# ---- if_id_stage ----
**if_id_stage: signal wires by layer**

Drawn at 4 px/um.
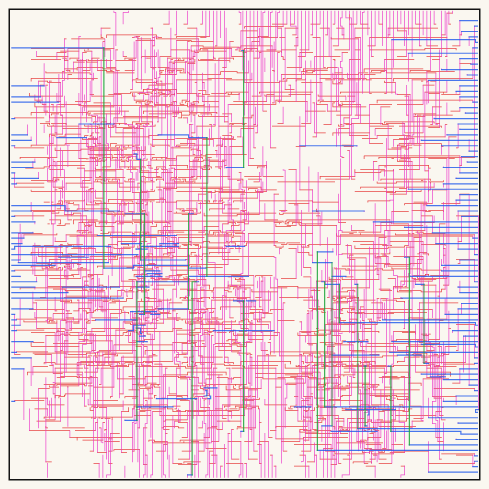

**src/rtl/if_id_stage.sv**
```systemverilog
// Instruction-fetch stage with IF/ID pipeline register: owns the PC, latches the
// fetched word, decodes its fields and handles branch redirect, stall, bubble and HLT.
module if_id_stage #(
  parameter logic [31:0] RESET_PC = 32'h0000_0000,
  parameter int          CNT_W    = 16
) (
  input  logic             clk,
  input  logic             rst_n,
  input  logic             stall,
  input  logic             br_taken_n,
  input  logic [31:0]      br_target,
  output logic [31:0]      imem_addr,
  input  logic [31:0]      imem_rdata,
  output logic [31:0]      ir,
  output logic [31:0]      npc,
  output logic [5:0]       opcode,
  output logic [4:0]       rs,
  output logic [4:0]       rt,
  output logic [4:0]       rd,
  output logic [31:0]      imm_sext,
  output logic             ir_valid,
  output logic             halted,
  output logic [CNT_W-1:0] fetch_cnt
);

  typedef enum logic {RUN = 1'b0, HALT = 1'b1} state_t;

  localparam logic [5:0] OP_HLT = 6'b111111;

  state_t           state_q, state_d;
  logic [31:0]      pc_q, pc_d;
  logic [31:0]      ir_q, ir_d;
  logic [31:0]      npc_q, npc_d;
  logic             ir_valid_q, ir_valid_d;
  logic [CNT_W-1:0] fetch_cnt_q, fetch_cnt_d;

  function automatic logic [CNT_W-1:0] sat_inc(input logic [CNT_W-1:0] v);
    return (&v) ? v : v + 1'b1;
  endfunction

  always_comb begin
    state_d     = state_q;
    pc_d        = pc_q;
    ir_d        = ir_q;
    npc_d       = npc_q;
    ir_valid_d  = ir_valid_q;
    fetch_cnt_d = fetch_cnt_q;
    case (state_q)
      RUN: begin
        if (!br_taken_n) begin
          // Redirect beats stall and HLT: the word fetched this cycle is on the wrong path.
          pc_d       = br_target;
          ir_d       = 32'h0;
          npc_d      = 32'h0;
          ir_valid_d = 1'b0;
        end else if (!stall) begin
          ir_d        = imem_rdata;
          npc_d       = pc_q + 32'd1;
          ir_valid_d  = 1'b1;
          fetch_cnt_d = sat_inc(fetch_cnt_q);
          if (imem_rdata[31:26] == OP_HLT) begin
            state_d = HALT;
          end else begin
            pc_d = pc_q + 32'd1;
          end
        end
      end
      HALT: ;
      default: state_d = RUN;
    endcase
  end

  always_ff @(posedge clk or negedge rst_n) begin
    if (!rst_n) begin
      state_q     <= RUN;
      pc_q        <= RESET_PC;
      ir_q        <= 32'h0;
      npc_q       <= 32'h0;
      ir_valid_q  <= 1'b0;
      fetch_cnt_q <= '0;
    end else begin
      state_q     <= state_d;
      pc_q        <= pc_d;
      ir_q        <= ir_d;
      npc_q       <= npc_d;
      ir_valid_q  <= ir_valid_d;
      fetch_cnt_q <= fetch_cnt_d;
    end
  end

  assign imem_addr = pc_q;
  assign ir        = ir_q;
  assign npc       = npc_q;
  assign opcode    = ir_q[31:26];
  assign rs        = ir_q[25:21];
  assign rt        = ir_q[20:16];
  assign rd        = ir_q[15:11];
  assign imm_sext  = {{16{ir_q[15]}}, ir_q[15:0]};
  assign ir_valid  = ir_valid_q;
  assign halted    = (state_q == HALT);
  assign fetch_cnt = fetch_cnt_q;

endmodule

```
**config.mk**
```make
export PLATFORM = sky130hd
export DESIGN_NAME = if_id_stage
export DESIGN_NICKNAME = d
export VERILOG_FILES = /design/src/rtl/if_id_stage.sv
export SDC_FILE = /design/constraint.sdc
export NUM_CORES = 1
export LEC_CHECK = 0
export ABC_AREA = 1
export CAP_MARGIN = 10
export CORE_MARGIN = 2
export CORE_UTILIZATION = 48
export DETAILED_ROUTE_END_ITERATION = 10
export GPL_ROUTABILITY_DRIVEN = 0
export PLACE_DENSITY_LB_ADDON = 0.08
export SYNTH_ARGS = -nofsm -noshare
export SYNTH_HDL_FRONTEND = slang
export SYNTH_SLANG_ARGS = --single-unit
```
**constraint.sdc**
```tcl
create_clock -name clk -period 3.2 [get_ports clk]
set_input_delay 0.48 -clock clk [delete_from_list [all_inputs] [get_ports clk]]
set_output_delay 0.48 -clock clk [all_outputs]
set_load 0.03 [all_outputs]
```
# ---- mem_port_arbiter ----
===== config.mk =====
export PLATFORM = sky130hd
export DESIGN_NAME = mem_port_arbiter
export DESIGN_NICKNAME = d
export VERILOG_FILES = /design/src/rtl/mem_port_arbiter_pkg.sv /design/src/rtl/mem_port_arbiter.sv
export SDC_FILE = /design/constraint.sdc
export NUM_CORES = 1
export LEC_CHECK = 0
export CORE_MARGIN = 2
export CORE_UTILIZATION = 35
export CTS_CLUSTER_SIZE = 24
export DETAILED_ROUTE_END_ITERATION = 6
export GPL_TIMING_DRIVEN = 0
export PLACE_DENSITY = 0.81
export SYNTH_ARGS = -nofsm -noshare
export SYNTH_HDL_FRONTEND = slang
export SYNTH_SLANG_ARGS = --single-unit

===== constraint.sdc =====
create_clock -name clk -period 3.3 [get_ports clk]
set_clock_uncertainty 0.2 [all_clocks]
set_input_delay 0.33 -clock clk [delete_from_list [all_inputs] [get_ports clk]]
set_output_delay 0.33 -clock clk [all_outputs]
set_load 0.02 [all_outputs]

===== src/rtl/mem_port_arbiter_pkg.sv =====
// Shared types for the memory-port arbiter: FSM state, transaction owner and
// default widths. Package name riscv_pkg is shared with the rest of the core.
package riscv_pkg;

   localparam int unsigned DEF_ADDR_W       = 32;
   localparam int unsigned DEF_DATA_W       = 32;
   localparam int unsigned DEF_STARVE_LIMIT = 4;
   localparam int unsigned DEF_TIMEOUT_CYC  = 64;

   typedef enum logic [1:0] {
      IDLE      = 2'd0,
      WAIT_GNT  = 2'd1,
      WAIT_RESP = 2'd2
   } arb_state_t;

   typedef enum logic [1:0] {
      OWN_NONE = 2'd0,
      OWN_IF   = 2'd1,
      OWN_D    = 2'd2
   } owner_t;

endpackage


===== src/rtl/mem_port_arbiter.sv =====
// Single-outstanding memory port shared by fetch and data access, data has priority
// with a starvation limit for fetch. Optional response timeout: MEM_TIMEOUT_EN.
module mem_port_arbiter
   import riscv_pkg::*;
#(
   parameter int unsigned ADDR_W       = DEF_ADDR_W,
   parameter int unsigned DATA_W       = DEF_DATA_W,
   parameter int unsigned STARVE_LIMIT = DEF_STARVE_LIMIT,
   parameter int unsigned TIMEOUT_CYC  = DEF_TIMEOUT_CYC
) (
   input  logic                clk,
   input  logic                rst,
   input  logic                if_req,
   input  logic [ADDR_W-1:0]   if_addr,
   output logic                if_gnt,
   output logic                if_rvalid,
   output logic [DATA_W-1:0]   if_rdata,
   input  logic                d_req,
   input  logic                d_we,
   input  logic [ADDR_W-1:0]   d_addr,
   input  logic [DATA_W-1:0]   d_wdata,
   input  logic [DATA_W/8-1:0] d_be,
   output logic                d_gnt,
   output logic                d_rvalid,
   output logic [DATA_W-1:0]   d_rdata,
   output logic                mem_req,
   output logic                mem_we,
   output logic [ADDR_W-1:0]   mem_addr,
   output logic [DATA_W-1:0]   mem_wdata,
   output logic [DATA_W/8-1:0] mem_be,
   input  logic                mem_gnt,
   input  logic                mem_rvalid,
   input  logic [DATA_W-1:0]   mem_rdata,
   output logic                busy,
   output logic                err_o
);

   localparam int unsigned BE_W = DATA_W / 8;
   localparam int unsigned SC_W = $clog2(STARVE_LIMIT + 1);

   if (STARVE_LIMIT < 1 || TIMEOUT_CYC < 1) begin : g_param_check
      $error("mem_port_arbiter: STARVE_LIMIT and TIMEOUT_CYC must be at least 1");
   end

   arb_state_t          state_q;
   owner_t              owner_q;
   logic [SC_W-1:0]     starve_q;
   logic [SC_W-1:0]     starve_d;
   logic                mem_req_q;
   logic                mem_we_q;
   logic [ADDR_W-1:0]   mem_addr_q;
   logic [DATA_W-1:0]   mem_wdata_q;
   logic [BE_W-1:0]     mem_be_q;
   logic                pick_data_s;
   logic                timeout_s;

   // Arbitration: data wins unless fetch has lost STARVE_LIMIT times in a row.
   always_comb begin
      pick_data_s = d_req && !(if_req && (starve_q == SC_W'(STARVE_LIMIT)));
      // pick_data_s is false once the limit is hit, so the count never exceeds it
      if (pick_data_s && if_req) begin
         starve_d = starve_q + SC_W'(1);
      end else begin
         starve_d = {SC_W{1'b0}};
      end
   end

`ifdef MEM_TIMEOUT_EN
   localparam int unsigned TO_W = $clog2(TIMEOUT_CYC + 1);
   logic [TO_W-1:0] tcnt_q;

   // Response wait counter, zero on every entry into WAIT_RESP.
   always_ff @(posedge clk) begin
      if (rst) begin
         tcnt_q <= {TO_W{1'b0}};
      end else if (state_q == WAIT_RESP) begin
         tcnt_q <= tcnt_q + TO_W'(1);
      end else begin
         tcnt_q <= {TO_W{1'b0}};
      end
   end

   assign timeout_s = (state_q == WAIT_RESP) && (tcnt_q == TO_W'(TIMEOUT_CYC));
`else
   assign timeout_s = 1'b0;
`endif

   // Transaction FSM with registered memory-side request attributes.
   always_ff @(posedge clk) begin
      if (rst) begin
         state_q     <= IDLE;
         owner_q     <= OWN_NONE;
         starve_q    <= {SC_W{1'b0}};
         mem_req_q   <= 1'b0;
         mem_we_q    <= 1'b0;
         mem_addr_q  <= {ADDR_W{1'b0}};
         mem_wdata_q <= {DATA_W{1'b0}};
         mem_be_q    <= {BE_W{1'b0}};
      end else begin
         case (state_q)
            IDLE: begin
               if (if_req || d_req) begin
                  state_q   <= WAIT_GNT;
                  mem_req_q <= 1'b1;
                  starve_q  <= starve_d;
                  if (pick_data_s) begin
                     owner_q     <= OWN_D;
                     mem_we_q    <= d_we;
                     mem_addr_q  <= d_addr;
                     mem_wdata_q <= d_wdata;
                     mem_be_q    <= d_be;
                  end else begin
                     owner_q     <= OWN_IF;
                     mem_we_q    <= 1'b0;
                     mem_addr_q  <= if_addr;
                     mem_wdata_q <= {DATA_W{1'b0}};
                     mem_be_q    <= {BE_W{1'b1}};
                  end
               end
            end
            WAIT_GNT: begin
               if (mem_gnt) begin
                  state_q   <= WAIT_RESP;
                  mem_req_q <= 1'b0;
               end
            end
            WAIT_RESP: begin
               if (mem_rvalid || timeout_s) begin
                  state_q <= IDLE;
                  owner_q <= OWN_NONE;
               end
            end
            default: begin
               state_q   <= IDLE;
               owner_q   <= OWN_NONE;
               mem_req_q <= 1'b0;
            end
         endcase
      end
   end

   // Grant and response routing to the current owner; nothing leaks during reset.
   always_comb begin
      if_gnt    = 1'b0;
      d_gnt     = 1'b0;
      if_rvalid = 1'b0;
      d_rvalid  = 1'b0;
      if_rdata  = {DATA_W{1'b0}};
      d_rdata   = {DATA_W{1'b0}};
      err_o     = 1'b0;
      if (!rst) begin
         case (state_q)
            WAIT_GNT: begin
               if_gnt = mem_gnt && (owner_q == OWN_IF);
               d_gnt  = mem_gnt && (owner_q == OWN_D);
            end
            WAIT_RESP: begin
               if_rvalid = (mem_rvalid || timeout_s) && (owner_q == OWN_IF);
               d_rvalid  = (mem_rvalid || timeout_s) && (owner_q == OWN_D);
               err_o     = timeout_s && !mem_rvalid;
               if (timeout_s && !mem_rvalid) begin
                  if_rdata = {DATA_W{1'b0}};
                  d_rdata  = {DATA_W{1'b0}};
               end else begin
                  if_rdata = mem_rdata;
                  d_rdata  = mem_rdata;
               end
            end
            default: begin
               if_gnt = 1'b0;
            end
         endcase
      end else begin
         err_o = 1'b0;
      end
   end

   assign mem_req   = mem_req_q;
   assign mem_we    = mem_we_q;
   assign mem_addr  = mem_addr_q;
   assign mem_wdata = mem_wdata_q;
   assign mem_be    = mem_be_q;
   assign busy      = (state_q != IDLE);

endmodule


# ---- sweep_acq_controller_flat ----
## src/rtl/sweep_acq_pkg.sv

```systemverilog
// -----------------------------------------------------------------------------
// sweep_acq_pkg
// Shared definitions for the SWEEP_ACQ sequencer and the mode switcher:
//   - sweep_state_e : sequencer FSM state encoding
//   - mode_e        : acquisition mode constants shared with the switcher
//   - sweep_cfg_t   : sweep parameters latched at sweep start
//   - HEADER_TAG / TRAILER_WORD and header_word() for the USB record format
// -----------------------------------------------------------------------------
package sweep_acq_pkg;

  typedef enum logic [3:0] {
    ST_IDLE,
    ST_LOAD_SC,
    ST_WAIT_SC,
    ST_SETTLE,
    ST_ACQ,
    ST_DRAIN,
    ST_HDR,
    ST_CNT,
    ST_NEXT,
    ST_TRAILER,
    ST_DONE
  } sweep_state_e;

  typedef enum logic [1:0] {
    MODE_ACQ       = 2'd0,
    MODE_SCURVE    = 2'd1,
    MODE_SWEEP_ACQ = 2'd2
  } mode_e;

  typedef struct packed {
    logic [9:0]  start_dac;
    logic [9:0]  end_dac;
    logic [9:0]  dac_step;
    logic [15:0] max_words;
    logic [15:0] acq_window;
  } sweep_cfg_t;

  localparam logic [3:0]  HEADER_TAG   = 4'hD;
  localparam logic [15:0] TRAILER_WORD = 16'hFF45;

  // Per-point header: tag in the top nibble, DAC code in the low 10 bits.
  function automatic logic [15:0] header_word(input logic [9:0] code);
    return {HEADER_TAG, 2'b00, code};
  endfunction

endpackage

```

## src/rtl/sweep_acq_controller_if.sv

```systemverilog
// -----------------------------------------------------------------------------
// sweep_acq_controller_if
// Bundles the sweep controller's control/status/data signals.
//   master : the sweep controller (consumes run level, sweep config,
//            SC-done and word strobe; drives DAC code, SC load, acq gate,
//            USB data/strobe, done and USB enable)
//   slave  : the surrounding switcher / Microroc / USB side
// -----------------------------------------------------------------------------
interface sweep_acq_controller_if;
  logic        SweepStartStop;
  logic [9:0]  StartDac;
  logic [9:0]  EndDac;
  logic [9:0]  DacStep;
  logic [15:0] MaxWordNumber;
  logic [15:0] AcqTimeWindow;
  logic        SCConfigDone;
  logic        ParallelData_en;

  logic [9:0]  SweepAcq10BitDac;
  logic        SweepAcqMicrorocSCParameterLoad;
  logic        SweepAcqMicrorocAcqStartStop;
  logic [15:0] SweepAcqData;
  logic        SweepAcqData_en;
  logic        SweepAcqDone;
  logic        SweepTestUsbStartStop;

  modport master (
    input  SweepStartStop, StartDac, EndDac, DacStep, MaxWordNumber,
           AcqTimeWindow, SCConfigDone, ParallelData_en,
    output SweepAcq10BitDac, SweepAcqMicrorocSCParameterLoad,
           SweepAcqMicrorocAcqStartStop, SweepAcqData, SweepAcqData_en,
           SweepAcqDone, SweepTestUsbStartStop
  );

  modport slave (
    output SweepStartStop, StartDac, EndDac, DacStep, MaxWordNumber,
           AcqTimeWindow, SCConfigDone, ParallelData_en,
    input  SweepAcq10BitDac, SweepAcqMicrorocSCParameterLoad,
           SweepAcqMicrorocAcqStartStop, SweepAcqData, SweepAcqData_en,
           SweepAcqDone, SweepTestUsbStartStop
  );
endinterface

```

## src/rtl/acq_window_timer.sv

```systemverilog
// -----------------------------------------------------------------------------
// acq_window_timer
// Microsecond prescaler plus saturating 16-bit microsecond counter that bounds
// one acquisition window.
//   Clk, reset  : clock, asynchronous active-high reset
//   clear_i     : synchronous clear of prescaler and counter (wins over enable)
//   enable_i    : count while high
//   window_i    : window length in us; 0 disables expiry
//   expire_o    : high in the last clock of the window, so the caller leaves
//                 after exactly window_i * CLK_PER_US enabled cycles
// -----------------------------------------------------------------------------
module acq_window_timer #(
  parameter int CLK_PER_US = 40
) (
  input  logic        Clk,
  input  logic        reset,
  input  logic        clear_i,
  input  logic        enable_i,
  input  logic [15:0] window_i,
  output logic        expire_o
);

  localparam int            PW         = (CLK_PER_US > 1) ? $clog2(CLK_PER_US) : 1;
  localparam logic [PW-1:0] PRESC_LAST = PW'(CLK_PER_US - 1);

  logic [PW-1:0] presc_q, presc_d;
  logic [15:0]   us_q, us_d;
  logic          tick;
  logic [16:0]   us_next;

  assign tick = enable_i && (presc_q == PRESC_LAST);

  always_comb begin
    // NOTE: every comb output gets a default first so no path can infer a latch.
    presc_d = presc_q;
    us_d    = us_q;
    if (clear_i) begin
      presc_d = '0;
      us_d    = '0;
    end else if (enable_i) begin
      if (tick) begin
        presc_d = '0;
        if (us_q != 16'hFFFF) us_d = us_q + 16'd1;
      end else begin
        presc_d = presc_q + 1'b1;
      end
    end
  end

  // NOTE: sequential state uses non-blocking assignments only, so every
  // register samples the pre-edge values regardless of statement order.
  always_ff @(posedge Clk or posedge reset) begin
    if (reset) begin
      presc_q <= '0;
      us_q    <= '0;
    end else begin
      presc_q <= presc_d;
      us_q    <= us_d;
    end
  end

  // Look one tick ahead so expiry lines up with the final cycle of the window.
  assign us_next  = {1'b0, us_q} + {16'b0, tick};
  assign expire_o = enable_i && (window_i != 16'd0) && (us_next >= {1'b0, window_i});

endmodule

```

## src/rtl/sweep_acq_controller.sv

```systemverilog
// -----------------------------------------------------------------------------
// sweep_acq_controller
// SWEEP_ACQ sequencer: steps the 10-bit Microroc DAC from StartDac to EndDac,
// reloading slow control and running one gated acquisition per point, then
// writes {header, word count} per point and a trailer to the USB FIFO.
//   Clk, reset : clock, asynchronous active-high reset
//   acq_if     : sweep_acq_controller_if.master (run level, sweep config,
//                SC-done, word strobe in; DAC, SC load, acq gate, USB data,
//                done, USB enable out)
// -----------------------------------------------------------------------------
module sweep_acq_controller
  import sweep_acq_pkg::*;
#(
  parameter int CLK_PER_US       = 40,
  parameter int SC_SETTLE_CYCLES = 400,
  parameter int DRAIN_CYCLES     = 64
) (
  input  logic                          Clk,
  input  logic                          reset,
  sweep_acq_controller_if.master        acq_if
);

  sweep_state_e state_q, state_d;
  sweep_cfg_t   cfg_q, cfg_d;
  logic [9:0]   dac_q, dac_d;
  logic [15:0]  word_cnt_q, word_cnt_d;
  logic [15:0]  cyc_q, cyc_d;
  logic         start_q;

  logic         start_rise;
  logic         timer_expire;
  logic         word_limit_hit;
  logic [9:0]   step_eff;
  logic [10:0]  dac_sum;

  logic [9:0]   dac_o;
  logic         sc_load_o, acq_gate_o, data_en_o, done_o, usb_o;
  logic [15:0]  data_o;

  assign start_rise     = acq_if.SweepStartStop & ~start_q;
  assign step_eff       = (cfg_q.dac_step == 10'd0) ? 10'd1 : cfg_q.dac_step;
  // 11-bit sum so an overshoot past 1023 is seen as "past the end", never wraps.
  assign dac_sum        = {1'b0, dac_q} + {1'b0, step_eff};
  assign word_limit_hit = (cfg_q.max_words != 16'd0) && (word_cnt_q >= cfg_q.max_words);

  acq_window_timer #(.CLK_PER_US(CLK_PER_US)) u_timer (
    .Clk      (Clk),
    .reset    (reset),
    .clear_i  (state_q != ST_ACQ),
    .enable_i (state_q == ST_ACQ),
    .window_i (cfg_q.acq_window),
    .expire_o (timer_expire)
  );

  // State register
  always_ff @(posedge Clk or posedge reset) begin
    if (reset) begin
      state_q    <= ST_IDLE;
      cfg_q      <= '0;
      dac_q      <= '0;
      word_cnt_q <= '0;
      cyc_q      <= '0;
      // NOTE: the edge detector resets to 1 so a run level already high when
      // reset releases is not mistaken for a fresh start request.
      start_q    <= 1'b1;
    end else begin
      state_q    <= state_d;
      cfg_q      <= cfg_d;
      dac_q      <= dac_d;
      word_cnt_q <= word_cnt_d;
      cyc_q      <= cyc_d;
      start_q    <= acq_if.SweepStartStop;
    end
  end

  // Next-state and datapath update
  always_comb begin
    state_d    = state_q;
    cfg_d      = cfg_q;
    dac_d      = dac_q;
    word_cnt_d = word_cnt_q;
    cyc_d      = '0;

    // Late words keep counting through DRAIN; count saturates at 0xFFFF.
    if ((state_q == ST_ACQ || state_q == ST_DRAIN) && acq_if.ParallelData_en &&
        word_cnt_q != 16'hFFFF)
      word_cnt_d = word_cnt_q + 16'd1;

    case (state_q)
      ST_IDLE: begin
        if (start_rise) begin
          cfg_d      = '{start_dac:  acq_if.StartDac,
                         end_dac:    acq_if.EndDac,
                         dac_step:   acq_if.DacStep,
                         max_words:  acq_if.MaxWordNumber,
                         acq_window: acq_if.AcqTimeWindow};
          dac_d      = acq_if.StartDac;
          word_cnt_d = '0;
          state_d    = ST_LOAD_SC;
        end
      end
      ST_LOAD_SC: state_d = ST_WAIT_SC;
      ST_WAIT_SC: if (acq_if.SCConfigDone) state_d = ST_SETTLE;
      ST_SETTLE: begin
        cyc_d = cyc_q + 16'd1;
        if (cyc_q == 16'(SC_SETTLE_CYCLES - 1)) state_d = ST_ACQ;
      end
      ST_ACQ: if (word_limit_hit || timer_expire) state_d = ST_DRAIN;
      ST_DRAIN: begin
        cyc_d = cyc_q + 16'd1;
        if (cyc_q == 16'(DRAIN_CYCLES - 1)) state_d = ST_HDR;
      end
      ST_HDR: state_d = ST_CNT;
      ST_CNT: state_d = ST_NEXT;
      ST_NEXT: begin
        if (dac_q >= cfg_q.end_dac || dac_sum > {1'b0, cfg_q.end_dac}) begin
          state_d = ST_TRAILER;
        end else begin
          dac_d      = dac_sum[9:0];
          word_cnt_d = '0;
          state_d    = ST_LOAD_SC;
        end
      end
      ST_TRAILER: state_d = ST_DONE;
      ST_DONE: if (!acq_if.SweepStartStop) state_d = ST_IDLE;
      default: state_d = ST_IDLE;
    endcase

    // Dropping the run level aborts from anywhere mid-sweep.
    if (state_q != ST_IDLE && state_q != ST_DONE && !acq_if.SweepStartStop)
      state_d = ST_IDLE;
  end

  // Outputs
  always_comb begin
    dac_o      = '0;
    sc_load_o  = 1'b0;
    acq_gate_o = 1'b0;
    data_o     = '0;
    data_en_o  = 1'b0;
    done_o     = 1'b0;
    usb_o      = 1'b0;

    case (state_q)
      ST_LOAD_SC: sc_load_o  = 1'b1;
      ST_ACQ:     acq_gate_o = 1'b1;
      ST_HDR: begin
        data_o    = header_word(dac_q);
        data_en_o = 1'b1;
      end
      ST_CNT: begin
        data_o    = word_cnt_q;
        data_en_o = 1'b1;
      end
      ST_TRAILER: begin
        data_o    = TRAILER_WORD;
        data_en_o = 1'b1;
      end
      ST_DONE:    done_o = 1'b1;
      default: ;
    endcase

    if (state_q != ST_IDLE) dac_o = dac_q;
    usb_o = (state_q != ST_IDLE) && (state_q != ST_DONE);

    // A record word due in the same cycle the run level drops is suppressed.
    if (!acq_if.SweepStartStop) begin
      data_o    = '0;
      data_en_o = 1'b0;
    end
  end

  assign acq_if.SweepAcq10BitDac                = dac_o;
  assign acq_if.SweepAcqMicrorocSCParameterLoad = sc_load_o;
  assign acq_if.SweepAcqMicrorocAcqStartStop    = acq_gate_o;
  assign acq_if.SweepAcqData                    = data_o;
  assign acq_if.SweepAcqData_en                 = data_en_o;
  assign acq_if.SweepAcqDone                    = done_o;
  assign acq_if.SweepTestUsbStartStop           = usb_o;

endmodule
```

## src/flat_wrapper.sv

```systemverilog
// flat-port wrapper written by rule: the top's interface ports become plain ports
module sweep_acq_controller_flat import sweep_acq_pkg::*;
#(
  parameter int CLK_PER_US       = 40,
  parameter int SC_SETTLE_CYCLES = 400,
  parameter int DRAIN_CYCLES     = 64
)
  (Clk, reset, acq_if_SweepStartStop, acq_if_StartDac, acq_if_EndDac, acq_if_DacStep, acq_if_MaxWordNumber, acq_if_AcqTimeWindow, acq_if_SCConfigDone, acq_if_ParallelData_en, acq_if_SweepAcq10BitDac, acq_if_SweepAcqMicrorocSCParameterLoad, acq_if_SweepAcqMicrorocAcqStartStop, acq_if_SweepAcqData, acq_if_SweepAcqData_en, acq_if_SweepAcqDone, acq_if_SweepTestUsbStartStop);
  sweep_acq_controller_if acq_if_i ();
  input  logic Clk;
  input  logic reset;
  input wire logic [$bits(acq_if_i.SweepStartStop)-1:0] acq_if_SweepStartStop;
  input wire logic [$bits(acq_if_i.StartDac)-1:0] acq_if_StartDac;
  input wire logic [$bits(acq_if_i.EndDac)-1:0] acq_if_EndDac;
  input wire logic [$bits(acq_if_i.DacStep)-1:0] acq_if_DacStep;
  input wire logic [$bits(acq_if_i.MaxWordNumber)-1:0] acq_if_MaxWordNumber;
  input wire logic [$bits(acq_if_i.AcqTimeWindow)-1:0] acq_if_AcqTimeWindow;
  input wire logic [$bits(acq_if_i.SCConfigDone)-1:0] acq_if_SCConfigDone;
  input wire logic [$bits(acq_if_i.ParallelData_en)-1:0] acq_if_ParallelData_en;
  output wire logic [$bits(acq_if_i.SweepAcq10BitDac)-1:0] acq_if_SweepAcq10BitDac;
  output wire logic [$bits(acq_if_i.SweepAcqMicrorocSCParameterLoad)-1:0] acq_if_SweepAcqMicrorocSCParameterLoad;
  output wire logic [$bits(acq_if_i.SweepAcqMicrorocAcqStartStop)-1:0] acq_if_SweepAcqMicrorocAcqStartStop;
  output wire logic [$bits(acq_if_i.SweepAcqData)-1:0] acq_if_SweepAcqData;
  output wire logic [$bits(acq_if_i.SweepAcqData_en)-1:0] acq_if_SweepAcqData_en;
  output wire logic [$bits(acq_if_i.SweepAcqDone)-1:0] acq_if_SweepAcqDone;
  output wire logic [$bits(acq_if_i.SweepTestUsbStartStop)-1:0] acq_if_SweepTestUsbStartStop;
  assign acq_if_i.SweepStartStop = acq_if_SweepStartStop;
  assign acq_if_i.StartDac = acq_if_StartDac;
  assign acq_if_i.EndDac = acq_if_EndDac;
  assign acq_if_i.DacStep = acq_if_DacStep;
  assign acq_if_i.MaxWordNumber = acq_if_MaxWordNumber;
  assign acq_if_i.AcqTimeWindow = acq_if_AcqTimeWindow;
  assign acq_if_i.SCConfigDone = acq_if_SCConfigDone;
  assign acq_if_i.ParallelData_en = acq_if_ParallelData_en;
  assign acq_if_SweepAcq10BitDac = acq_if_i.SweepAcq10BitDac;
  assign acq_if_SweepAcqMicrorocSCParameterLoad = acq_if_i.SweepAcqMicrorocSCParameterLoad;
  assign acq_if_SweepAcqMicrorocAcqStartStop = acq_if_i.SweepAcqMicrorocAcqStartStop;
  assign acq_if_SweepAcqData = acq_if_i.SweepAcqData;
  assign acq_if_SweepAcqData_en = acq_if_i.SweepAcqData_en;
  assign acq_if_SweepAcqDone = acq_if_i.SweepAcqDone;
  assign acq_if_SweepTestUsbStartStop = acq_if_i.SweepTestUsbStartStop;
  sweep_acq_controller #(.CLK_PER_US(CLK_PER_US), .SC_SETTLE_CYCLES(SC_SETTLE_CYCLES), .DRAIN_CYCLES(DRAIN_CYCLES)) u_core (.Clk(Clk), .reset(reset), .acq_if(acq_if_i));
endmodule
```

## config.mk

```make
export PLATFORM = sky130hd
export DESIGN_NAME = sweep_acq_controller_flat
export DESIGN_NICKNAME = d
export VERILOG_FILES = /design/src/rtl/sweep_acq_pkg.sv /design/src/rtl/sweep_acq_controller_if.sv /design/src/rtl/acq_window_timer.sv /design/src/rtl/sweep_acq_controller.sv /design/src/flat_wrapper.sv
export SDC_FILE = /design/constraint.sdc
export NUM_CORES = 1
export LEC_CHECK = 0
export CAP_MARGIN = 20
export CORE_MARGIN = 2
export CORE_UTILIZATION = 40
export DETAILED_ROUTE_END_ITERATION = 6
export PLACE_DENSITY = 0.59
export SETUP_SLACK_MARGIN = 0.3
export SYNTH_ARGS = -nofsm -noshare
export SYNTH_HDL_FRONTEND = slang
export SYNTH_SLANG_ARGS = --single-unit
```

## constraint.sdc

```tcl
create_clock -name Clk -period 5.1 [get_ports Clk]
set_input_delay 1.53 -clock Clk [delete_from_list [all_inputs] [get_ports Clk]]
set_output_delay 1.53 -clock Clk [all_outputs]
set_load 0.02 [all_outputs]
```

# ---- cache_fill_ctrl ----
$ cat config.mk
export PLATFORM = sky130hd
export DESIGN_NAME = cache_fill_ctrl
export DESIGN_NICKNAME = d
export VERILOG_FILES = /design/src/rtl/cache_fill_ctrl.sv
export SDC_FILE = /design/constraint.sdc
export NUM_CORES = 1
export LEC_CHECK = 0
export CAP_MARGIN = 20
export CORE_MARGIN = 2
export CORE_UTILIZATION = 48
export DETAILED_ROUTE_END_ITERATION = 8
export PLACE_DENSITY = 0.88
export SLEW_MARGIN = 25
export SYNTH_ARGS = -nofsm -noshare
export SYNTH_HDL_FRONTEND = slang
export SYNTH_SLANG_ARGS = --single-unit
$ cat constraint.sdc
create_clock -name clk_1 -period 2.45 [get_ports clk_1]
set_input_delay 0.245 -clock clk_1 [delete_from_list [all_inputs] [get_ports clk_1]]
set_output_delay 0.245 -clock clk_1 [all_outputs]
set_load 0.005 [all_outputs]
$ cat src/rtl/cache_fill_ctrl.sv
// Cache fill controller: single-port lookup, write-through/write-allocate fill
// from main memory, with an ack timeout and saturating hit/miss statistics.
module cache_fill_ctrl #(
  parameter int COUNT_W     = 16,
  parameter int ACK_TIMEOUT = 255
) (
  input  logic               clk_1,
  input  logic               rst,
  input  logic               req,
  input  logic               w_rd,
  input  logic [15:0]        address,
  input  logic [7:0]         wdata,
  output logic [7:0]         rdata,
  output logic               ready,
  output logic               err,
  output logic [15:0]        cache_addr,
  output logic               cache_w_rd,
  output logic [7:0]         cache_wdata,
  input  logic [7:0]         cache_rdata,
  input  logic               cache_hit,
  output logic               mem_req,
  output logic               mem_we,
  output logic [15:0]        mem_addr,
  output logic [7:0]         mem_wdata,
  input  logic [7:0]         mem_rdata,
  input  logic               mem_ack,
  output logic [COUNT_W-1:0] hit_cnt,
  output logic [COUNT_W-1:0] miss_cnt
);

  localparam logic [2:0] IDLE   = 3'd0;
  localparam logic [2:0] LOOKUP = 3'd1;
  localparam logic [2:0] MEM_RD = 3'd2;
  localparam logic [2:0] MEM_WR = 3'd3;
  localparam logic [2:0] FILL   = 3'd4;
  localparam logic [2:0] DONE   = 3'd5;

  // The wait counter only has to reach ACK_TIMEOUT-1 (the last allowed cycle).
  localparam int              WAIT_W    = (ACK_TIMEOUT < 2) ? 1 : $clog2(ACK_TIMEOUT);
  localparam logic [WAIT_W-1:0] WAIT_LAST = WAIT_W'(ACK_TIMEOUT - 1);

  logic [2:0]        state_r;
  logic [2:0]        state_nxt_s;
  logic [WAIT_W-1:0] wait_r;
  logic              wr_r;
  logic [7:0]        wdata_r;
  logic              to_r;
  logic              ack_ok_s;
  logic              timeout_s;
  logic              mem_nxt_s;

  function automatic logic [COUNT_W-1:0] sat_inc(input logic [COUNT_W-1:0] v);
    sat_inc = (&v) ? v : v + COUNT_W'(1);
  endfunction

  // Next-state decode; an ack in the timeout cycle wins over the timeout.
  always_comb begin
    state_nxt_s = state_r;
    ack_ok_s    = 1'b0;
    timeout_s   = 1'b0;
    case (state_r)
      IDLE: begin
        if (req) state_nxt_s = LOOKUP;
        else     state_nxt_s = IDLE;
      end
      LOOKUP: begin
        if (wr_r)           state_nxt_s = MEM_WR;
        else if (cache_hit) state_nxt_s = DONE;
        else                state_nxt_s = MEM_RD;
      end
      MEM_RD, MEM_WR: begin
        if (mem_ack) begin
          ack_ok_s    = 1'b1;
          state_nxt_s = FILL;
        end else if (wait_r == WAIT_LAST) begin
          timeout_s   = 1'b1;
          state_nxt_s = DONE;
        end else begin
          state_nxt_s = state_r;
        end
      end
      FILL:    state_nxt_s = DONE;
      DONE:    state_nxt_s = IDLE;
      default: state_nxt_s = IDLE;
    endcase
    mem_nxt_s = (state_nxt_s == MEM_RD) || (state_nxt_s == MEM_WR);
  end

  // State, wait counter and the registered control strobes.
  always_ff @(posedge clk_1 or negedge rst) begin
    if (!rst) begin
      state_r    <= IDLE;
      wait_r     <= '0;
      ready      <= 1'b0;
      err        <= 1'b0;
      mem_req    <= 1'b0;
      mem_we     <= 1'b0;
      cache_w_rd <= 1'b0;
    end else begin
      state_r    <= state_nxt_s;
      ready      <= (state_r == DONE);
      err        <= (state_r == DONE) && to_r;
      mem_req    <= mem_nxt_s;
      mem_we     <= (state_nxt_s == MEM_WR);
      cache_w_rd <= (state_nxt_s == FILL);
      if (mem_nxt_s && (state_nxt_s == state_r)) wait_r <= wait_r + WAIT_W'(1);
      else                                        wait_r <= '0;
    end
  end

  // Request latching and the address/data paths toward cache, memory and CPU.
  always_ff @(posedge clk_1 or negedge rst) begin
    if (!rst) begin
      cache_addr  <= 16'h0000;
      mem_addr    <= 16'h0000;
      wr_r        <= 1'b0;
      wdata_r     <= 8'h00;
      to_r        <= 1'b0;
      mem_wdata   <= 8'h00;
      cache_wdata <= 8'h00;
      rdata       <= 8'h00;
    end else begin
      case (state_r)
        IDLE: begin
          if (req) begin
            cache_addr <= address;
            wr_r       <= w_rd;
            wdata_r    <= wdata;
            to_r       <= 1'b0;
          end
        end
        LOOKUP: begin
          mem_addr <= cache_addr;
          if (wr_r)           mem_wdata <= wdata_r;
          else if (cache_hit) rdata     <= cache_rdata;
        end
        MEM_RD, MEM_WR: begin
          if (ack_ok_s) begin
            if (wr_r) begin
              cache_wdata <= wdata_r;
            end else begin
              rdata       <= mem_rdata;
              cache_wdata <= mem_rdata;
            end
          end else if (timeout_s) begin
            to_r  <= 1'b1;
            rdata <= 8'h00;
          end
        end
        default: begin
        end
      endcase
    end
  end

  // Statistics: reads only, counted at the end of LOOKUP.
  always_ff @(posedge clk_1 or negedge rst) begin
    if (!rst) begin
      hit_cnt  <= '0;
      miss_cnt <= '0;
    end else if ((state_r == LOOKUP) && !wr_r) begin
      if (cache_hit) hit_cnt  <= sat_inc(hit_cnt);
      else           miss_cnt <= sat_inc(miss_cnt);
    end
  end

endmodule


==> screenshots <==
Clock nets.
Plate I
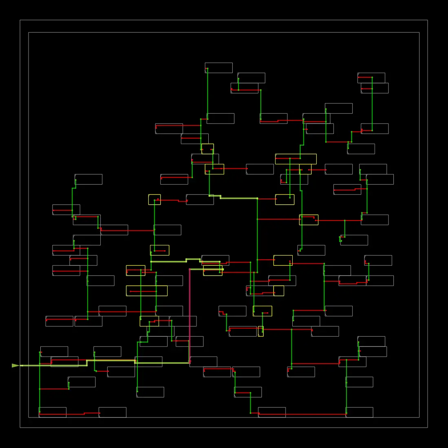
Plate II
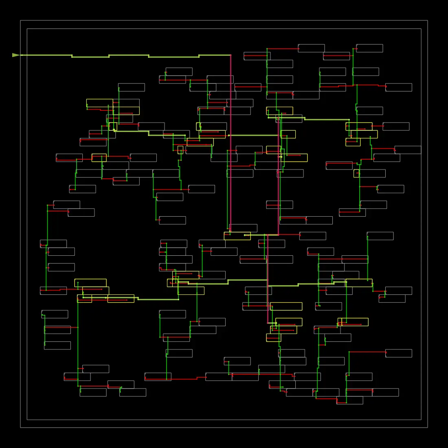
Plate III
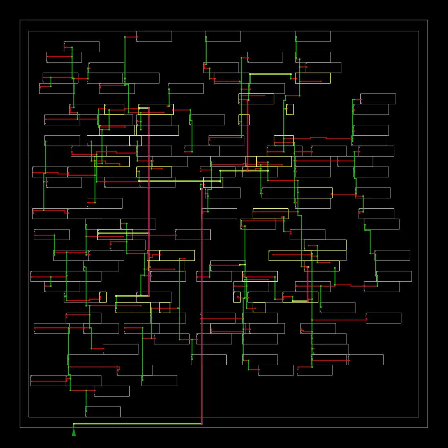
Plate IV
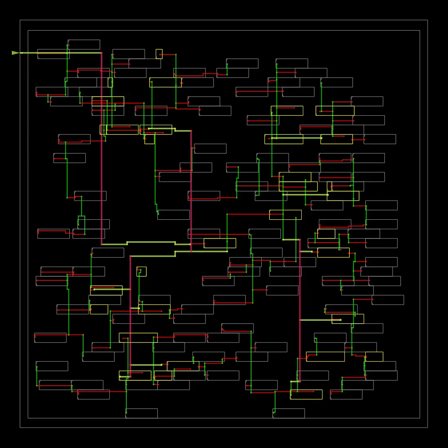
Plate III is cache_fill_ctrl.
Plate IV is if_id_stage.
Plate I is mem_port_arbiter.
Plate II is sweep_acq_controller_flat.

**cache_fill_ctrl: power grid**

Drawn at 4 px/um. Pins as bars on the die edge. Tap cells in grey.
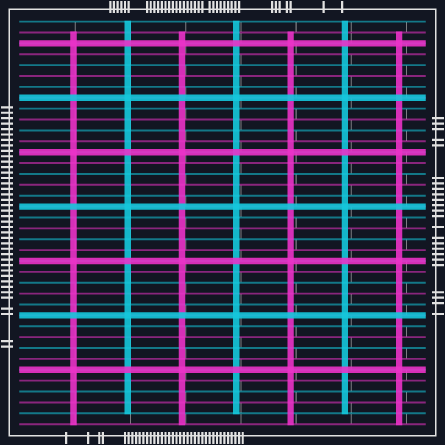
cyan -> VDD
magenta -> VSS
signal pins = 139
tap cells = 136
met5 straps = 7
core area: 10200 um^2
DIE WIDTH: 106 um
Die Span Y: 106 um
worst vdd ir: 0.892 mV

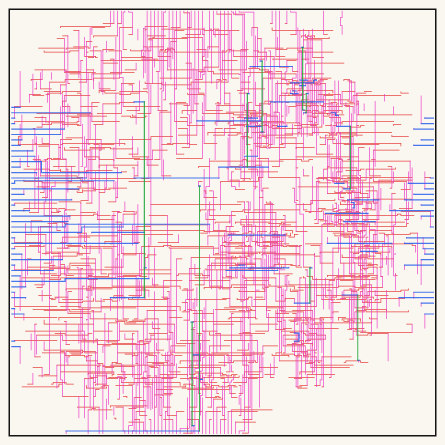
**Above:** cache_fill_ctrl (signal wires by layer).
Drawn at 4 px/um.
blue -> met3  # wire length 793 um
green -> met4  # wire length 233 um
red -> met1  # wire length 4810 um
magenta -> met2  # wire length 6150 um
routed len/inst: 16.9 um
Overall Global Routing Usage: 0.225

==> notes.md, cache_fill_ctrl <==
On the final layout, the worst hold slack is 244 ps. The sequential fraction of total cell area is 0.396. The run gives 136 for the number of tap cells inserted. For the number of antenna violations at the first check in global routing, the log shows 0. By count the netlist is led by sky130_fd_sc_hd__dfrtp_1, sky130_fd_sc_hd__mux2_2, sky130_fd_sc_hd__nand2_1. Cell internal power was estimated by the tool at 0.00604 W. The leading area contributor after synthesis is sky130_fd_sc_hd__dfrtp_1. The total count of max-transition violations in the final report was 0; the total of clock buffers placed in the layout was 19. The flow measured a signed area growth from synthesis to layout of 43.6%.

The first detailed-routing pass took 4 iterations. STA reports a reg2reg setup slack of 260 ps. No sink is reached through more buffers than the 2 on the longest clock path. In the final run the clock tree shows a worst skew of 7.17 ps. The wire length on met3 came out at 792 um. The synthesized-area fraction occupied by xor and xnor cells was 0.0523; the post-synthesis area per instance was 12.2 um^2. For the sequential cell area in the final layout, the log shows 2850 um^2. The run finished with clean final reports.

Area used by multi-input combinational logic: 2070 um^2. Detailed placement finished with a half-perimeter wire length of 8.37 mm. The worst setup path is of the reg2reg kind. The clock slew seen by the registers of the worst setup and hold paths is 60 ps, and the total of fill cells in the finished design is 698. STA classifies the critical path endpoint as a flop.

In the layout the commonest cells are sky130_fd_sc_hd__clkdlybuf4s50_1, sky130_fd_sc_hd__dfrtp_1, sky130_fd_sc_hd__mux2_2. The flip-flop and latch count after synthesis was 114; the synthesized instance count was 410. The dominant kind of cell by area was registers.

The kind of launch point of the worst setup path is a flop.
## cache_fill_ctrl: power groups by stage
| stage | logic (W) | registers [W] | clock network [W] |
|---|---|---|---|
| CTS | 0.00286 | 0.00305 | 0.00261 |
| global route | 0.00306 | 0.00313 | 0.00270 |
| detailed placement | 0.00283 | 0.00306 | 0 |
| floorplan | 0.00134 | 0.00297 | 0 |
| finish | 0.00282 | 0.00304 | 0.00258 |
| global placement | 0.00274 | 0.00302 | 0 |
## cache_fill_ctrl: repair_timing
item / in CTS / in global routing
endpoints found under the hold margin: 36 / 0
gates resized: 0 / 0
hold buffers: 1 / 0
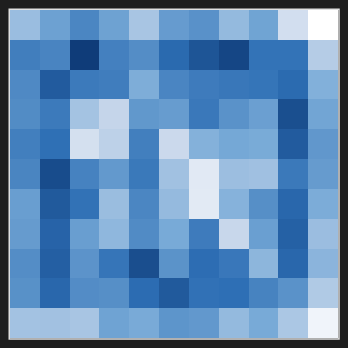
**Above:** mem_port_arbiter (cell density map).
Drawn at 3 px/um. The die is cut into 11 by 11 equal tiles; white is low, dark blue is high, 0 to 100% covered.
mean over tiles = 57%
nearly empty tiles = 0.80%
tiles over 75% full = 17%
core area: 10800 um^2
final standard cell utilization of the core: 0.650
Core Util at FP: 0.359

==> notes.md, mem_port_arbiter <==
Ranking logic cells in the layout by count gives the top entries sky130_fd_sc_hd__clkdlybuf4s50_1, sky130_fd_sc_hd__dfxtp_1, sky130_fd_sc_hd__a21oi_1. Top layer used by detailed routing: met4. The fraction of post-synthesis cell area in the top cell type by area works out to 0.396.

The transition time recorded at the tightest slew-check pin is 604 ps. The clock tree synthesis step divided the H-tree into 3 levels. For this run, the slowest stage of the critical path takes 600 ps. Per the layout report, the design carries 360 non-clock buffers. The fraction of met1 tracks used by global routing was 0.315. Aoi/oai-family share of the synthesized area: 0.267. 279 I/O pins were placed. The length of routed met2 wiring came out at 7.73 mm. The most common logic cell in the final layout is sky130_fd_sc_hd__clkdlybuf4s50_1. The flow ran to the end, and the final reports show no timing, DRC or antenna violations. TritonCTS built the clock tree. The design draws 0.00268 W. For this run, the top clock speed supported by timing is 327 MHz.

The critical path's top delay family was buffers and inverters. The power per cell area came out at 380 nW/um^2. In the setup report, the worst path falls into the class reg2out.

The run gives 888 as the number of placed instances with taps included. For this run, combinational gates with multiple inputs come to 296. For the setup slack of the worst register-to-register path, the log shows 1250 ps. The synthesis report lists the Yosys warning total as 0. The async set or reset register ratio after synthesis works out to 0. The run gives 15 for the largest net degree at the start of global routing. In this run the deepest clock path goes through 2 buffers.

Across all hold checks on the routed design, the worst slack comes to 127 ps. The cell area after placement was 6820 um^2. The run gives 68.4 ps as the setup slack after placement. For the worst flop-to-flop path, the logic depth is 7. Total count of max-transition violations in the final report: 0. For this run, the script counts the antenna cells in the layout as 0. For this run, the chip area from Yosys synthesis comes to 3890 um^2.

Area fraction in full adders, half adders and majority gates: 0.00644. The class of the tightest hold or removal check was in2reg. The via count of the first global-routing pass was 4659; the number of buffers inserted during clock tree synthesis was 9.

Data arrives at the worst endpoint at 2530 ps.
[mem_port_arbiter: state kept, by name, summed over array words and instances (netlist names)]
signal and flops:
mem_addr 32, mem_wdata 32, mem_be 4, starve_q 3, owner_q 2, state_q 2
mem_req 1, mem_we 1
[mem_port_arbiter: report_power, final]
part / switching (W) / internal (W)
Combinational: 0.000389 / 0.000413
Sequential: 0.0000520 / 0.00101
Clock: 0.000375 / 0.000434
Total: 0.000817 / 0.00186
[mem_port_arbiter: repair_timing]
item                                    in CTS  in global routing
endpoints found under the setup margin       3                  0
buffers inserted                             0                  0
resized                                      1                  0
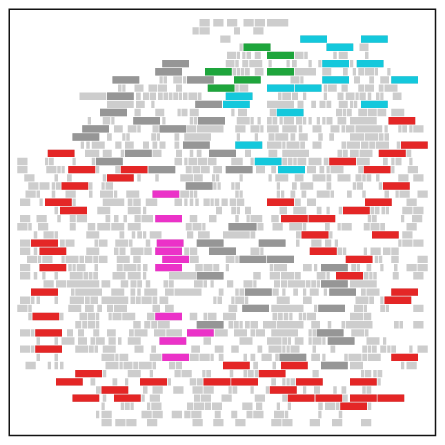
**Above:** sweep_acq_controller_flat (sequential cells coloured by netlist name).
Drawn at 3 px/um.
red -> `u_core.cfg_q`  # placed flops 52
cyan -> `u_core.u_timer.us_q`  # placed flops 16
green -> `u_core.u_timer.presc_q`  # placed flops 6, where north
magenta -> `u_core.dac_q`  # placed flops 10
not coloured = 37
sequential cell area share: 0.323
power drawn by the sequential cells: 0.00146 W
final standard cell utilization of the core: 0.502

==> notes.md, sweep_acq_controller_flat <==
The largest net degree at the start of global routing is 65, and the all-layer global routing usage is 0.200. TritonCTS built the clock tree. Per the detail_route report, routed wire per instance is 16.0 um. For the sequential element share of the synthesized area, the log shows 0.400. The count of input and output buffers works out to 97.

Per the TritonCTS log, the buffer count is 17. The run gives 1005 for the number of nets produced by synthesis. The run gives 4 as the maximum level of the CTS H-tree. The run gives 0.406 as the floorplan utilization. The flow ran to the end, and the final reports show no timing, DRC or antenna violations.

The run gives 0.216 for the basic-gate share of the synthesized area counting and, or, nand and nor cells. The synth_stat.txt file lists the number of cells as 869. The clock network fraction of design power is 0.253.

The setup check on the worst reg-to-reg path leaves a slack of 720 ps. The dominant power group in this design is combinational cells. The leakage power in the latest report is 4.08 nW. The cell area that synthesis handed to floorplanning was 7580 um^2. Endpoints with negative setup slack in the final report add up to 0.

After the flow finishes, the layout carries non-filler instances totaling 1200. Setup repair after global routing left no endpoint under its margin. The repair_antennas step left the layout with diodes totalling 0.

On the final layout, the worst clock skew is 10.2 ps. The post-synthesis area per instance was 8.72 um^2; the fraction of power consumed by sequential logic was 0.303.
sweep_acq_controller_flat: sequential cells by signal (all words and copies together) (netlist names):
name	cells
u_core.cfg_q	52
u_core.cyc_q	16
u_core.u_timer.us_q	16
u_core.word_cnt_q	16
u_core.dac_q	10
u_core.u_timer.presc_q	6
u_core.state_q	4
u_core.start_q	1
sweep_acq_controller_flat: per-layer routing:
metal,part of all wire,GRT usage,wire [um],vias up
li1,-,-,-,3147
met1,0.47,0.273,9040,2906
met2,0.48,0.328,9140,113
met3,0.041,0.0445,787,14
met4,0.0094,0.0447,180,0
met5,0,0,0,-
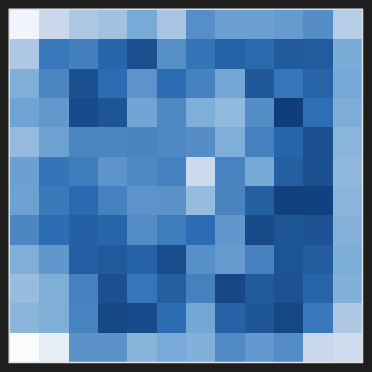
**Above:** if_id_stage (cell density map).
Drawn at 3 px/um. The die is cut into 12 by 12 equal tiles; white is low, dark blue is high, 0 to 100% covered.
fullest tile = 94%
nearly empty tiles = 0.70%
mean over tiles = 63%
tiles over 75% full = 33%
final standard cell utilization of the core: 0.708
core area: 12600 um^2

Notes on 'signal wires by layer' of if_id_stage above:
blue -> met3  # wire length 1450 um
magenta -> met2  # wire length 9020 um
red -> met1  # wire length 7100 um
green -> met4  # wire length 575 um
routed len/inst: 15.8 um
aggregate routed wire length: 18.1 mm
total vias in the final route: 5884

==> notes.md, if_id_stage <==
The tools report the half-perimeter wire length after detailed placement as 13.4 mm. The worst setup path is launched from a flop. For the largest net degree at the start of global routing, the log shows 59. The biggest slice of the area belongs to registers.

The share of the final layout cell area in multi-input gates came out at 0.294. The average via count per standard cell was 5.12. The worst path arrival time is 1840 ps.

The synthesized design contains 0 enable-type register cells. The run gives 0.000150 W as the power drawn by the combinational cells. Broken down by cell family, the worst path's largest delay share belongs to buffers and inverters. The flow ran to the end, and the final reports show no timing, DRC or antenna violations. Setup repair after global routing left no endpoint under its margin. The switching component of the power is 0.000730 W. Heaviest power group: the clock network. The run gives 17 for the number of buffers inserted during clock tree synthesis.

Per the post-route antenna check, the number of violating nets is 0. Counting the fill cells in the layout gives 1014. The net switching share of the total power is 0.196.
if_id_stage: worst paths after layout:
path / startpoint / end / cells past startpoint
max: ir[15]$_DFFE_PN0P_ / imm_sext[28] / 1
min: rst_n / npc[31]$_DFFE_PN0P_ / 1
max reg2reg: imem_addr[1]$_DFFE_PN0P_ / imem_addr[18]$_DFFE_PN0P_ / 10
min reg2reg: npc[22]$_DFFE_PN0P_ / npc[22]$_DFFE_PN0P_ / 2
max in group asynchronous: rst_n / fetch_cnt[8]$_DFFE_PN0P_ / 2
min in group clk: npc[22]$_DFFE_PN0P_ / npc[22]$_DFFE_PN0P_ / 2

# ---- uart_tx_arbiter ----
**uart_tx_arbiter: sequential cells coloured by netlist name**

Drawn at 8 px/um.
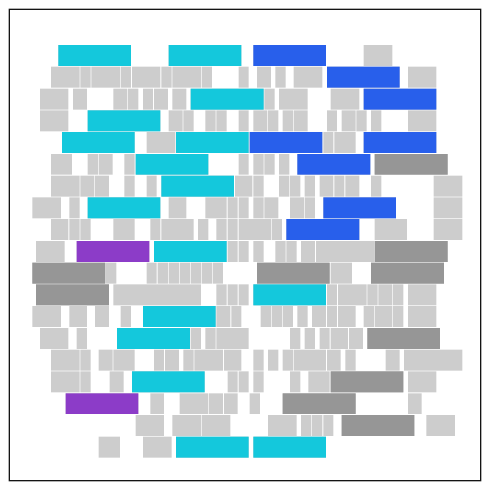

**src/rtl/uart_tx_arbiter.sv**
```systemverilog
// uart_tx_arbiter: shares one UART transmitter between NUM_REQ byte sources, each with a 1-deep holding register.
// Build option: define UART_TX_ARB_FIXED_PRIO_EN for fixed lowest-index priority (default is round-robin).
module uart_tx_arbiter #(
   parameter int NUM_REQ = 2
) (
   input  logic                 clk,
   input  logic                 rst_n,
   input  logic [NUM_REQ-1:0]   req,
   input  logic [8*NUM_REQ-1:0] req_data,
   input  logic                 clr_ovf,
   input  logic                 tx_done,
   output logic                 trmt,
   output logic [7:0]           resp,
   output logic [NUM_REQ-1:0]   ack,
   output logic [NUM_REQ-1:0]   pend,
   output logic [NUM_REQ-1:0]   ovf,
   output logic                 busy
);

   localparam int IW = (NUM_REQ > 1) ? $clog2(NUM_REQ) : 1;

   typedef enum logic [1:0] {
      IDLE = 2'd0,
      CLR  = 2'd1,
      XMIT = 2'd2
   } state_t;

   state_t              state;
   state_t              state_nxt;

   logic [7:0]          hold [NUM_REQ];
   logic [IW-1:0]       grant;
   logic [IW-1:0]       grant_nxt;
   logic [IW-1:0]       sel_idx;
   logic                sel_found;
   logic                launch;
   logic                complete;
   logic                trmt_nxt;
   logic [7:0]          resp_nxt;
   logic [NUM_REQ-1:0]  ack_nxt;
   logic [NUM_REQ-1:0]  pend_nxt;
   logic [NUM_REQ-1:0]  ovf_nxt;
   logic [NUM_REQ-1:0]  load;

`ifdef UART_TX_ARB_FIXED_PRIO_EN
   // Scanning downward lets the lowest pending index overwrite any higher one.
   always_comb begin
      sel_found = 1'b0;
      sel_idx   = '0;
      for (int k = NUM_REQ - 1; k >= 0; k--) begin
         if (pend[k]) begin
            sel_found = 1'b1;
            sel_idx   = IW'(k);
         end
      end
   end
`else
   logic [IW-1:0] rr_ptr;
   logic [IW-1:0] rr_ptr_nxt;

   function automatic logic [IW-1:0] wrap_idx(input logic [IW-1:0] base, input int offset);
      int sum;
      sum = int'(base) + offset;
      if (sum >= NUM_REQ) begin
         sum = sum - NUM_REQ;
      end
      return IW'(sum);
   endfunction

   always_comb begin
      sel_found = 1'b0;
      sel_idx   = rr_ptr;
      for (int k = 0; k < NUM_REQ; k++) begin
         if (!sel_found && pend[wrap_idx(rr_ptr, k)]) begin
            sel_found = 1'b1;
            sel_idx   = wrap_idx(rr_ptr, k);
         end
      end
   end

   // The pointer only moves when a byte finishes, to the slot just past the winner.
   always_comb begin
      rr_ptr_nxt = complete ? wrap_idx(grant, 1) : rr_ptr;
   end

   always_ff @(posedge clk or negedge rst_n) begin
      if (!rst_n) begin
         rr_ptr <= '0;
      end else begin
         rr_ptr <= rr_ptr_nxt;
      end
   end
`endif

   always_ff @(posedge clk or negedge rst_n) begin
      if (!rst_n) begin
         state <= IDLE;
         busy  <= 1'b0;
      end else begin
         state <= state_nxt;
         busy  <= (state_nxt != IDLE);
      end
   end

   always_comb begin
      state_nxt = state;
      case (state)
         IDLE:    if (sel_found) state_nxt = CLR;
         CLR:     if (!tx_done)  state_nxt = XMIT;
         XMIT:    if (tx_done)   state_nxt = IDLE;
         default: state_nxt = IDLE;
      endcase
   end

   // A post landing on its own completion edge refills the slot instead of overflowing.
   always_comb begin
      launch    = (state == IDLE) && sel_found;
      complete  = (state == XMIT) && tx_done;
      trmt_nxt  = launch;
      resp_nxt  = launch ? hold[sel_idx] : resp;
      grant_nxt = launch ? sel_idx : grant;
      ack_nxt   = '0;
      if (complete) begin
         ack_nxt[grant] = 1'b1;
      end
      load     = req & (~pend | ack_nxt);
      pend_nxt = req | (pend & ~ack_nxt);
      ovf_nxt  = (ovf & ~{NUM_REQ{clr_ovf}}) | (req & pend & ~ack_nxt);
   end

   always_ff @(posedge clk or negedge rst_n) begin
      if (!rst_n) begin
         trmt  <= 1'b0;
         resp  <= 8'h00;
         ack   <= '0;
         pend  <= '0;
         ovf   <= '0;
         grant <= '0;
         for (int i = 0; i < NUM_REQ; i++) begin
            hold[i] <= 8'h00;
         end
      end else begin
         trmt  <= trmt_nxt;
         resp  <= resp_nxt;
         ack   <= ack_nxt;
         pend  <= pend_nxt;
         ovf   <= ovf_nxt;
         grant <= grant_nxt;
         for (int i = 0; i < NUM_REQ; i++) begin
            if (load[i]) begin
               hold[i] <= req_data[8*i +: 8];
            end
         end
      end
   end

endmodule

```
**config.mk**
```make
export PLATFORM = sky130hd
export DESIGN_NAME = uart_tx_arbiter
export DESIGN_NICKNAME = d
export VERILOG_FILES = /design/src/rtl/uart_tx_arbiter.sv
export SDC_FILE = /design/constraint.sdc
export NUM_CORES = 1
export LEC_CHECK = 0
export ABC_AREA = 1
export CAP_MARGIN = 40
export CORE_MARGIN = 2
export CORE_UTILIZATION = 52
export CTS_CLUSTER_DIAMETER = 100
export CTS_CLUSTER_SIZE = 20
export DETAILED_ROUTE_END_ITERATION = 12
export GPL_TIMING_DRIVEN = 0
export PLACE_DENSITY = 0.83
export SLEW_MARGIN = 20
export SYNTH_ARGS = -nofsm -noshare
export SYNTH_HDL_FRONTEND = slang
export SYNTH_SLANG_ARGS = --single-unit
```
**constraint.sdc**
```tcl
create_clock -name clk -period 2.22 [get_ports clk]
set_input_delay 0.555 -clock clk [delete_from_list [all_inputs] [get_ports clk]]
set_output_delay 0.555 -clock clk [all_outputs]
set_load 0.03 [all_outputs]
```
# ---- fetch_stage_flat ----
`src/rtl/fetch_stage_if.sv`:
```
// Fetch-stage bus: instruction-memory port, hazard/branch controls and the IF/ID register outputs.
// master = fetch stage, slave = the surrounding pipeline / memory.
interface fetch_stage_if;
    logic [31:0] pc_out;
    logic [31:0] instr_in;
    logic        stall;
    logic        branch_taken;
    logic [31:0] branch_target;
    logic [31:0] if_id_instr;
    logic [31:0] if_id_pc_plus4;
    logic        if_id_valid;

    modport master (
        output pc_out,
        output if_id_instr,
        output if_id_pc_plus4,
        output if_id_valid,
        input  instr_in,
        input  stall,
        input  branch_taken,
        input  branch_target
    );

    modport slave (
        input  pc_out,
        input  if_id_instr,
        input  if_id_pc_plus4,
        input  if_id_valid,
        output instr_in,
        output stall,
        output branch_taken,
        output branch_target
    );
endinterface

```
`src/rtl/fetch_stage.sv`:
```
// MIPS instruction-fetch stage: PC register, PC+4, IF/ID register with stall and branch flush.
// Optional early jump decode in IF is enabled by defining FETCH_EARLY_JUMP_EN.
module fetch_stage #(
    parameter logic [31:0] RESET_PC  = 32'h0000_0000,
    parameter logic [31:0] NOP_INSTR = 32'h0000_0000
) (
    input  logic                 clk,
    input  logic                 reset,
    fetch_stage_if.master        bus
);

    logic [31:0] pc_q, pc_d;
    logic [31:0] instr_q, instr_d;
    logic [31:0] pp4_q, pp4_d;
    logic        valid_q, valid_d;
    logic [31:0] pc_plus4;

    always_comb begin
        pc_plus4 = pc_q + 32'd4;
        pc_d     = pc_plus4;
        instr_d  = bus.instr_in;
        pp4_d    = pc_plus4;
        valid_d  = 1'b1;
        // Branch beats stall: redirect and flush even while the hazard unit asks to hold.
        if (bus.branch_taken) begin
            pc_d    = bus.branch_target & ~32'h3;
            instr_d = NOP_INSTR;
            pp4_d   = 32'h0;
            valid_d = 1'b0;
        end else if (bus.stall) begin
            pc_d    = pc_q;
            instr_d = instr_q;
            pp4_d   = pp4_q;
            valid_d = valid_q;
        end
`ifdef FETCH_EARLY_JUMP_EN
        else if (bus.instr_in[31:26] == 6'b000010) begin
            // The jump word still enters IF/ID; only the PC is steered.
            pc_d = {pc_plus4[31:28], bus.instr_in[25:0], 2'b00};
        end
`endif
    end

    always_ff @(posedge clk) begin
        if (reset) begin
            pc_q    <= RESET_PC;
            instr_q <= NOP_INSTR;
            pp4_q   <= 32'h0;
            valid_q <= 1'b0;
        end else begin
            pc_q    <= pc_d;
            instr_q <= instr_d;
            pp4_q   <= pp4_d;
            valid_q <= valid_d;
        end
    end

    assign bus.pc_out         = pc_q;
    assign bus.if_id_instr    = instr_q;
    assign bus.if_id_pc_plus4 = pp4_q;
    assign bus.if_id_valid    = valid_q;

endmodule

```
`src/flat_wrapper.sv`:
```
// flat-port wrapper written by rule: the top's interface ports become plain ports
module fetch_stage_flat 
#(
    parameter logic [31:0] RESET_PC  = 32'h0000_0000,
    parameter logic [31:0] NOP_INSTR = 32'h0000_0000
)
  (clk, reset, bus_pc_out, bus_if_id_instr, bus_if_id_pc_plus4, bus_if_id_valid, bus_instr_in, bus_stall, bus_branch_taken, bus_branch_target);
  fetch_stage_if bus_i ();
  input  logic clk;
  input  logic reset;
  output wire logic [$bits(bus_i.pc_out)-1:0] bus_pc_out;
  output wire logic [$bits(bus_i.if_id_instr)-1:0] bus_if_id_instr;
  output wire logic [$bits(bus_i.if_id_pc_plus4)-1:0] bus_if_id_pc_plus4;
  output wire logic [$bits(bus_i.if_id_valid)-1:0] bus_if_id_valid;
  input wire logic [$bits(bus_i.instr_in)-1:0] bus_instr_in;
  input wire logic [$bits(bus_i.stall)-1:0] bus_stall;
  input wire logic [$bits(bus_i.branch_taken)-1:0] bus_branch_taken;
  input wire logic [$bits(bus_i.branch_target)-1:0] bus_branch_target;
  assign bus_pc_out = bus_i.pc_out;
  assign bus_if_id_instr = bus_i.if_id_instr;
  assign bus_if_id_pc_plus4 = bus_i.if_id_pc_plus4;
  assign bus_if_id_valid = bus_i.if_id_valid;
  assign bus_i.instr_in = bus_instr_in;
  assign bus_i.stall = bus_stall;
  assign bus_i.branch_taken = bus_branch_taken;
  assign bus_i.branch_target = bus_branch_target;
  fetch_stage #(.RESET_PC(RESET_PC), .NOP_INSTR(NOP_INSTR)) u_core (.clk(clk), .reset(reset), .bus(bus_i));
endmodule
```
`config.mk`:
```
export PLATFORM = sky130hd
export DESIGN_NAME = fetch_stage_flat
export DESIGN_NICKNAME = d
export VERILOG_FILES = /design/src/rtl/fetch_stage_if.sv /design/src/rtl/fetch_stage.sv /design/src/flat_wrapper.sv
export SDC_FILE = /design/constraint.sdc
export NUM_CORES = 1
export LEC_CHECK = 0
export ABC_AREA = 1
export CORE_ASPECT_RATIO = 0.6
export CORE_MARGIN = 3
export CORE_UTILIZATION = 47
export DETAILED_ROUTE_END_ITERATION = 6
export GPL_ROUTABILITY_DRIVEN = 0
export HOLD_SLACK_MARGIN = 0.15
export PLACE_DENSITY = 0.93
export SLEW_MARGIN = 15
export SYNTH_ARGS = -nofsm -noshare
export SYNTH_HDL_FRONTEND = slang
export SYNTH_SLANG_ARGS = --single-unit
```
`constraint.sdc`:
```
create_clock -name clk -period 2.83 [get_ports clk]
set_clock_uncertainty 0.05 [all_clocks]
set_input_delay 0.566 -clock clk [delete_from_list [all_inputs] [get_ports clk]]
set_output_delay 0.566 -clock clk [all_outputs]
set_load 0.005 [all_outputs]
```
# ---- recv_matcher ----
<file path="src/rtl/recv_matcher.sv">
// recv_matcher: receive-side data finder behind the message-matching CAM.
// Receive requests (each naming a CAM source slot) are queued in FIFO order.
// The head request polls the CAM read port until the slot holds a packet.
// The packet is then offered to the consumer over a valid/ready handshake.
// If MAX_POLLS empty polls go by first, the request is dropped and
// err_timeout pulses.
// All outputs come straight from flops.
module recv_matcher #(
  parameter int packetizer_width = 128,
  parameter int ADDR_WIDTH       = 2,
  parameter int FIFO_DEPTH       = 4,
  parameter int POLL_GAP         = 4,
  parameter int MAX_POLLS        = 256
) (
  input  logic                        clk,
  input  logic                        rst,
  input  logic                        req_valid,
  output logic                        req_ready,
  input  logic [ADDR_WIDTH-1:0]       req_src,
  output logic                        cam_re,
  output logic [ADDR_WIDTH-1:0]       cam_addr,
  input  logic [packetizer_width-1:0] cam_q,
  output logic                        out_valid,
  input  logic                        out_ready,
  output logic [packetizer_width-1:0] out_data,
  output logic [ADDR_WIDTH-1:0]       out_src,
  output logic                        err_timeout,
  output logic [ADDR_WIDTH-1:0]       err_src,
  output logic                        busy
);

  localparam int PTR_W = (FIFO_DEPTH > 1) ? $clog2(FIFO_DEPTH) : 1;
  localparam int CNT_W = PTR_W + 1;
  localparam logic [CNT_W-1:0] DEPTH_C  = CNT_W'(FIFO_DEPTH);
  localparam logic [15:0]      MAX_C    = 16'(MAX_POLLS);
  localparam logic [15:0]      GAP_LAST = (POLL_GAP > 0) ? 16'(POLL_GAP - 1) : 16'd0;
  localparam bit               POLL_FOREVER = (MAX_POLLS == 0);
  localparam bit               NO_GAP       = (POLL_GAP == 0);

  typedef enum logic [2:0] {
    S_IDLE  = 3'd0,
    S_ISSUE = 3'd1,
    S_WAIT  = 3'd2,
    S_GAP   = 3'd3,
    S_HOLD  = 3'd4
  } state_t;

  // Request queue storage and bookkeeping.
  logic [ADDR_WIDTH-1:0] mem_q [FIFO_DEPTH];
  logic [ADDR_WIDTH-1:0] mem_d [FIFO_DEPTH];
  logic [PTR_W-1:0]      wr_ptr_q, wr_ptr_d;
  logic [PTR_W-1:0]      rd_ptr_q, rd_ptr_d;
  logic [CNT_W-1:0]      count_q, count_d;
  logic                  ready_q, ready_d;

  // Sequencer state.
  state_t                state_q, state_d;
  logic [ADDR_WIDTH-1:0] cur_src_q, cur_src_d;
  logic [15:0]           poll_cnt_q, poll_cnt_d;
  logic [15:0]           gap_cnt_q, gap_cnt_d;

  // Registered outputs.
  logic                        cam_re_q, cam_re_d;
  logic [ADDR_WIDTH-1:0]       cam_addr_q, cam_addr_d;
  logic                        out_valid_q, out_valid_d;
  logic [packetizer_width-1:0] out_data_q, out_data_d;
  logic [ADDR_WIDTH-1:0]       out_src_q, out_src_d;
  logic                        err_timeout_q, err_timeout_d;
  logic [ADDR_WIDTH-1:0]       err_src_q, err_src_d;
  logic                        busy_q, busy_d;

  // Combinational helpers.
  logic                  push_s;
  logic                  pop_s;
  logic [ADDR_WIDTH-1:0] head_s;
  logic [15:0]           poll_inc_s;
  logic                  cam_hit_s;

  assign push_s     = req_valid && ready_q;
  assign head_s     = mem_q[rd_ptr_q];
  assign cam_hit_s  = (cam_q != '0);
  assign poll_inc_s = (poll_cnt_q == 16'hFFFF) ? poll_cnt_q : (poll_cnt_q + 16'd1);

  // Sequencer next state: pop, issue a read, evaluate the result, back off or hold.
  always_comb begin
    state_d       = state_q;
    cur_src_d     = cur_src_q;
    poll_cnt_d    = poll_cnt_q;
    gap_cnt_d     = gap_cnt_q;
    out_data_d    = out_data_q;
    out_src_d     = out_src_q;
    err_timeout_d = 1'b0;
    err_src_d     = err_src_q;
    pop_s         = 1'b0;
    case (state_q)
      S_IDLE: begin
        if (count_q != {CNT_W{1'b0}}) begin
          pop_s      = 1'b1;
          cur_src_d  = head_s;
          poll_cnt_d = 16'd0;
          state_d    = S_ISSUE;
        end else begin
          state_d = S_IDLE;
        end
      end
      S_ISSUE: begin
        state_d = S_WAIT;
      end
      S_WAIT: begin
        if (cam_hit_s) begin
          out_data_d = cam_q;
          out_src_d  = cur_src_q;
          state_d    = S_HOLD;
        end else begin
          poll_cnt_d = poll_inc_s;
          if (!POLL_FOREVER && (poll_inc_s == MAX_C)) begin
            // Give up on this request; the next one is picked up from IDLE.
            err_timeout_d = 1'b1;
            err_src_d     = cur_src_q;
            state_d       = S_IDLE;
          end else if (NO_GAP) begin
            state_d = S_ISSUE;
          end else begin
            gap_cnt_d = 16'd0;
            state_d   = S_GAP;
          end
        end
      end
      S_GAP: begin
        if (gap_cnt_q == GAP_LAST) begin
          state_d = S_ISSUE;
        end else begin
          gap_cnt_d = gap_cnt_q + 16'd1;
        end
      end
      S_HOLD: begin
        if (out_ready) begin
          state_d = S_IDLE;
        end else begin
          state_d = S_HOLD;
        end
      end
      default: begin
        state_d = S_IDLE;
      end
    endcase
  end

  // Request queue update: push and pop in the same cycle are both honoured.
  always_comb begin
    mem_d    = mem_q;
    wr_ptr_d = wr_ptr_q;
    rd_ptr_d = rd_ptr_q;
    count_d  = count_q;
    if (push_s) begin
      mem_d[wr_ptr_q] = req_src;
      wr_ptr_d        = wr_ptr_q + PTR_W'(1);
    end else begin
      wr_ptr_d = wr_ptr_q;
    end
    if (pop_s) begin
      rd_ptr_d = rd_ptr_q + PTR_W'(1);
    end else begin
      rd_ptr_d = rd_ptr_q;
    end
    case ({push_s, pop_s})
      2'b10:   count_d = count_q + CNT_W'(1);
      2'b01:   count_d = count_q - CNT_W'(1);
      default: count_d = count_q;
    endcase
  end

  // Output flop inputs, derived from the upcoming state so each output lines up with its state.
  always_comb begin
    cam_re_d    = (state_d == S_ISSUE);
    cam_addr_d  = cam_addr_q;
    if (state_d == S_ISSUE) begin
      cam_addr_d = cur_src_d;
    end else begin
      cam_addr_d = cam_addr_q;
    end
    out_valid_d = (state_d == S_HOLD);
    busy_d      = (state_d != S_IDLE) || (count_d != {CNT_W{1'b0}});
    ready_d     = (count_d != DEPTH_C);
  end

  // State and output registers with synchronous reset.
  always_ff @(posedge clk) begin
    if (rst) begin
      for (int i = 0; i < FIFO_DEPTH; i++) begin
        mem_q[i] <= '0;
      end
      wr_ptr_q      <= '0;
      rd_ptr_q      <= '0;
      count_q       <= '0;
      ready_q       <= 1'b0;
      state_q       <= S_IDLE;
      cur_src_q     <= '0;
      poll_cnt_q    <= 16'd0;
      gap_cnt_q     <= 16'd0;
      cam_re_q      <= 1'b0;
      cam_addr_q    <= '0;
      out_valid_q   <= 1'b0;
      out_data_q    <= '0;
      out_src_q     <= '0;
      err_timeout_q <= 1'b0;
      err_src_q     <= '0;
      busy_q        <= 1'b0;
    end else begin
      mem_q         <= mem_d;
      wr_ptr_q      <= wr_ptr_d;
      rd_ptr_q      <= rd_ptr_d;
      count_q       <= count_d;
      ready_q       <= ready_d;
      state_q       <= state_d;
      cur_src_q     <= cur_src_d;
      poll_cnt_q    <= poll_cnt_d;
      gap_cnt_q     <= gap_cnt_d;
      cam_re_q      <= cam_re_d;
      cam_addr_q    <= cam_addr_d;
      out_valid_q   <= out_valid_d;
      out_data_q    <= out_data_d;
      out_src_q     <= out_src_d;
      err_timeout_q <= err_timeout_d;
      err_src_q     <= err_src_d;
      busy_q        <= busy_d;
    end
  end

  assign req_ready   = ready_q;
  assign cam_re      = cam_re_q;
  assign cam_addr    = cam_addr_q;
  assign out_valid   = out_valid_q;
  assign out_data    = out_data_q;
  assign out_src     = out_src_q;
  assign err_timeout = err_timeout_q;
  assign err_src     = err_src_q;
  assign busy        = busy_q;

endmodule

</file>
<file path="config.mk">
export PLATFORM = sky130hd
export DESIGN_NAME = recv_matcher
export DESIGN_NICKNAME = d
export VERILOG_FILES = /design/src/rtl/recv_matcher.sv
export SDC_FILE = /design/constraint.sdc
export NUM_CORES = 1
export LEC_CHECK = 0
export CORE_ASPECT_RATIO = 0.7
export CORE_UTILIZATION = 50
export DETAILED_ROUTE_END_ITERATION = 10
export PLACE_DENSITY = 0.86
export SLEW_MARGIN = 10
export SYNTH_ARGS = -nofsm -noshare
export SYNTH_HDL_FRONTEND = slang
export SYNTH_SLANG_ARGS = --single-unit
</file>
<file path="constraint.sdc">
create_clock -name clk -period 4.8 [get_ports clk]
set_input_delay 0.48 -clock clk [delete_from_list [all_inputs] [get_ports clk]]
set_output_delay 0.48 -clock clk [all_outputs]
set_load 0.005 [all_outputs]
</file>
**recv_matcher: clock nets**

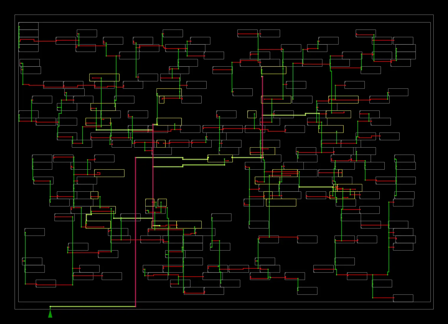
Layout Skew: 12.3 ps
Clock Sinks: 191
Worst-Skew Late Latency: 420 ps
clock tree buffer count of the final layout: 19
flip-flops: 191

==> notes.md, recv_matcher <==
The run finished with clean final reports. For the total cells reported by yosys after synthesis, the log shows 1032. The tools report the kind of launch point of the worst setup path as an input port. TritonCTS built the clock tree. The tools report the area used by multi-input combinational logic as 4010 um^2.

The largest net degree at the start of global routing came out at 112. The power report puts the leakage power at 3.80 nW. Warnings reported by Yosys during synthesis add up to 0. After layout, the worst setup slack is 1390 ps.

The run gives 0.00154 W for the power consumed by the clock network. The worst register-to-register path begins at poll_cnt_q[0]$_SDFFE_PP0P_. Gates resized during post-CTS repair numbered 0. Counting I/O delays and the setup requirement, the final critical path takes 3410 ps. The startpoint identified for the worst hold timing path is out_data[70]$_SDFFE_PP0P_. Floorplan utilization: 0.519.
[recv_matcher: routing by layer]
| layer | part of all wire | GRT usage |
|---|---|---|
| met1 | 0.43 | 0.402 |
| met2 | 0.47 | 0.491 |
| met3 | 0.073 | 0.0731 |
| met4 | 0.027 | 0.109 |
| met5 | 0 | 0 |
[recv_matcher: cell type report]
type	count	share of cell area
inverters	14	0.00452
flip-flops and latches	191	0.329
repair buffers	283	0.242
clock inverters	12	0.0178
well taps	220	0.0237
clock buffers	19	0.0373
multi-input cells	755	0.345
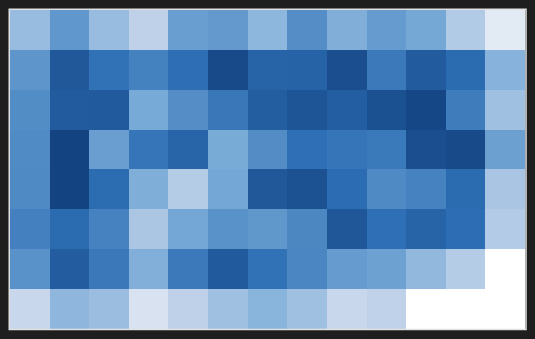
**Above:** fetch_stage_flat (cell density map).
Drawn at 4 px/um. The die is cut into 13 by 8 equal tiles; white is low, dark blue is high, 0 to 100% covered.
nearly empty tiles = 3.8%
emptiest ninth of the die = south-east
mean over tiles = 59%
core area: 8650 um^2
Core Util at FP: 0.491

==> notes.md, fetch_stage_flat <==
The net switching share of the total power was 0.239. 467 cells are multi-input combinational gates. Count of input and output buffers: 158.

In the Yosys stats the netlist draws on 28 distinct library cells. The flow ran to the end, and the final reports show no timing, DRC or antenna violations. With the combinational power share at 0.127, the half-perimeter wire length after detailed placement is 10.2 mm. The largest net degree at the start of global routing was 36; the total number of cells along the worst setup path was 7. Dominant register cell in the synthesized netlist: sky130_fd_sc_hd__dfxtp_1.

Per report_power, the top consumer among the power groups is sequential cells. The area used by multi-input combinational logic came out at 2070 um^2. Power comes to 0.00303 W. Counting instances in the post-synthesis netlist gives the leading cell types as sky130_fd_sc_hd__nand2_1, sky130_fd_sc_hd__dfxtp_1, sky130_fd_sc_hd__nand3_1.

The number of antenna violations at the first check in global routing was 0; the number of non-clock buffers was 166. The area fraction in full adders, half adders and majority gates was 0.00294.
fetch_stage_flat: cells by family after synthesis:
family                     count (synthesis)
DFF                                       93
buffers and inverters                     78
and+or+nand+nor                          383
other                                      1
AOI/OAI and AO/OA                         78
xor gates and xnor gates                   1
adders and majority gates                  1
fetch_stage_flat: registers in the layout, indices dropped and copies added, names as in the netlist:
register                   cells
u_core.bus.if_id_instr        32
u_core.bus.pc_out             30
u_core.bus.if_id_pc_plus4     30
u_core.bus.if_id_valid         1
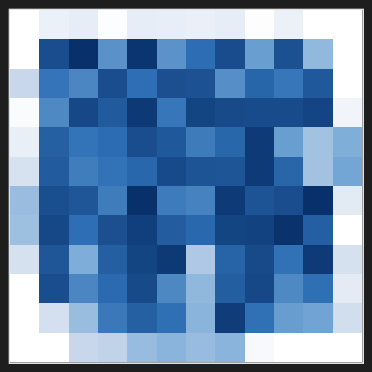
**Above:** uart_tx_arbiter (cell density map).
Drawn at 6 px/um. The die is cut into 12 by 12 equal tiles; white is low, dark blue is high, 0 to 100% covered.
tiles over 75% full = 44%
densest ninth of the die = centre
fullest tile = 100%
nearly empty tiles = 11%
Core Util at FP: 0.555
final standard cell utilization of the core: 0.727
core area: 2810 um^2

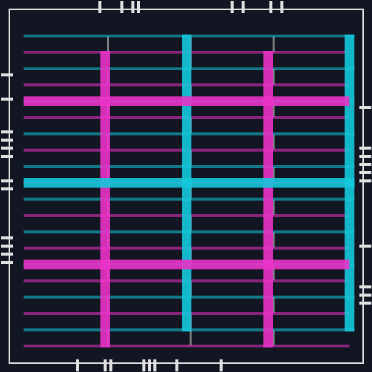
**Above:** uart_tx_arbiter (power grid).
Drawn at 6 px/um. Pins as bars on the die edge. Tap cells in grey.
cyan -> VDD
magenta -> VSS
met4 straps = 4
tap cells = 31
signal pins = 38
met5 straps = 3
met1 rails = 20
DIE WIDTH: 58.7 um
worst vdd ir: 0.657 mV
Die Span Y: 58.7 um

Notes on 'sequential cells coloured by netlist name' of uart_tx_arbiter above:
blue -> `resp`  # placed flops 8
cyan -> `hold`  # placed flops 16
purple -> `pend`  # placed flops 2
Sequential cell area: 901 um^2
sequential cell area share: 0.442
power drawn by the sequential cells: 0.00109 W

==> notes.md, uart_tx_arbiter <==
Clock tree root driver cell: sky130_fd_sc_hd__clkbuf_4. Headroom to the max-slew limit: 0.784. With the number of buffers and inverters on the critical path at 1, the final critical delay including setup and external delays is 2050 ps. The run gives 0.208 for the all-layer global routing usage. The total of fill cells in the finished design is 240, and the iteration count of the initial detailed-routing pass is 8. Non-clock buffer area fraction after layout: 0.207. According to the timing report, the critical path is launched from pend[1]$_DFF_PN0_. The critical path is of the reg2out type. The total of endpoints with negative setup slack in the final report came out at 0. The flow ran to the end, but the final reports show violations.

The run gives 30.8% for the synthesis-to-finish area growth. Setup repair after global routing left no endpoint under its margin. Per the cell usage report, the commonest logic cell in the layout is sky130_fd_sc_hd__nand2_1. Entering global routing, the biggest net connects 29 pins. The run gives 1500 ps for the worst path arrival time. The dominant kind of cell by area was registers. The skew report gives the latency at the later pin of the worst-skew pair as 340 ps. The final reports fail on DRC. The area fraction in full adders, half adders and majority gates is 0. The remaining routing DRC violations is 2. STA lists the maximum fanout along the critical path as 5. The finished layout holds 252 standard cells, fillers aside. Counting tap cells, the placed design contains a total of 244 instances.
==> uart_tx_arbiter: logic make-up (layout without fill, tap and decap cells) <==
group	after synthesis	count (layout)
AND-OR/OR-AND	13	13
buffers and inverters	26	70
flip-flops	36	36
AND/OR/NAND/NOR	102	102
==> uart_tx_arbiter: per-layer routing <==
metal,global-route usage,vias up
met3,0.0484,6
met4,0.0877,0
met5,0,-
met1,0.262,605
met2,0.344,29
li1,-,633
==> uart_tx_arbiter: state kept, by name, indices dropped and copies added (netlist names) <==
signal  flops
ack         2
pend        2
rr_ptr      1
ovf         2
grant       1
busy        1
resp        8
trmt        1
state       2
hold       16

# ---- sobel_frame_ctrl ----
**sobel_frame_ctrl: power grid**

Drawn at 4 px/um. Pins as bars on the die edge. Tap cells in grey.
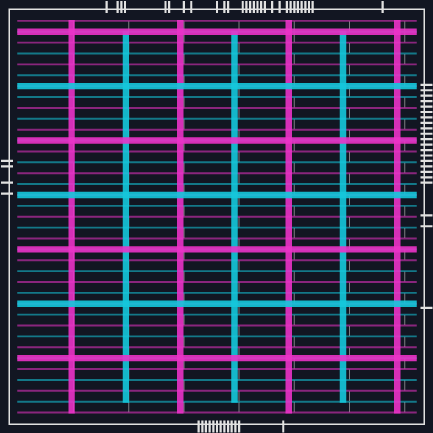

--- config.mk ---
export PLATFORM = sky130hd
export DESIGN_NAME = sobel_frame_ctrl
export DESIGN_NICKNAME = d
export VERILOG_FILES = /design/src/rtl/sobel_pkg.sv /design/src/rtl/sobel_raster_cnt.sv /design/src/rtl/sobel_frame_ctrl.sv
export SDC_FILE = /design/constraint.sdc
export NUM_CORES = 1
export LEC_CHECK = 0
export CORE_MARGIN = 1.5
export CORE_UTILIZATION = 40
export CTS_CLUSTER_SIZE = 20
export DETAILED_ROUTE_END_ITERATION = 10
export PLACE_DENSITY = 0.74
export RECOVER_POWER = 50
export SLEW_MARGIN = 20
export SYNTH_ARGS = -nofsm -noshare
export SYNTH_HDL_FRONTEND = slang
export SYNTH_HIERARCHICAL = 1
export SYNTH_SLANG_ARGS = --single-unit
--- constraint.sdc ---
create_clock -name clk -period 3.99 [get_ports clk]
set_clock_uncertainty 0.05 [all_clocks]
set_input_delay 1.197 -clock clk [delete_from_list [all_inputs] [get_ports clk]]
set_output_delay 1.197 -clock clk [all_outputs]
set_load 0.02 [all_outputs]
--- src/rtl/sobel_pkg.sv ---
// Shared types and defaults for the Sobel frame sequencer.
package sobel_pkg;

  typedef enum logic [1:0] {
    IDLE  = 2'd0,
    FETCH = 2'd1,
    DRAIN = 2'd2,
    DONE  = 2'd3
  } state_t;

  localparam int PIX_W_DEF = 8;
  localparam int IMG_W_DEF = 64;
  localparam int IMG_H_DEF = 48;

endpackage

--- src/rtl/sobel_raster_cnt.sv ---
// Raster-order col/row/linear-address counter; the address is built by
// incrementing, so no multiplier is needed.
module sobel_raster_cnt #(
  parameter int W      = 8,
  parameter int H      = 4,
  parameter int ADDR_W = 5
) (
  input  logic              clk,
  input  logic              reset,
  input  logic              clr,
  input  logic              en,
  output logic [ADDR_W-1:0] col,
  output logic [ADDR_W-1:0] row,
  output logic [ADDR_W-1:0] addr,
  output logic              last
);

  localparam logic [ADDR_W-1:0] COL_END = ADDR_W'(W - 1);
  localparam logic [ADDR_W-1:0] ROW_END = ADDR_W'(H - 1);

  assign last = (col == COL_END) && (row == ROW_END);

  always_ff @(posedge clk) begin
    if (reset || clr) begin
      col  <= '0;
      row  <= '0;
      addr <= '0;
    end else if (en) begin
      addr <= addr + ADDR_W'(1);
      if (col == COL_END) begin
        col <= '0;
        row <= row + ADDR_W'(1);
      end else begin
        col <= col + ADDR_W'(1);
      end
    end
  end

endmodule

--- src/rtl/sobel_frame_ctrl.sv ---
// Frame sequencer: streams image RAM into the Sobel core and stores results.
// Optional SOBEL_BORDER_ZERO_EN forces results on the frame border to zero.
//
// state | meaning
// IDLE  | waiting for start
// FETCH | issuing image reads in raster order
// DRAIN | all reads issued, collecting remaining results
// DONE  | one-cycle completion pulse
module sobel_frame_ctrl
  import sobel_pkg::*;
#(
  parameter int IMG_W     = IMG_W_DEF,
  parameter int IMG_H     = IMG_H_DEF,
  parameter int ADDR_W    = 12,
  parameter int PIX_W     = PIX_W_DEF,
  parameter int DRAIN_MAX = 4096
) (
  input  logic              clk,
  input  logic              reset,
  input  logic              start,
  output logic              busy,
  output logic              done,
  output logic              err,
  output logic              rd_en,
  output logic [ADDR_W-1:0] rd_addr,
  input  logic [PIX_W-1:0]  rd_data,
  input  logic              core_ready,
  output logic [PIX_W-1:0]  pix_out,
  output logic              pix_valid,
  output logic              pix_sof,
  input  logic [PIX_W-1:0]  sob_data,
  input  logic              sob_valid,
  output logic              wr_en,
  output logic [ADDR_W-1:0] wr_addr,
  output logic [PIX_W-1:0]  wr_data
);

  localparam int CNT_W = ADDR_W + 1;
  localparam int TMO_W = $clog2(DRAIN_MAX + 1);
  localparam logic [CNT_W-1:0] NPIX_C  = CNT_W'(IMG_W * IMG_H);
  localparam logic [TMO_W-1:0] TMO_MAX = TMO_W'(DRAIN_MAX);

  state_t            state, state_nxt;
  logic              start_acc, rd_last, wr_acc;
  logic [ADDR_W-1:0] rd_col, rd_row;
  logic [CNT_W-1:0]  wr_cnt;
  logic [TMO_W-1:0]  tmo;
  logic [PIX_W-1:0]  wr_val;

  assign start_acc = (state == IDLE) && start;
  assign wr_acc    = sob_valid && ((state == FETCH) || (state == DRAIN)) && (wr_cnt < NPIX_C);

  sobel_raster_cnt #(.W(IMG_W), .H(IMG_H), .ADDR_W(ADDR_W)) u_rd_cnt (
    .clk  (clk),
    .reset(reset),
    .clr  (start_acc),
    .en   (rd_en),
    .col  (rd_col),
    .row  (rd_row),
    .addr (rd_addr),
    .last (rd_last)
  );

`ifdef SOBEL_BORDER_ZERO_EN
  localparam logic [ADDR_W-1:0] COL_END = ADDR_W'(IMG_W - 1);
  localparam logic [ADDR_W-1:0] ROW_END = ADDR_W'(IMG_H - 1);
  logic [ADDR_W-1:0] wr_col, wr_row, wr_lin;
  logic              wr_last, wr_border;

  sobel_raster_cnt #(.W(IMG_W), .H(IMG_H), .ADDR_W(ADDR_W)) u_wr_cnt (
    .clk  (clk),
    .reset(reset),
    .clr  (start_acc),
    .en   (wr_acc),
    .col  (wr_col),
    .row  (wr_row),
    .addr (wr_lin),
    .last (wr_last)
  );

  assign wr_border = (wr_row == '0) || (wr_row == ROW_END) || (wr_col == '0) || (wr_col == COL_END);
  assign wr_val    = wr_border ? '0 : sob_data;
`else
  assign wr_val = sob_data;
`endif

  always_ff @(posedge clk) begin
    if (reset) state <= IDLE;
    else       state <= state_nxt;
  end

  always_comb begin
    state_nxt = state;
    case (state)
      IDLE:    if (start) state_nxt = FETCH;
      FETCH:   if (rd_en && rd_last) state_nxt = DRAIN;
      DRAIN:   if ((wr_cnt == NPIX_C) || (tmo == TMO_MAX)) state_nxt = DONE;
      DONE:    state_nxt = IDLE;
      default: state_nxt = IDLE;
    endcase
  end

  always_comb begin
    rd_en = (state == FETCH) && core_ready;
    busy  = (state == FETCH) || (state == DRAIN);
    done  = (state == DONE);
  end

  // pix_out is gated so it reads 0 whenever no pixel is presented
  assign pix_out = pix_valid ? rd_data : '0;

  always_ff @(posedge clk) begin
    if (reset) begin
      pix_valid <= 1'b0;
      pix_sof   <= 1'b0;
      wr_en     <= 1'b0;
      wr_addr   <= '0;
      wr_data   <= '0;
      wr_cnt    <= '0;
      tmo       <= '0;
      err       <= 1'b0;
    end else begin
      pix_valid <= rd_en;
      pix_sof   <= rd_en && (rd_col == '0) && (rd_row == '0);
      wr_en     <= wr_acc;
      if (wr_acc) begin
        wr_addr <= wr_cnt[ADDR_W-1:0];
        wr_data <= wr_val;
        wr_cnt  <= wr_cnt + CNT_W'(1);
      end
      if (start_acc) wr_cnt <= '0;

      if ((state != DRAIN) || sob_valid) tmo <= '0;
      else if (tmo != TMO_MAX)           tmo <= tmo + TMO_W'(1);

      // a full result count on the same cycle as saturation still counts as success
      if (start_acc)
        err <= 1'b0;
      else if ((state == DRAIN) && (tmo == TMO_MAX) && (wr_cnt != NPIX_C))
        err <= 1'b1;
    end
  end

endmodule
# ---- ysyx_22051013_lsu ----
$ cat src/rtl/ysyx_22051013_lsu_pkg.sv
// Shared LSU definitions: widths, funct3 memory codes, write-back selectors and FSM states.
package ysyx_22051013_lsu_pkg;

    localparam int unsigned LSU_DATA_W    = 64;
    localparam int unsigned LSU_PC_W      = 64;
    localparam int unsigned LSU_INST_W    = 32;
    localparam int unsigned LSU_REGADDR_W = 5;

    localparam logic [2:0] F3_LB  = 3'b000;
    localparam logic [2:0] F3_LH  = 3'b001;
    localparam logic [2:0] F3_LW  = 3'b010;
    localparam logic [2:0] F3_LD  = 3'b011;
    localparam logic [2:0] F3_LBU = 3'b100;
    localparam logic [2:0] F3_LHU = 3'b101;
    localparam logic [2:0] F3_LWU = 3'b110;

    localparam logic [2:0] F3_SB  = 3'b000;
    localparam logic [2:0] F3_SH  = 3'b001;
    localparam logic [2:0] F3_SW  = 3'b010;
    localparam logic [2:0] F3_SD  = 3'b011;

    localparam logic [1:0] WB_LOAD = 2'b01;
    localparam logic [1:0] WB_ALU  = 2'b10;

    typedef enum logic [1:0] {
        LSU_IDLE = 2'b00,
        LSU_REQ  = 2'b01,
        LSU_WAIT = 2'b10
    } lsu_state_e;

    // Byte-enable pattern for an access size at offset 0.
    function automatic logic [7:0] size_mask(input logic [1:0] sz);
        logic [7:0] m;
        case ({1'b0, sz})
            F3_SB:   m = 8'h01;
            F3_SH:   m = 8'h03;
            F3_SW:   m = 8'h0F;
            F3_SD:   m = 8'hFF;
            default: m = 8'hFF;
        endcase
        return m;
    endfunction

endpackage

$ cat src/rtl/ysyx_22051013_lsu_align.sv
// Combinational byte-lane alignment: store mask/data placement and load shift with extension.
module ysyx_22051013_lsu_align
    import ysyx_22051013_lsu_pkg::*;
#(
    parameter int unsigned DATA_W = LSU_DATA_W
) (
    input  logic [2:0]        off_i,
    input  logic [2:0]        mem_op_i,
    input  logic [DATA_W-1:0] st_data_i,
    input  logic [DATA_W-1:0] rdata_i,
    output logic [7:0]        wmask_o,
    output logic [DATA_W-1:0] wdata_o,
    output logic [DATA_W-1:0] ld_data_o
);

    logic [DATA_W-1:0] raw;

    always_comb begin
        // Bytes shifted past lane 7 fall off; misalignment is silently truncated.
        wmask_o = size_mask(mem_op_i[1:0]) << off_i;
        wdata_o = st_data_i << {off_i, 3'b000};
        raw     = rdata_i >> {off_i, 3'b000};

        case (mem_op_i)
            F3_LB:   ld_data_o = {{(DATA_W-8){raw[7]}}, raw[7:0]};
            F3_LH:   ld_data_o = {{(DATA_W-16){raw[15]}}, raw[15:0]};
            F3_LW:   ld_data_o = {{(DATA_W-32){raw[31]}}, raw[31:0]};
            F3_LD:   ld_data_o = raw;
            F3_LBU:  ld_data_o = {{(DATA_W-8){1'b0}}, raw[7:0]};
            F3_LHU:  ld_data_o = {{(DATA_W-16){1'b0}}, raw[15:0]};
            F3_LWU:  ld_data_o = {{(DATA_W-32){1'b0}}, raw[31:0]};
            default: ld_data_o = '0;
        endcase
    end

endmodule

$ cat src/rtl/ysyx_22051013_lsu.sv
// Memory-access stage: request register + IDLE/REQ/WAIT bus FSM feeding an independent output register.
module ysyx_22051013_lsu
    import ysyx_22051013_lsu_pkg::*;
#(
    parameter int unsigned DATA_W = LSU_DATA_W,
    parameter int unsigned REG_AW = LSU_REGADDR_W
) (
    input  logic                  clk,
    input  logic                  rst,
    input  logic                  ex_valid,
    output logic                  ls_ready,
    input  logic [LSU_PC_W-1:0]   ex_pc,
    input  logic [LSU_INST_W-1:0] ex_inst,
    input  logic [DATA_W-1:0]     exu_res_i,
    input  logic [DATA_W-1:0]     st_data,
    input  logic                  mem_rd,
    input  logic                  mem_wr,
    input  logic [2:0]            mem_op,
    input  logic [1:0]            wb_ctl_i,
    input  logic                  rd_ena_i,
    input  logic [REG_AW-1:0]     rd_addr_i,
    output logic                  dmem_req_valid,
    input  logic                  dmem_req_ready,
    output logic [DATA_W-1:0]     dmem_addr,
    output logic                  dmem_wen,
    output logic [DATA_W-1:0]     dmem_wdata,
    output logic [7:0]            dmem_wmask,
    input  logic                  dmem_rsp_valid,
    input  logic [DATA_W-1:0]     dmem_rdata,
    output logic                  ls_valid,
    input  logic                  wb_ready,
    output logic [DATA_W-1:0]     ls_rd_data,
    output logic [DATA_W-1:0]     exu_res_o,
    output logic [1:0]            wb_ctl_o,
    output logic [LSU_PC_W-1:0]   pc_o,
    output logic [LSU_INST_W-1:0] inst_o,
    output logic                  rd_ena_o,
    output logic [REG_AW-1:0]     rd_addr_o,
    output logic                  ls_fwd_valid,
    output logic [REG_AW-1:0]     ls_fwd_addr,
    output logic [DATA_W-1:0]     ls_fwd_data
);

    lsu_state_e state_q, state_d;
    logic req_valid_q, req_valid_d;

    logic [LSU_PC_W-1:0]   rq_pc_q, rq_pc_d;
    logic [LSU_INST_W-1:0] rq_inst_q, rq_inst_d;
    logic [DATA_W-1:0]     rq_res_q, rq_res_d;
    logic [DATA_W-1:0]     rq_st_q, rq_st_d;
    logic [2:0]            rq_op_q, rq_op_d;
    logic [1:0]            rq_wb_q, rq_wb_d;
    logic                  rq_rd_ena_q, rq_rd_ena_d;
    logic [REG_AW-1:0]     rq_rd_addr_q, rq_rd_addr_d;
    logic                  rq_store_q, rq_store_d;

    logic                  ls_valid_q, ls_valid_d;
    logic [DATA_W-1:0]     rd_data_q, rd_data_d;
    logic [DATA_W-1:0]     res_o_q, res_o_d;
    logic [1:0]            wb_o_q, wb_o_d;
    logic [LSU_PC_W-1:0]   pc_o_q, pc_o_d;
    logic [LSU_INST_W-1:0] inst_o_q, inst_o_d;
    logic                  rd_ena_o_q, rd_ena_o_d;
    logic [REG_AW-1:0]     rd_addr_o_q, rd_addr_o_d;

    logic              accept, is_mem, rsp_done;
    logic [7:0]        al_wmask;
    logic [DATA_W-1:0] al_wdata, al_ld;

    ysyx_22051013_lsu_align #(.DATA_W(DATA_W)) u_align (
        .off_i    (rq_res_q[2:0]),
        .mem_op_i (rq_op_q),
        .st_data_i(rq_st_q),
        .rdata_i  (dmem_rdata),
        .wmask_o  (al_wmask),
        .wdata_o  (al_wdata),
        .ld_data_o(al_ld)
    );

    assign ls_ready = (state_q == LSU_IDLE) && (!ls_valid_q || wb_ready);
    assign accept   = ex_valid && ls_ready;
    assign is_mem   = mem_rd || mem_wr;
    assign rsp_done = (state_q == LSU_WAIT) && dmem_rsp_valid;

    always_comb begin
        state_d      = state_q;
        req_valid_d  = req_valid_q;
        rq_pc_d      = rq_pc_q;
        rq_inst_d    = rq_inst_q;
        rq_res_d     = rq_res_q;
        rq_st_d      = rq_st_q;
        rq_op_d      = rq_op_q;
        rq_wb_d      = rq_wb_q;
        rq_rd_ena_d  = rq_rd_ena_q;
        rq_rd_addr_d = rq_rd_addr_q;
        rq_store_d   = rq_store_q;
        ls_valid_d   = ls_valid_q;
        rd_data_d    = rd_data_q;
        res_o_d      = res_o_q;
        wb_o_d       = wb_o_q;
        pc_o_d       = pc_o_q;
        inst_o_d     = inst_o_q;
        rd_ena_o_d   = rd_ena_o_q;
        rd_addr_o_d  = rd_addr_o_q;

        if (accept) begin
            rq_pc_d      = ex_pc;
            rq_inst_d    = ex_inst;
            rq_res_d     = exu_res_i;
            rq_st_d      = st_data;
            rq_op_d      = mem_op;
            rq_wb_d      = wb_ctl_i;
            rq_rd_ena_d  = rd_ena_i;
            rq_rd_addr_d = rd_addr_i;
            // A simultaneous rd+wr is resolved as a store.
            rq_store_d   = mem_wr;
        end

        case (state_q)
            LSU_IDLE: if (accept && is_mem) begin
                state_d     = LSU_REQ;
                req_valid_d = 1'b1;
            end
            LSU_REQ: if (dmem_req_ready) begin
                state_d     = LSU_WAIT;
                req_valid_d = 1'b0;
            end
            LSU_WAIT: if (dmem_rsp_valid) state_d = LSU_IDLE;
            default: begin
                state_d     = LSU_IDLE;
                req_valid_d = 1'b0;
            end
        endcase

        // ALU results bypass the request register to keep single-cycle latency.
        if (accept && !is_mem) begin
            ls_valid_d  = 1'b1;
            rd_data_d   = '0;
            res_o_d     = exu_res_i;
            wb_o_d      = wb_ctl_i;
            pc_o_d      = ex_pc;
            inst_o_d    = ex_inst;
            rd_ena_o_d  = rd_ena_i;
            rd_addr_o_d = rd_addr_i;
        end else if (rsp_done) begin
            ls_valid_d  = 1'b1;
            rd_data_d   = rq_store_q ? '0 : al_ld;
            res_o_d     = rq_res_q;
            wb_o_d      = rq_wb_q;
            pc_o_d      = rq_pc_q;
            inst_o_d    = rq_inst_q;
            rd_ena_o_d  = rq_rd_ena_q;
            rd_addr_o_d = rq_rd_addr_q;
        end else if (ls_valid_q && wb_ready) begin
            ls_valid_d = 1'b0;
            inst_o_d   = '0;
        end
    end

    always_ff @(posedge clk) begin
        if (rst) begin
            state_q      <= LSU_IDLE;
            req_valid_q  <= 1'b0;
            rq_pc_q      <= '0;
            rq_inst_q    <= '0;
            rq_res_q     <= '0;
            rq_st_q      <= '0;
            rq_op_q      <= '0;
            rq_wb_q      <= '0;
            rq_rd_ena_q  <= 1'b0;
            rq_rd_addr_q <= '0;
            rq_store_q   <= 1'b0;
            ls_valid_q   <= 1'b0;
            rd_data_q    <= '0;
            res_o_q      <= '0;
            wb_o_q       <= '0;
            pc_o_q       <= '0;
            inst_o_q     <= '0;
            rd_ena_o_q   <= 1'b0;
            rd_addr_o_q  <= '0;
        end else begin
            state_q      <= state_d;
            req_valid_q  <= req_valid_d;
            rq_pc_q      <= rq_pc_d;
            rq_inst_q    <= rq_inst_d;
            rq_res_q     <= rq_res_d;
            rq_st_q      <= rq_st_d;
            rq_op_q      <= rq_op_d;
            rq_wb_q      <= rq_wb_d;
            rq_rd_ena_q  <= rq_rd_ena_d;
            rq_rd_addr_q <= rq_rd_addr_d;
            rq_store_q   <= rq_store_d;
            ls_valid_q   <= ls_valid_d;
            rd_data_q    <= rd_data_d;
            res_o_q      <= res_o_d;
            wb_o_q       <= wb_o_d;
            pc_o_q       <= pc_o_d;
            inst_o_q     <= inst_o_d;
            rd_ena_o_q   <= rd_ena_o_d;
            rd_addr_o_q  <= rd_addr_o_d;
        end
    end

    // Bus fields are driven only while a request is outstanding, so they read 0 otherwise.
    assign dmem_req_valid = req_valid_q;
    assign dmem_addr      = req_valid_q ? {rq_res_q[DATA_W-1:3], 3'b000} : '0;
    assign dmem_wen       = req_valid_q && rq_store_q;
    assign dmem_wdata     = req_valid_q ? al_wdata : '0;
    assign dmem_wmask     = req_valid_q ? al_wmask : '0;

    assign ls_valid   = ls_valid_q;
    assign ls_rd_data = rd_data_q;
    assign exu_res_o  = res_o_q;
    assign wb_ctl_o   = wb_o_q;
    assign pc_o       = pc_o_q;
    assign inst_o     = inst_o_q;
    assign rd_ena_o   = rd_ena_o_q;
    assign rd_addr_o  = rd_addr_o_q;

    assign ls_fwd_valid = ls_valid_q && rd_ena_o_q && (rd_addr_o_q != '0);
    assign ls_fwd_addr  = rd_addr_o_q;
    assign ls_fwd_data  = (wb_o_q == WB_LOAD) ? rd_data_q : res_o_q;

endmodule

$ cat config.mk
export PLATFORM = sky130hd
export DESIGN_NAME = ysyx_22051013_lsu
export DESIGN_NICKNAME = d
export VERILOG_FILES = /design/src/rtl/ysyx_22051013_lsu_pkg.sv /design/src/rtl/ysyx_22051013_lsu_align.sv /design/src/rtl/ysyx_22051013_lsu.sv
export SDC_FILE = /design/constraint.sdc
export NUM_CORES = 1
export LEC_CHECK = 0
export CAP_MARGIN = 10
export CORE_AREA = 3 3 293 295
export DETAILED_ROUTE_END_ITERATION = 6
export DIE_AREA = 0 0 296 298
export GPL_TIMING_DRIVEN = 0
export HOLD_SLACK_MARGIN = 0.12
export PLACE_DENSITY_LB_ADDON = 0.3
export SLEW_MARGIN = 5
export SYNTH_ARGS = -nofsm -noshare
export SYNTH_HDL_FRONTEND = slang
export SYNTH_SLANG_ARGS = --single-unit
$ cat constraint.sdc
create_clock -name clk -period 2.3 [get_ports clk]
set_input_delay 0.575 -clock clk [delete_from_list [all_inputs] [get_ports clk]]
set_output_delay 0.575 -clock clk [all_outputs]
set_load 0.01 [all_outputs]
# ---- muon_frame_collector ----
--- config.mk ---
export PLATFORM = sky130hd
export DESIGN_NAME = muon_frame_collector
export DESIGN_NICKNAME = d
export VERILOG_FILES = /design/src/rtl/muon_frame_collector.sv
export SDC_FILE = /design/constraint.sdc
export NUM_CORES = 1
export LEC_CHECK = 0
export CAP_MARGIN = 40
export CORE_MARGIN = 2
export CORE_UTILIZATION = 35
export CTS_CLUSTER_DIAMETER = 30
export CTS_CLUSTER_SIZE = 24
export DETAILED_ROUTE_END_ITERATION = 16
export PLACE_DENSITY = 0.69
export SLEW_MARGIN = 20
export SYNTH_ARGS = -nofsm -noshare
export SYNTH_HDL_FRONTEND = slang
export SYNTH_SLANG_ARGS = --single-unit
--- constraint.sdc ---
create_clock -name clk -period 2.6 [get_ports clk]
set_input_delay 0.52 -clock clk [delete_from_list [all_inputs] [get_ports clk]]
set_output_delay 0.52 -clock clk [all_outputs]
set_load 0.02 [all_outputs]
--- src/rtl/muon_frame_collector.sv ---
// Collects a variable-length stream of muon candidates into a fixed WIDTH-slot frame for the bitonic sorter.
// Optional feature: define MUON_FRAME_COLLECTOR_FRAME_ID_EN to add an 8-bit m_frame_id output.

package bitonic_sorter_pkg;
  typedef struct packed {
    logic [7:0] pt;
    logic [3:0] eta;
    logic [3:0] phi;
  } muon_t;
endpackage

module muon_frame_collector
  import bitonic_sorter_pkg::*;
#(
  parameter int WIDTH = 16
) (
  input  logic                       clk,
  input  logic                       rst,
  input  logic                       s_valid,
  output logic                       s_ready,
  input  muon_t                      s_muon,
  input  logic                       s_last,
  output logic                       m_valid,
  input  logic                       m_ready,
  output muon_t                      m_frame [0:WIDTH-1],
  output logic [$clog2(WIDTH+1)-1:0] m_count,
`ifdef MUON_FRAME_COLLECTOR_FRAME_ID_EN
  output logic [7:0]                 m_frame_id,
`endif
  output logic                       m_overflow
);

  localparam int PW = $clog2(WIDTH);
  localparam int CW = $clog2(WIDTH+1);

  typedef enum logic [1:0] {FILL, DRAIN, HOLD} state_t;

  state_t        state;
  logic [PW-1:0] wr_ptr;
  logic          s_fire;
  logic          m_fire;
  logic          frame_clear;

  // Ready depends only on state (and reset), never on m_ready.
  assign s_ready     = !rst && (state != HOLD);
  assign s_fire      = s_valid && s_ready;
  assign m_fire      = m_valid && m_ready;
  assign frame_clear = rst || m_fire;

  always_ff @(posedge clk) begin
    if (rst) begin
      state      <= FILL;
      wr_ptr     <= '0;
      m_count    <= '0;
      m_overflow <= 1'b0;
      m_valid    <= 1'b0;
    end else begin
      case (state)
        FILL: begin
          if (s_fire) begin
            m_count <= CW'(wr_ptr) + CW'(1);
            if (s_last) begin
              state   <= HOLD;
              m_valid <= 1'b1;
            end else if (wr_ptr == PW'(WIDTH-1)) begin
              state <= DRAIN;
            end else begin
              wr_ptr <= wr_ptr + PW'(1);
            end
          end
        end
        DRAIN: begin
          // Excess candidates are dropped; only the overflow flag records them.
          if (s_fire) begin
            m_overflow <= 1'b1;
            if (s_last) begin
              state   <= HOLD;
              m_valid <= 1'b1;
            end
          end
        end
        HOLD: begin
          if (m_fire) begin
            state      <= FILL;
            m_valid    <= 1'b0;
            wr_ptr     <= '0;
            m_count    <= '0;
            m_overflow <= 1'b0;
          end
        end
        default: begin
          state   <= FILL;
          m_valid <= 1'b0;
        end
      endcase
    end
  end

  // One register per slot; unwritten slots stay at the all-zero null muon.
  generate
    for (genvar gi = 0; gi < WIDTH; gi++) begin : g_slot
      muon_t slot_reg;
      always_ff @(posedge clk) begin
        if (frame_clear) begin
          slot_reg <= '0;
        end else if (state == FILL && s_fire && wr_ptr == PW'(gi)) begin
          slot_reg <= s_muon;
        end
      end
      assign m_frame[gi] = slot_reg;
    end
  endgenerate

`ifdef MUON_FRAME_COLLECTOR_FRAME_ID_EN
  always_ff @(posedge clk) begin
    if (rst) begin
      m_frame_id <= 8'd0;
    end else if (m_fire) begin
      m_frame_id <= m_frame_id + 8'd1;
    end
  end
`endif

endmodule


==> screenshots <==
Clock nets.
shot_01.png
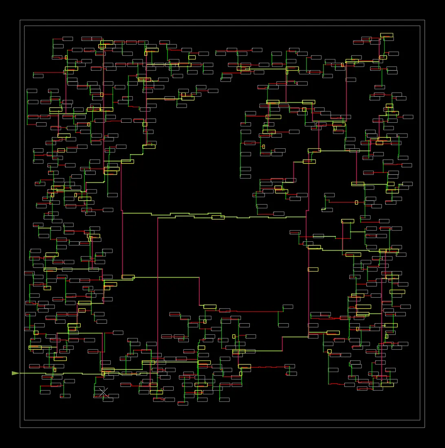
shot_02.png
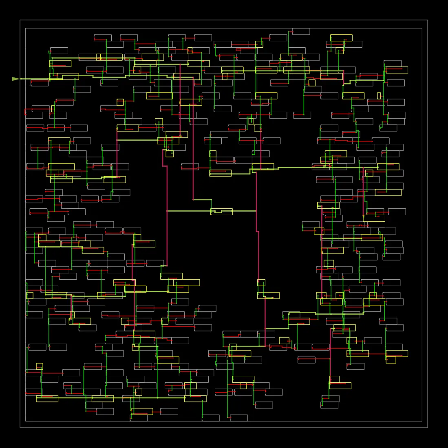
shot_03.png
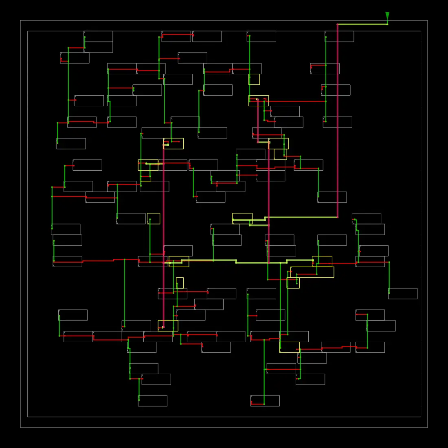
shot_02.png: muon_frame_collector
shot_03.png: sobel_frame_ctrl
shot_01.png: ysyx_22051013_lsu

**ysyx_22051013_lsu: power grid**

Drawn at 1 px/um. Pins as bars on the die edge. Tap cells in grey.
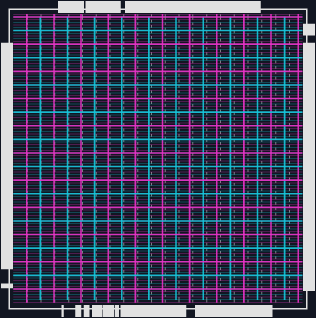
magenta -> VSS
cyan -> VDD
signal pins = 749
met5 straps = 21
met1 rails = 107
met4 straps = 21
worst vdd ir: 0.598 mV
Die Span Y: 298 um

==> notes.md, ysyx_22051013_lsu <==
STA classifies the critical path startpoint as a flop. The combinational power share was 0.235; the clock latency at the later pin of the worst-skew pair was 610 ps. The violation tally recorded at the end of detailed-routing iteration 0 is 2186.

Largest clock skew in the final design: 14.5 ps. Among all stages on the critical path, the maximum delay recorded is 500 ps. Among all stages on the critical path, the largest delay is contributed by sky130_fd_sc_hd__mux4_2.

The run gives 88200 um^2 as the total die size. For hold timing, the worst endpoint is rq_pc_q[45]$_SDFFE_PP0P_. The tools report the critical path startpoint as rq_res_q[0]$_SDFFE_PP0P_.

The most common cell type on the critical path was sky130_fd_sc_hd__buf_12. The logs give 4622 for the number of placed instances with taps included and 454 ps for the hold slack. The tools report the setup slack of the worst register-to-register path as 40 ps. According to the floorplan report, the die width is 296 um. The most critical setup path has its endpoint at dmem_wdata[35]. Once synthesis finished, the tally of register bits stood at 472.

The checks that failed: DRC, setup timing. The critical path contains buffers and inverters numbering 5 combined. The smallest setup slack after layout was -676 ps. The half-perimeter wire length after detailed placement was 95.9 mm. Looking at the post-CTS report, the setup buffer insertion count equals 141. With the worst hold path depth at 2, the setup slack after placement is -1680 ps.

The synthesis-to-finish area growth was 64.5%. The report lists the number of standard-cell rows as 106. TritonCTS built the clock tree. Floorplan utilization: 0.277. For reference, the final report shows the hold violation count at 0. Net switching share of the total power: 0.297. In the log, the iteration count for the first detailed-route pass is 7. The tools report the post-route total power as 0.0242 W. The region available for standard cell placement spans 83400 um^2. After detailed routing, the wire length on met1 is 48.7 mm.

The clock network fraction of design power is 0.389. STA classifies the critical path endpoint as an output port. The routed design shows a via density per instance of 5.28.

Fraction of power consumed by sequential logic: 0.376. The all-layer global routing usage is 0.275. The total of endpoints with negative setup slack in the final report was 169; the fraction of layout cells with a size suffix above 1 was 0.270. The count of flip-flops with a built-in enable after synthesis is 0, and the count of hold-fix buffers inserted at cts is 0. The total number of cells along the worst setup path came out at 7.

The heaviest power group was the clock network. The count of maximum capacitance violations was 0. The run gives 1 for the remaining routing DRC violations.

The flow ran to the end, but the final reports show violations.
==> ysyx_22051013_lsu: final cells by class <==
type                    instances  share of cell area
diodes                         20             0.00132
plain buffers                 256              0.0494
clock buffers                  81              0.0439
clock inverters                22             0.00716
inverters                       1           0.0000989
multi-input cells            2055               0.359
flip-flops and latches        472               0.251
well taps                    1080              0.0356
repair buffers                945               0.253
==> ysyx_22051013_lsu: logic make-up (layout without fill, tap and decap cells) <==
group,Yosys count,count (layout),synth area share
simple gates,1216,1217,0.218
other cells,1,23,0.000163
buf+inv,271,1305,0.0510
compound gates,612,612,0.192
mux,223,223,0.129
flops,472,472,0.410
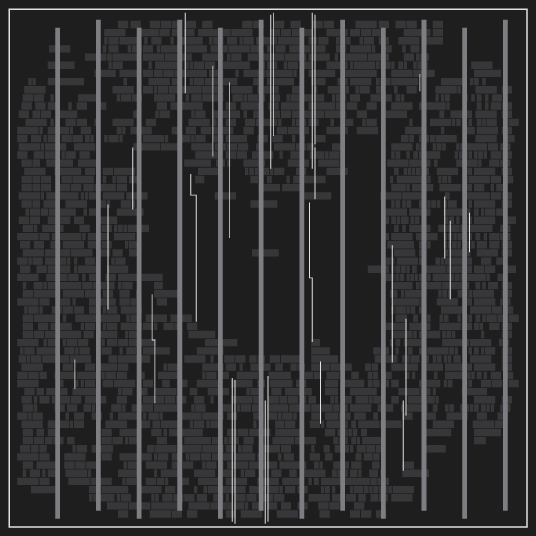
**Above:** muon_frame_collector (M4 wires).
Drawn at 3 px/um. Supply wires on this layer in grey. Cells faint in the background.
main direction = vertical
nets with wire on the layer = 19
longest straight run = 51.7 um
share of all routed wire = 2.8%
total vias in the final route: 8401
aggregate routed wire length: 31.8 mm

==> notes.md, muon_frame_collector <==
The flow ran to the end, and the final reports show no timing, DRC or antenna violations. Gates resized during post-CTS repair numbered 0. The number of core rows came out at 61. The run gives 0.169 for the basic-gate share of the synthesized area counting and, or, nand and nor cells. For the final routed database, the setup TNS stands at 0 ps.

The via count of the first global-routing pass came out at 8121. The run gives 378 as the number of tap cells inserted. Among all stages on the critical path, the maximum delay recorded is 540 ps. Leaving out the clock tree, the finished layout contains an inverter count of 4. The kind of critical path is reg2out.

Clock tree synthesis found a total of 269 sinks. The floorplan step set the die height to 172 um. Count of input and output buffers: 284.

The run gives 451 ps for the hold slack. The average via count per standard cell came out at 4.76. The finished layout holds 1764 standard cells, fillers aside. The most common cell in the netlist is sky130_fd_sc_hd__dfxtp_1. The combinational power share is 0.040, and the tally of nets with antenna violations remaining after routing is 0.
muon_frame_collector: layer usage:
metal	vias up	global-route usage	part of all wire
li1	4046	-	-
met1	3959	0.254	0.42
met2	336	0.343	0.46
met3	60	0.0723	0.090
met4	0	0.0789	0.028
met5	-	0	0
muon_frame_collector: worst min-delay path: stages (launching register included):
cell and delay, ps:
sky130_fd_sc_hd__dfxtp_1 300, sky130_fd_sc_hd__nand2_1 50, sky130_fd_sc_hd__a21oi_1 50
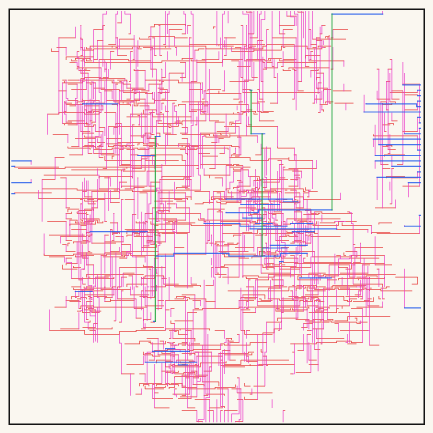
**Above:** sobel_frame_ctrl (signal wires by layer).
Drawn at 4 px/um.
green -> met4  # wire length 137 um
red -> met1  # wire length 3950 um
magenta -> met2  # wire length 4330 um
blue -> met3  # wire length 385 um
routed len/inst: 13.0 um
Overall Global Routing Usage: 0.169

## Picture notes: 'power grid' of sobel_frame_ctrl
magenta -> VSS
cyan -> VDD
rows = 36
met5 straps = 7
Die Span Y: 103 um
core area: 9770 um^2
worst vdd ir: 0.241 mV
DIE WIDTH: 103 um

==> notes.md, sobel_frame_ctrl <==
For reference, the top cells by area after synthesis are sky130_fd_sc_hd__dfxtp_1, sky130_fd_sc_hd__nand2_1, sky130_fd_sc_hd__a21oi_1, sky130_fd_sc_hd__nor2_1, sky130_fd_sc_hd__xnor2_1. Summed over all failing endpoints, the final setup total negative slack is 0 ps. The hold slack came out at 404 ps.

68 I/O pins were placed. The flow ran to the end, and the final reports show no timing, DRC or antenna violations. Dominant kind of combinational cell: simple AND/OR/NAND/NOR gates. Of all power groups, the one with the highest power is sequential cells.

For this run, the detailed router reports a per-instance via density of 5.24. Kind of critical path: in2out. The net switching share of the total power was 0.315. Once layout is done, the placed cells without fillers occupy 5000 um^2.

The report lists the number of cells resized after CTS as 0. Global routing usage on met3: 0.0302. Per the run summary, max-cap violations total 0.

The startpoint of the most critical register-to-register path was state[1]$_SDFFE_PP0P_. The final timing report lists a max-slew violation count of 0. The area used by multi-input combinational logic came out at 2130 um^2. The number of cells on the worst reg-to-reg path is 8. Endpoints failing hold in the final report were tallied at 0.

For this block, wires on met1 add up to 3.95 mm. The sequential cell area in the final layout is 1760 um^2, and the number of antenna violations at the first check in global routing is 0. The post-synth register bit count is 88. The placement summary gives the final routability congestion estimate as 0.834. Fraction of post-synthesis cell area in the top cell type by area: 0.437. TritonCTS built the clock tree. The library cell used most frequently in the layout, excluding fill and tap cells, is sky130_fd_sc_hd__dfxtp_1.

The synthesized-area fraction occupied by xor and xnor cells was 0.0717; the power consumed by the clock network was 0.000628 W. Per the timing report, the achievable frequency comes out to 272 MHz. The number of nets produced by synthesis was 510. The tools report the critical path startpoint as core_ready.

Once detailed placement completed, the half-perimeter wirelength came to 6.37 mm. Detailed routing inserted a total of 3555 vias. The aoi/oai-family share of the synthesized area was 0.0997.

In the final layout, the clock buffer count is 9. The count of input and output buffers is 67. The run gives 0.412 as the floorplan utilization. Global routing put the most usage on met2. The largest registers in the layout are tmo: 13 flops, wr_cnt: 13 flops.
-- sobel_frame_ctrl: cell usage after synthesis (all sizes together) --
cell / n
inv: 14
nor4: 19
nor3: 9
nand4: 18
or3: 10
a211o: 2
a21oi: 44
or2: 3
a32oi: 1
dfxtp: 88
o21ai: 9
and3: 8
o31ai: 8
and3b: 1
or4: 8
nand2b: 4
mux2i: 5
xnor2: 18
nand2: 68
nor2b: 3
a31o: 1
nor2: 46
and2: 14
o21a: 1
nand3: 17
clkbuf: 13
nor4b: 3
a41oi: 2
buf: 6
a311oi: 1
and4: 3
xor2: 15
ha: 11
nor3b: 2
nand3b: 2
a21boi: 1

# ---- dwt97_lifting_step ----
**dwt97_lifting_step: sequential cells coloured by netlist name**

Drawn at 1.5 px/um.
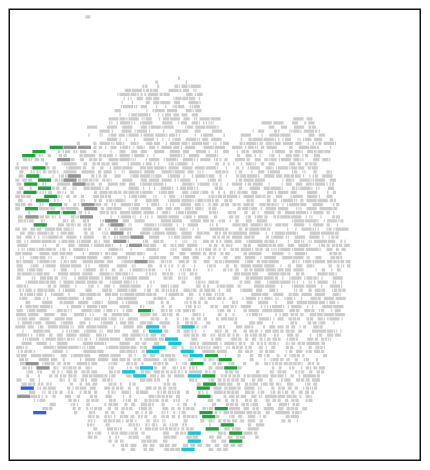
**dwt97_lifting_step: M4 wires**

Drawn at 2 px/um. Supply wires on this layer in grey. Cells faint in the background.
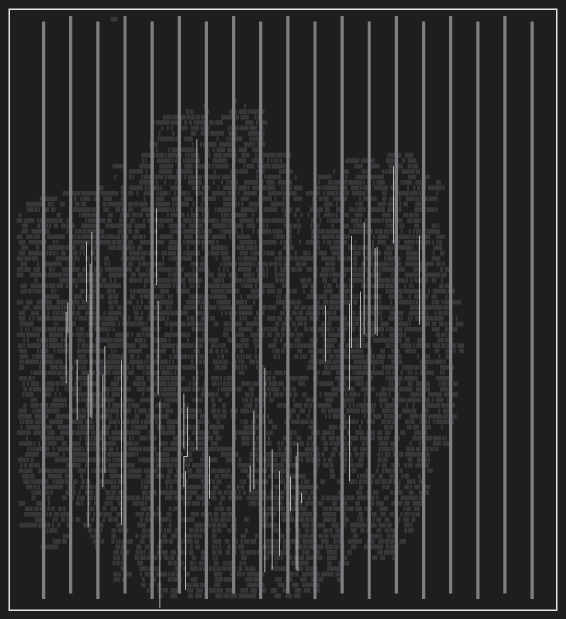
**dwt97_lifting_step: cell density map**

Drawn at 1 px/um. The die is cut into 27 by 30 equal tiles; white is low, dark blue is high, 0 to 100% covered.
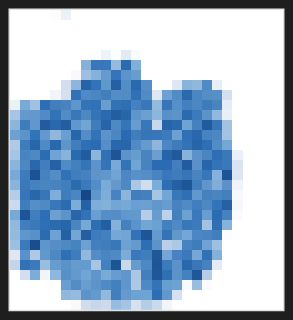
## src/rtl/dwt97_lifting_step.sv

```systemverilog
`default_nettype none
// ============================================================================
// dwt97_lifting_step: one 9/7 DWT lifting step (predict or update) on a pair stream
// Revision: 1.0
// ============================================================================
module dwt97_lifting_step #(
  parameter int DataWidth = 16,
  parameter int CoefWidth = 16,
  parameter int FracBits  = 14,
  parameter int Coef      = -25987,
  parameter int Mode      = 0
) (
  input  logic                   clk_i,
  input  logic                   rst_ni,
  output logic                   s_ready_o,
  input  logic                   s_valid_i,
  input  logic                   s_sof_i,
  input  logic                   s_eol_i,
  input  logic [2*DataWidth-1:0] s_data_i,
  input  logic                   m_ready_i,
  output logic                   m_valid_o,
  output logic                   m_sof_o,
  output logic                   m_eol_o,
  output logic [2*DataWidth-1:0] m_data_o
);

  localparam int SUM_W  = DataWidth + 1;
  localparam int PROD_W = SUM_W + CoefWidth;
  localparam int RES_W  = PROD_W + 1;

  localparam logic signed [CoefWidth-1:0] COEF_S  = CoefWidth'(Coef);
  localparam logic signed [PROD_W-1:0]    HALF    = PROD_W'(1 << (FracBits - 1));
  localparam logic signed [RES_W-1:0]     SAT_MAX = RES_W'((1 << (DataWidth - 1)) - 1);
  localparam logic signed [RES_W-1:0]     SAT_MIN = RES_W'(-(1 << (DataWidth - 1)));

  // tgt + round(C*(a+b)), rounding half toward +inf, saturated to the sample range
  function automatic logic signed [DataWidth-1:0] lift(
    input logic signed [DataWidth-1:0] tgt,
    input logic signed [DataWidth-1:0] a,
    input logic signed [DataWidth-1:0] b
  );
    logic signed [SUM_W-1:0]  sum;
    logic signed [PROD_W-1:0] prod;
    logic signed [PROD_W-1:0] rnd;
    logic signed [RES_W-1:0]  res;
    sum  = SUM_W'(a) + SUM_W'(b);
    prod = PROD_W'(sum) * PROD_W'(COEF_S);
    rnd  = (prod + HALF) >>> FracBits;
    res  = RES_W'(tgt) + RES_W'(rnd);
    if (res > SAT_MAX) begin
      return SAT_MAX[DataWidth-1:0];
    end else if (res < SAT_MIN) begin
      return SAT_MIN[DataWidth-1:0];
    end
    return res[DataWidth-1:0];
  endfunction

  logic                          out_free;
  logic                          accept;
  logic                          out_load;
  logic                          out_sof;
  logic                          out_eol;
  logic [2*DataWidth-1:0]        out_data;
  logic signed [DataWidth-1:0]   in_e;
  logic signed [DataWidth-1:0]   in_o;

  logic                          m_valid_q;
  logic                          m_sof_q;
  logic                          m_eol_q;
  logic [2*DataWidth-1:0]        m_data_q;

  assign in_e     = s_data_i[DataWidth-1:0];
  assign in_o     = s_data_i[2*DataWidth-1:DataWidth];
  assign out_free = !m_valid_q || m_ready_i;
  assign accept   = s_valid_i && s_ready_o;

  generate
    if (Mode == 0) begin : g_predict
      localparam logic [1:0] ST_IDLE  = 2'd0;
      localparam logic [1:0] ST_HOLD  = 2'd1;
      localparam logic [1:0] ST_FLUSH = 2'd2;

      logic [1:0]                  state_q;
      logic [1:0]                  state_d;
      logic signed [DataWidth-1:0] hold_e_q;
      logic signed [DataWidth-1:0] hold_o_q;
      logic                        hold_sof_q;
      logic                        hold_load;

      assign s_ready_o = out_free && (state_q != ST_FLUSH);

      always_ff @(posedge clk_i or negedge rst_ni) begin
        if (!rst_ni) begin
          state_q <= ST_IDLE;
        end else begin
          state_q <= state_d;
        end
      end

      always_comb begin
        state_d = state_q;
        case (state_q)
          ST_IDLE:  if (accept && !s_eol_i) state_d = ST_HOLD;
          ST_HOLD:  if (accept && s_eol_i)  state_d = ST_FLUSH;
          ST_FLUSH: if (out_free)           state_d = ST_IDLE;
          default:                          state_d = ST_IDLE;
        endcase
      end

      // The held pair is emitted once its right neighbour arrives; the line's
      // last pair mirrors its own even sample (whole-sample symmetric edge).
      always_comb begin
        out_load  = 1'b0;
        out_sof   = 1'b0;
        out_eol   = 1'b0;
        out_data  = '0;
        hold_load = 1'b0;
        case (state_q)
          ST_IDLE: begin
            if (accept) begin
              if (s_eol_i) begin
                out_load = 1'b1;
                out_sof  = s_sof_i;
                out_eol  = 1'b1;
                out_data = {lift(in_o, in_e, in_e), in_e};
              end else begin
                hold_load = 1'b1;
              end
            end
          end
          ST_HOLD: begin
            if (accept) begin
              out_load  = 1'b1;
              out_sof   = hold_sof_q;
              out_eol   = 1'b0;
              out_data  = {lift(hold_o_q, hold_e_q, in_e), hold_e_q};
              hold_load = 1'b1;
            end
          end
          ST_FLUSH: begin
            if (out_free) begin
              out_load = 1'b1;
              out_sof  = hold_sof_q;
              out_eol  = 1'b1;
              out_data = {lift(hold_o_q, hold_e_q, hold_e_q), hold_e_q};
            end
          end
          default: begin
            out_load = 1'b0;
          end
        endcase
      end

      always_ff @(posedge clk_i or negedge rst_ni) begin
        if (!rst_ni) begin
          hold_e_q   <= '0;
          hold_o_q   <= '0;
          hold_sof_q <= 1'b0;
        end else if (hold_load) begin
          hold_e_q   <= in_e;
          hold_o_q   <= in_o;
          hold_sof_q <= s_sof_i;
        end
      end
    end else begin : g_update
      logic                        first_q;
      logic signed [DataWidth-1:0] prev_o_q;
      logic signed [DataWidth-1:0] left_o;

      // The first pair of a line has no left neighbour, so it mirrors its own odd.
      assign left_o    = first_q ? in_o : prev_o_q;
      assign s_ready_o = out_free;
      assign out_load  = accept;
      assign out_sof   = s_sof_i;
      assign out_eol   = s_eol_i;
      assign out_data  = {in_o, lift(in_e, left_o, in_o)};

      always_ff @(posedge clk_i or negedge rst_ni) begin
        if (!rst_ni) begin
          first_q  <= 1'b1;
          prev_o_q <= '0;
        end else if (accept) begin
          first_q  <= s_eol_i;
          prev_o_q <= in_o;
        end
      end
    end
  endgenerate

  always_ff @(posedge clk_i or negedge rst_ni) begin
    if (!rst_ni) begin
      m_valid_q <= 1'b0;
      m_sof_q   <= 1'b0;
      m_eol_q   <= 1'b0;
      m_data_q  <= '0;
    end else if (out_load) begin
      m_valid_q <= 1'b1;
      m_sof_q   <= out_sof;
      m_eol_q   <= out_eol;
      m_data_q  <= out_data;
    end else if (m_ready_i) begin
      m_valid_q <= 1'b0;
    end
  end

  assign m_valid_o = m_valid_q;
  assign m_sof_o   = m_sof_q;
  assign m_eol_o   = m_eol_q;
  assign m_data_o  = m_data_q;

endmodule
`default_nettype wire

```

## config.mk

```make
export PLATFORM = sky130hd
export DESIGN_NAME = dwt97_lifting_step
export DESIGN_NICKNAME = d
export VERILOG_FILES = /design/src/rtl/dwt97_lifting_step.sv
export SDC_FILE = /design/constraint.sdc
export NUM_CORES = 1
export LEC_CHECK = 0
export ABC_AREA = 0
export CAP_MARGIN = 20
export CORE_ASPECT_RATIO = 1.1
export CORE_MARGIN = 3
export CORE_UTILIZATION = 30
export CTS_BUF_LIST = sky130_fd_sc_hd__clkbuf_8 sky130_fd_sc_hd__clkbuf_16
export DETAILED_ROUTE_END_ITERATION = 8
export SYNTH_ARGS = -nofsm -noshare
export SYNTH_HDL_FRONTEND = slang
export SYNTH_SLANG_ARGS = --single-unit
```

## constraint.sdc

```tcl
create_clock -name clk_i -period 10.31 [get_ports clk_i]
set_input_delay 2.5775 -clock clk_i [delete_from_list [all_inputs] [get_ports clk_i]]
set_output_delay 2.5775 -clock clk_i [all_outputs]
set_load 0.05 [all_outputs]
```

==> notes.md <==
The flow ran to the end, but the final reports show violations. The checks that failed: setup timing. The OpenROAD warning count works out to 64. The headroom to the max-slew limit is 0.325. The met2 layer usage reported by global route is 0.293. Fraction of met1 tracks used by global routing: 0.217. The final antenna diode tally reported by the flow is 0. The run gives -1230 ps as the smallest setup slack after layout. The endpoint of the worst hold path is reported as m_data_o[3]$_DFFE_PN0P_. In the Yosys stats the netlist draws on 86 distinct library cells.

From the final report, the count of setup violators was given as 16. Total number of clock tree sinks: 70. The final layout report lists a clock buffer count of 9. The post-layout net count was 3894; the length of routed met2 wiring was 33.2 mm. The timing-limited maximum frequency was 86.6 MHz; the count of maximum capacitance violations was 0. The share of final layout cell area taken by clock buffers and inverters is 0.0108. Startpoint of the most critical register-to-register path: g_predict.hold_e_q[0]$_DFFE_PN0P_.

Post-synthesis, Yosys gives the total cell area as 23500 um^2. The run gives 5 for the biggest fanout along the worst timing path. The fraction of layout cells with a size suffix above 1 works out to 0.198. The tools report the kind of launch point of the worst setup path as an input port.

The non-clock buffer area fraction after layout is 0.135. The worst path arrival time came out at 11760 ps.
Notes on 'sequential cells coloured by netlist name' of dwt97_lifting_step above:
blue -> `g_predict.state_q`  # placed flops 2
green -> `m_data_o`  # placed flops 32
cyan -> `g_predict.hold_o_q`  # placed flops 16, where south
not coloured = 20
Sequential cell area: 1750 um^2
final standard cell utilization of the core: 0.384

Notes on 'M4 wires' of dwt97_lifting_step above:
main direction = vertical
longest straight run = 155 um
total vias in the final route: 19200
aggregate routed wire length: 66.8 mm

Notes on 'cell density map' of dwt97_lifting_step above:
nearly empty tiles = 40%
fullest tile = 90%
tiles over 75% full = 8.5%
core area: 77500 um^2
Core Util at FP: 0.304

==> kinds of logic after synthesis <==
logic type / Yosys count / synth area share
XOR/XNOR: 89 / 0.0331
AND-OR/OR-AND: 471 / 0.136
flip-flops: 70 / 0.0745
buffers and inverters: 689 / 0.112
multiplexers: 23 / 0.0107
AND/OR/NAND/NOR: 411 / 0.0857
adder cells (fa/ha/maj): 807 / 0.549


==> notes/layouts.md <==
Pictures saved along the way, in no particular order.

Clock nets.
panel A
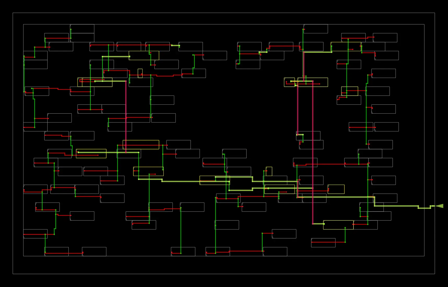
panel B
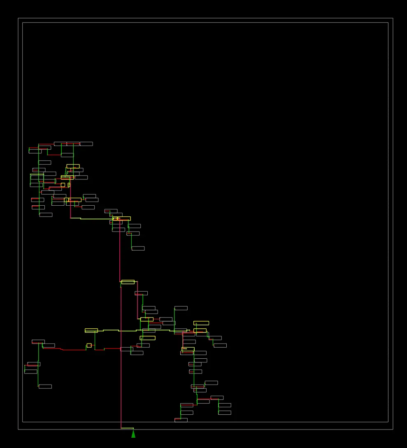
panel C
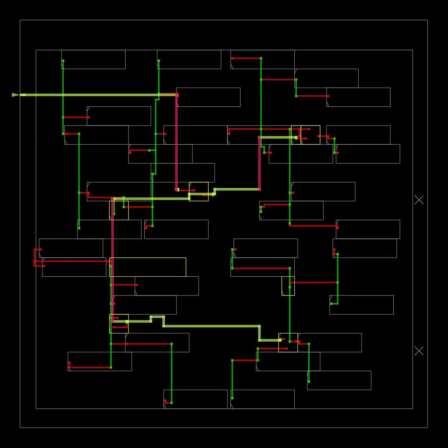
panel C -> uart_tx_arbiter
panel A -> fetch_stage_flat
panel B -> dwt97_lifting_step


==> layout pictures side by side <==
M4 wires.
picture 1
Drawn at 4 px/um. Supply wires on this layer in grey. Cells faint in the background.
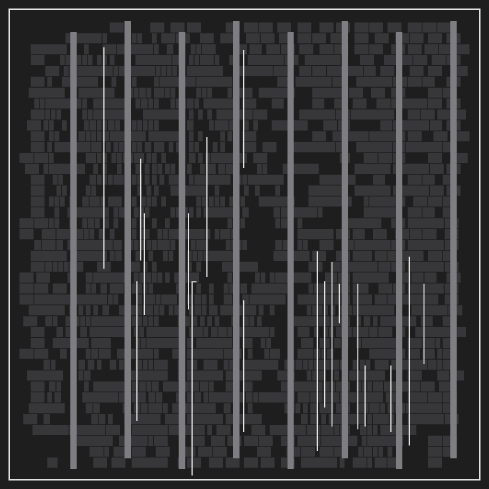
picture 2
Drawn at 2 px/um. Supply wires on this layer in grey. Cells faint in the background.
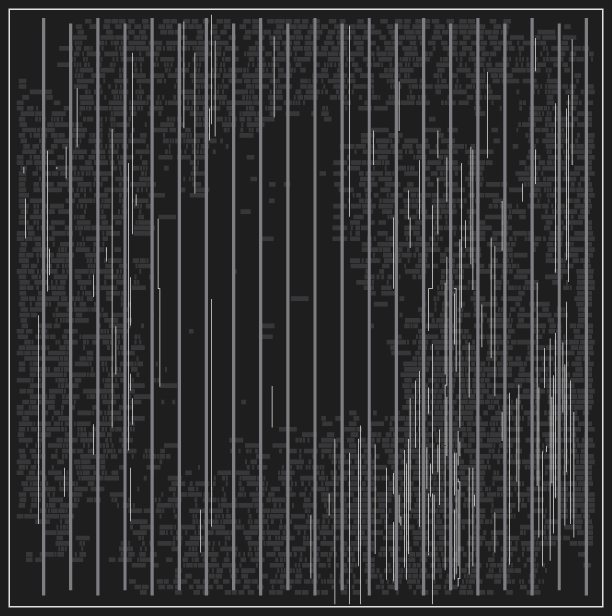
picture 3
Drawn at 4 px/um. Supply wires on this layer in grey. Cells faint in the background.
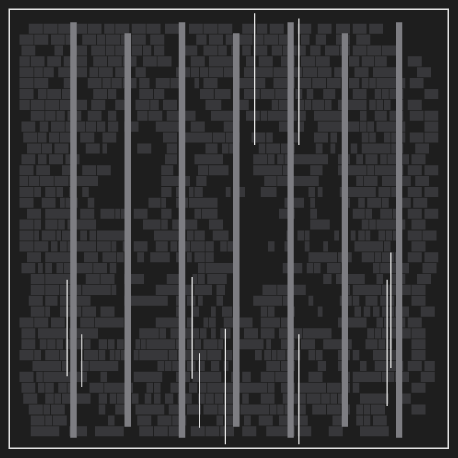
picture 4
Drawn at 6 px/um. Supply wires on this layer in grey. Cells faint in the background.
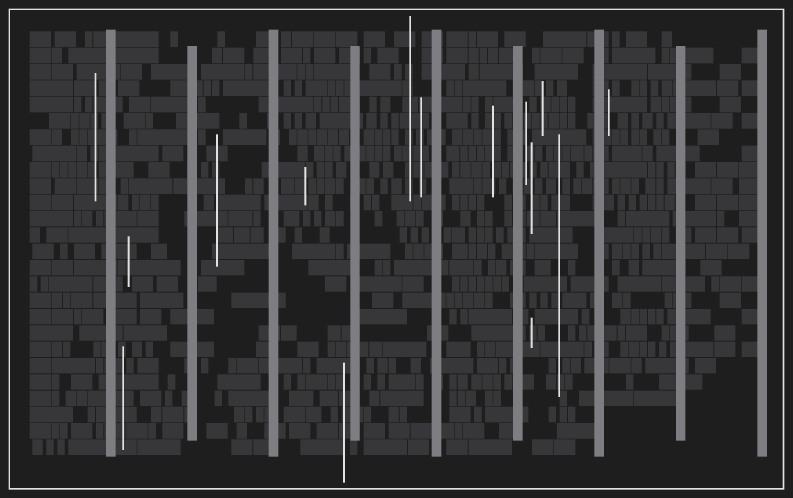
picture 5
Drawn at 4 px/um. Supply wires on this layer in grey. Cells faint in the background.
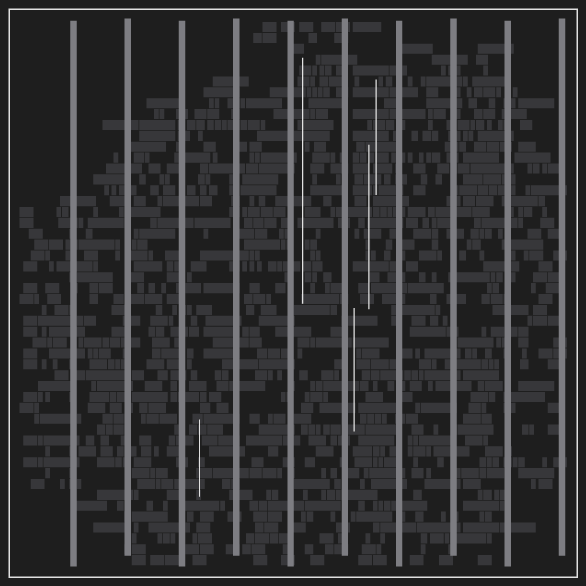
picture 6
Drawn at 4 px/um. Supply wires on this layer in grey. Cells faint in the background.
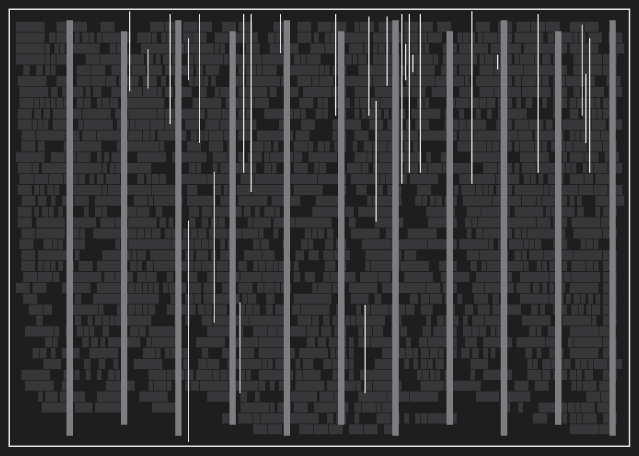
fetch_stage_flat is picture 4.
if_id_stage is picture 1.
mem_port_arbiter is picture 3.
ysyx_22051013_lsu is picture 2.
recv_matcher is picture 6.
sweep_acq_controller_flat is picture 5.
Of these, smallest die: picture 4

Power is estimated from default activity; no workload was simulated.
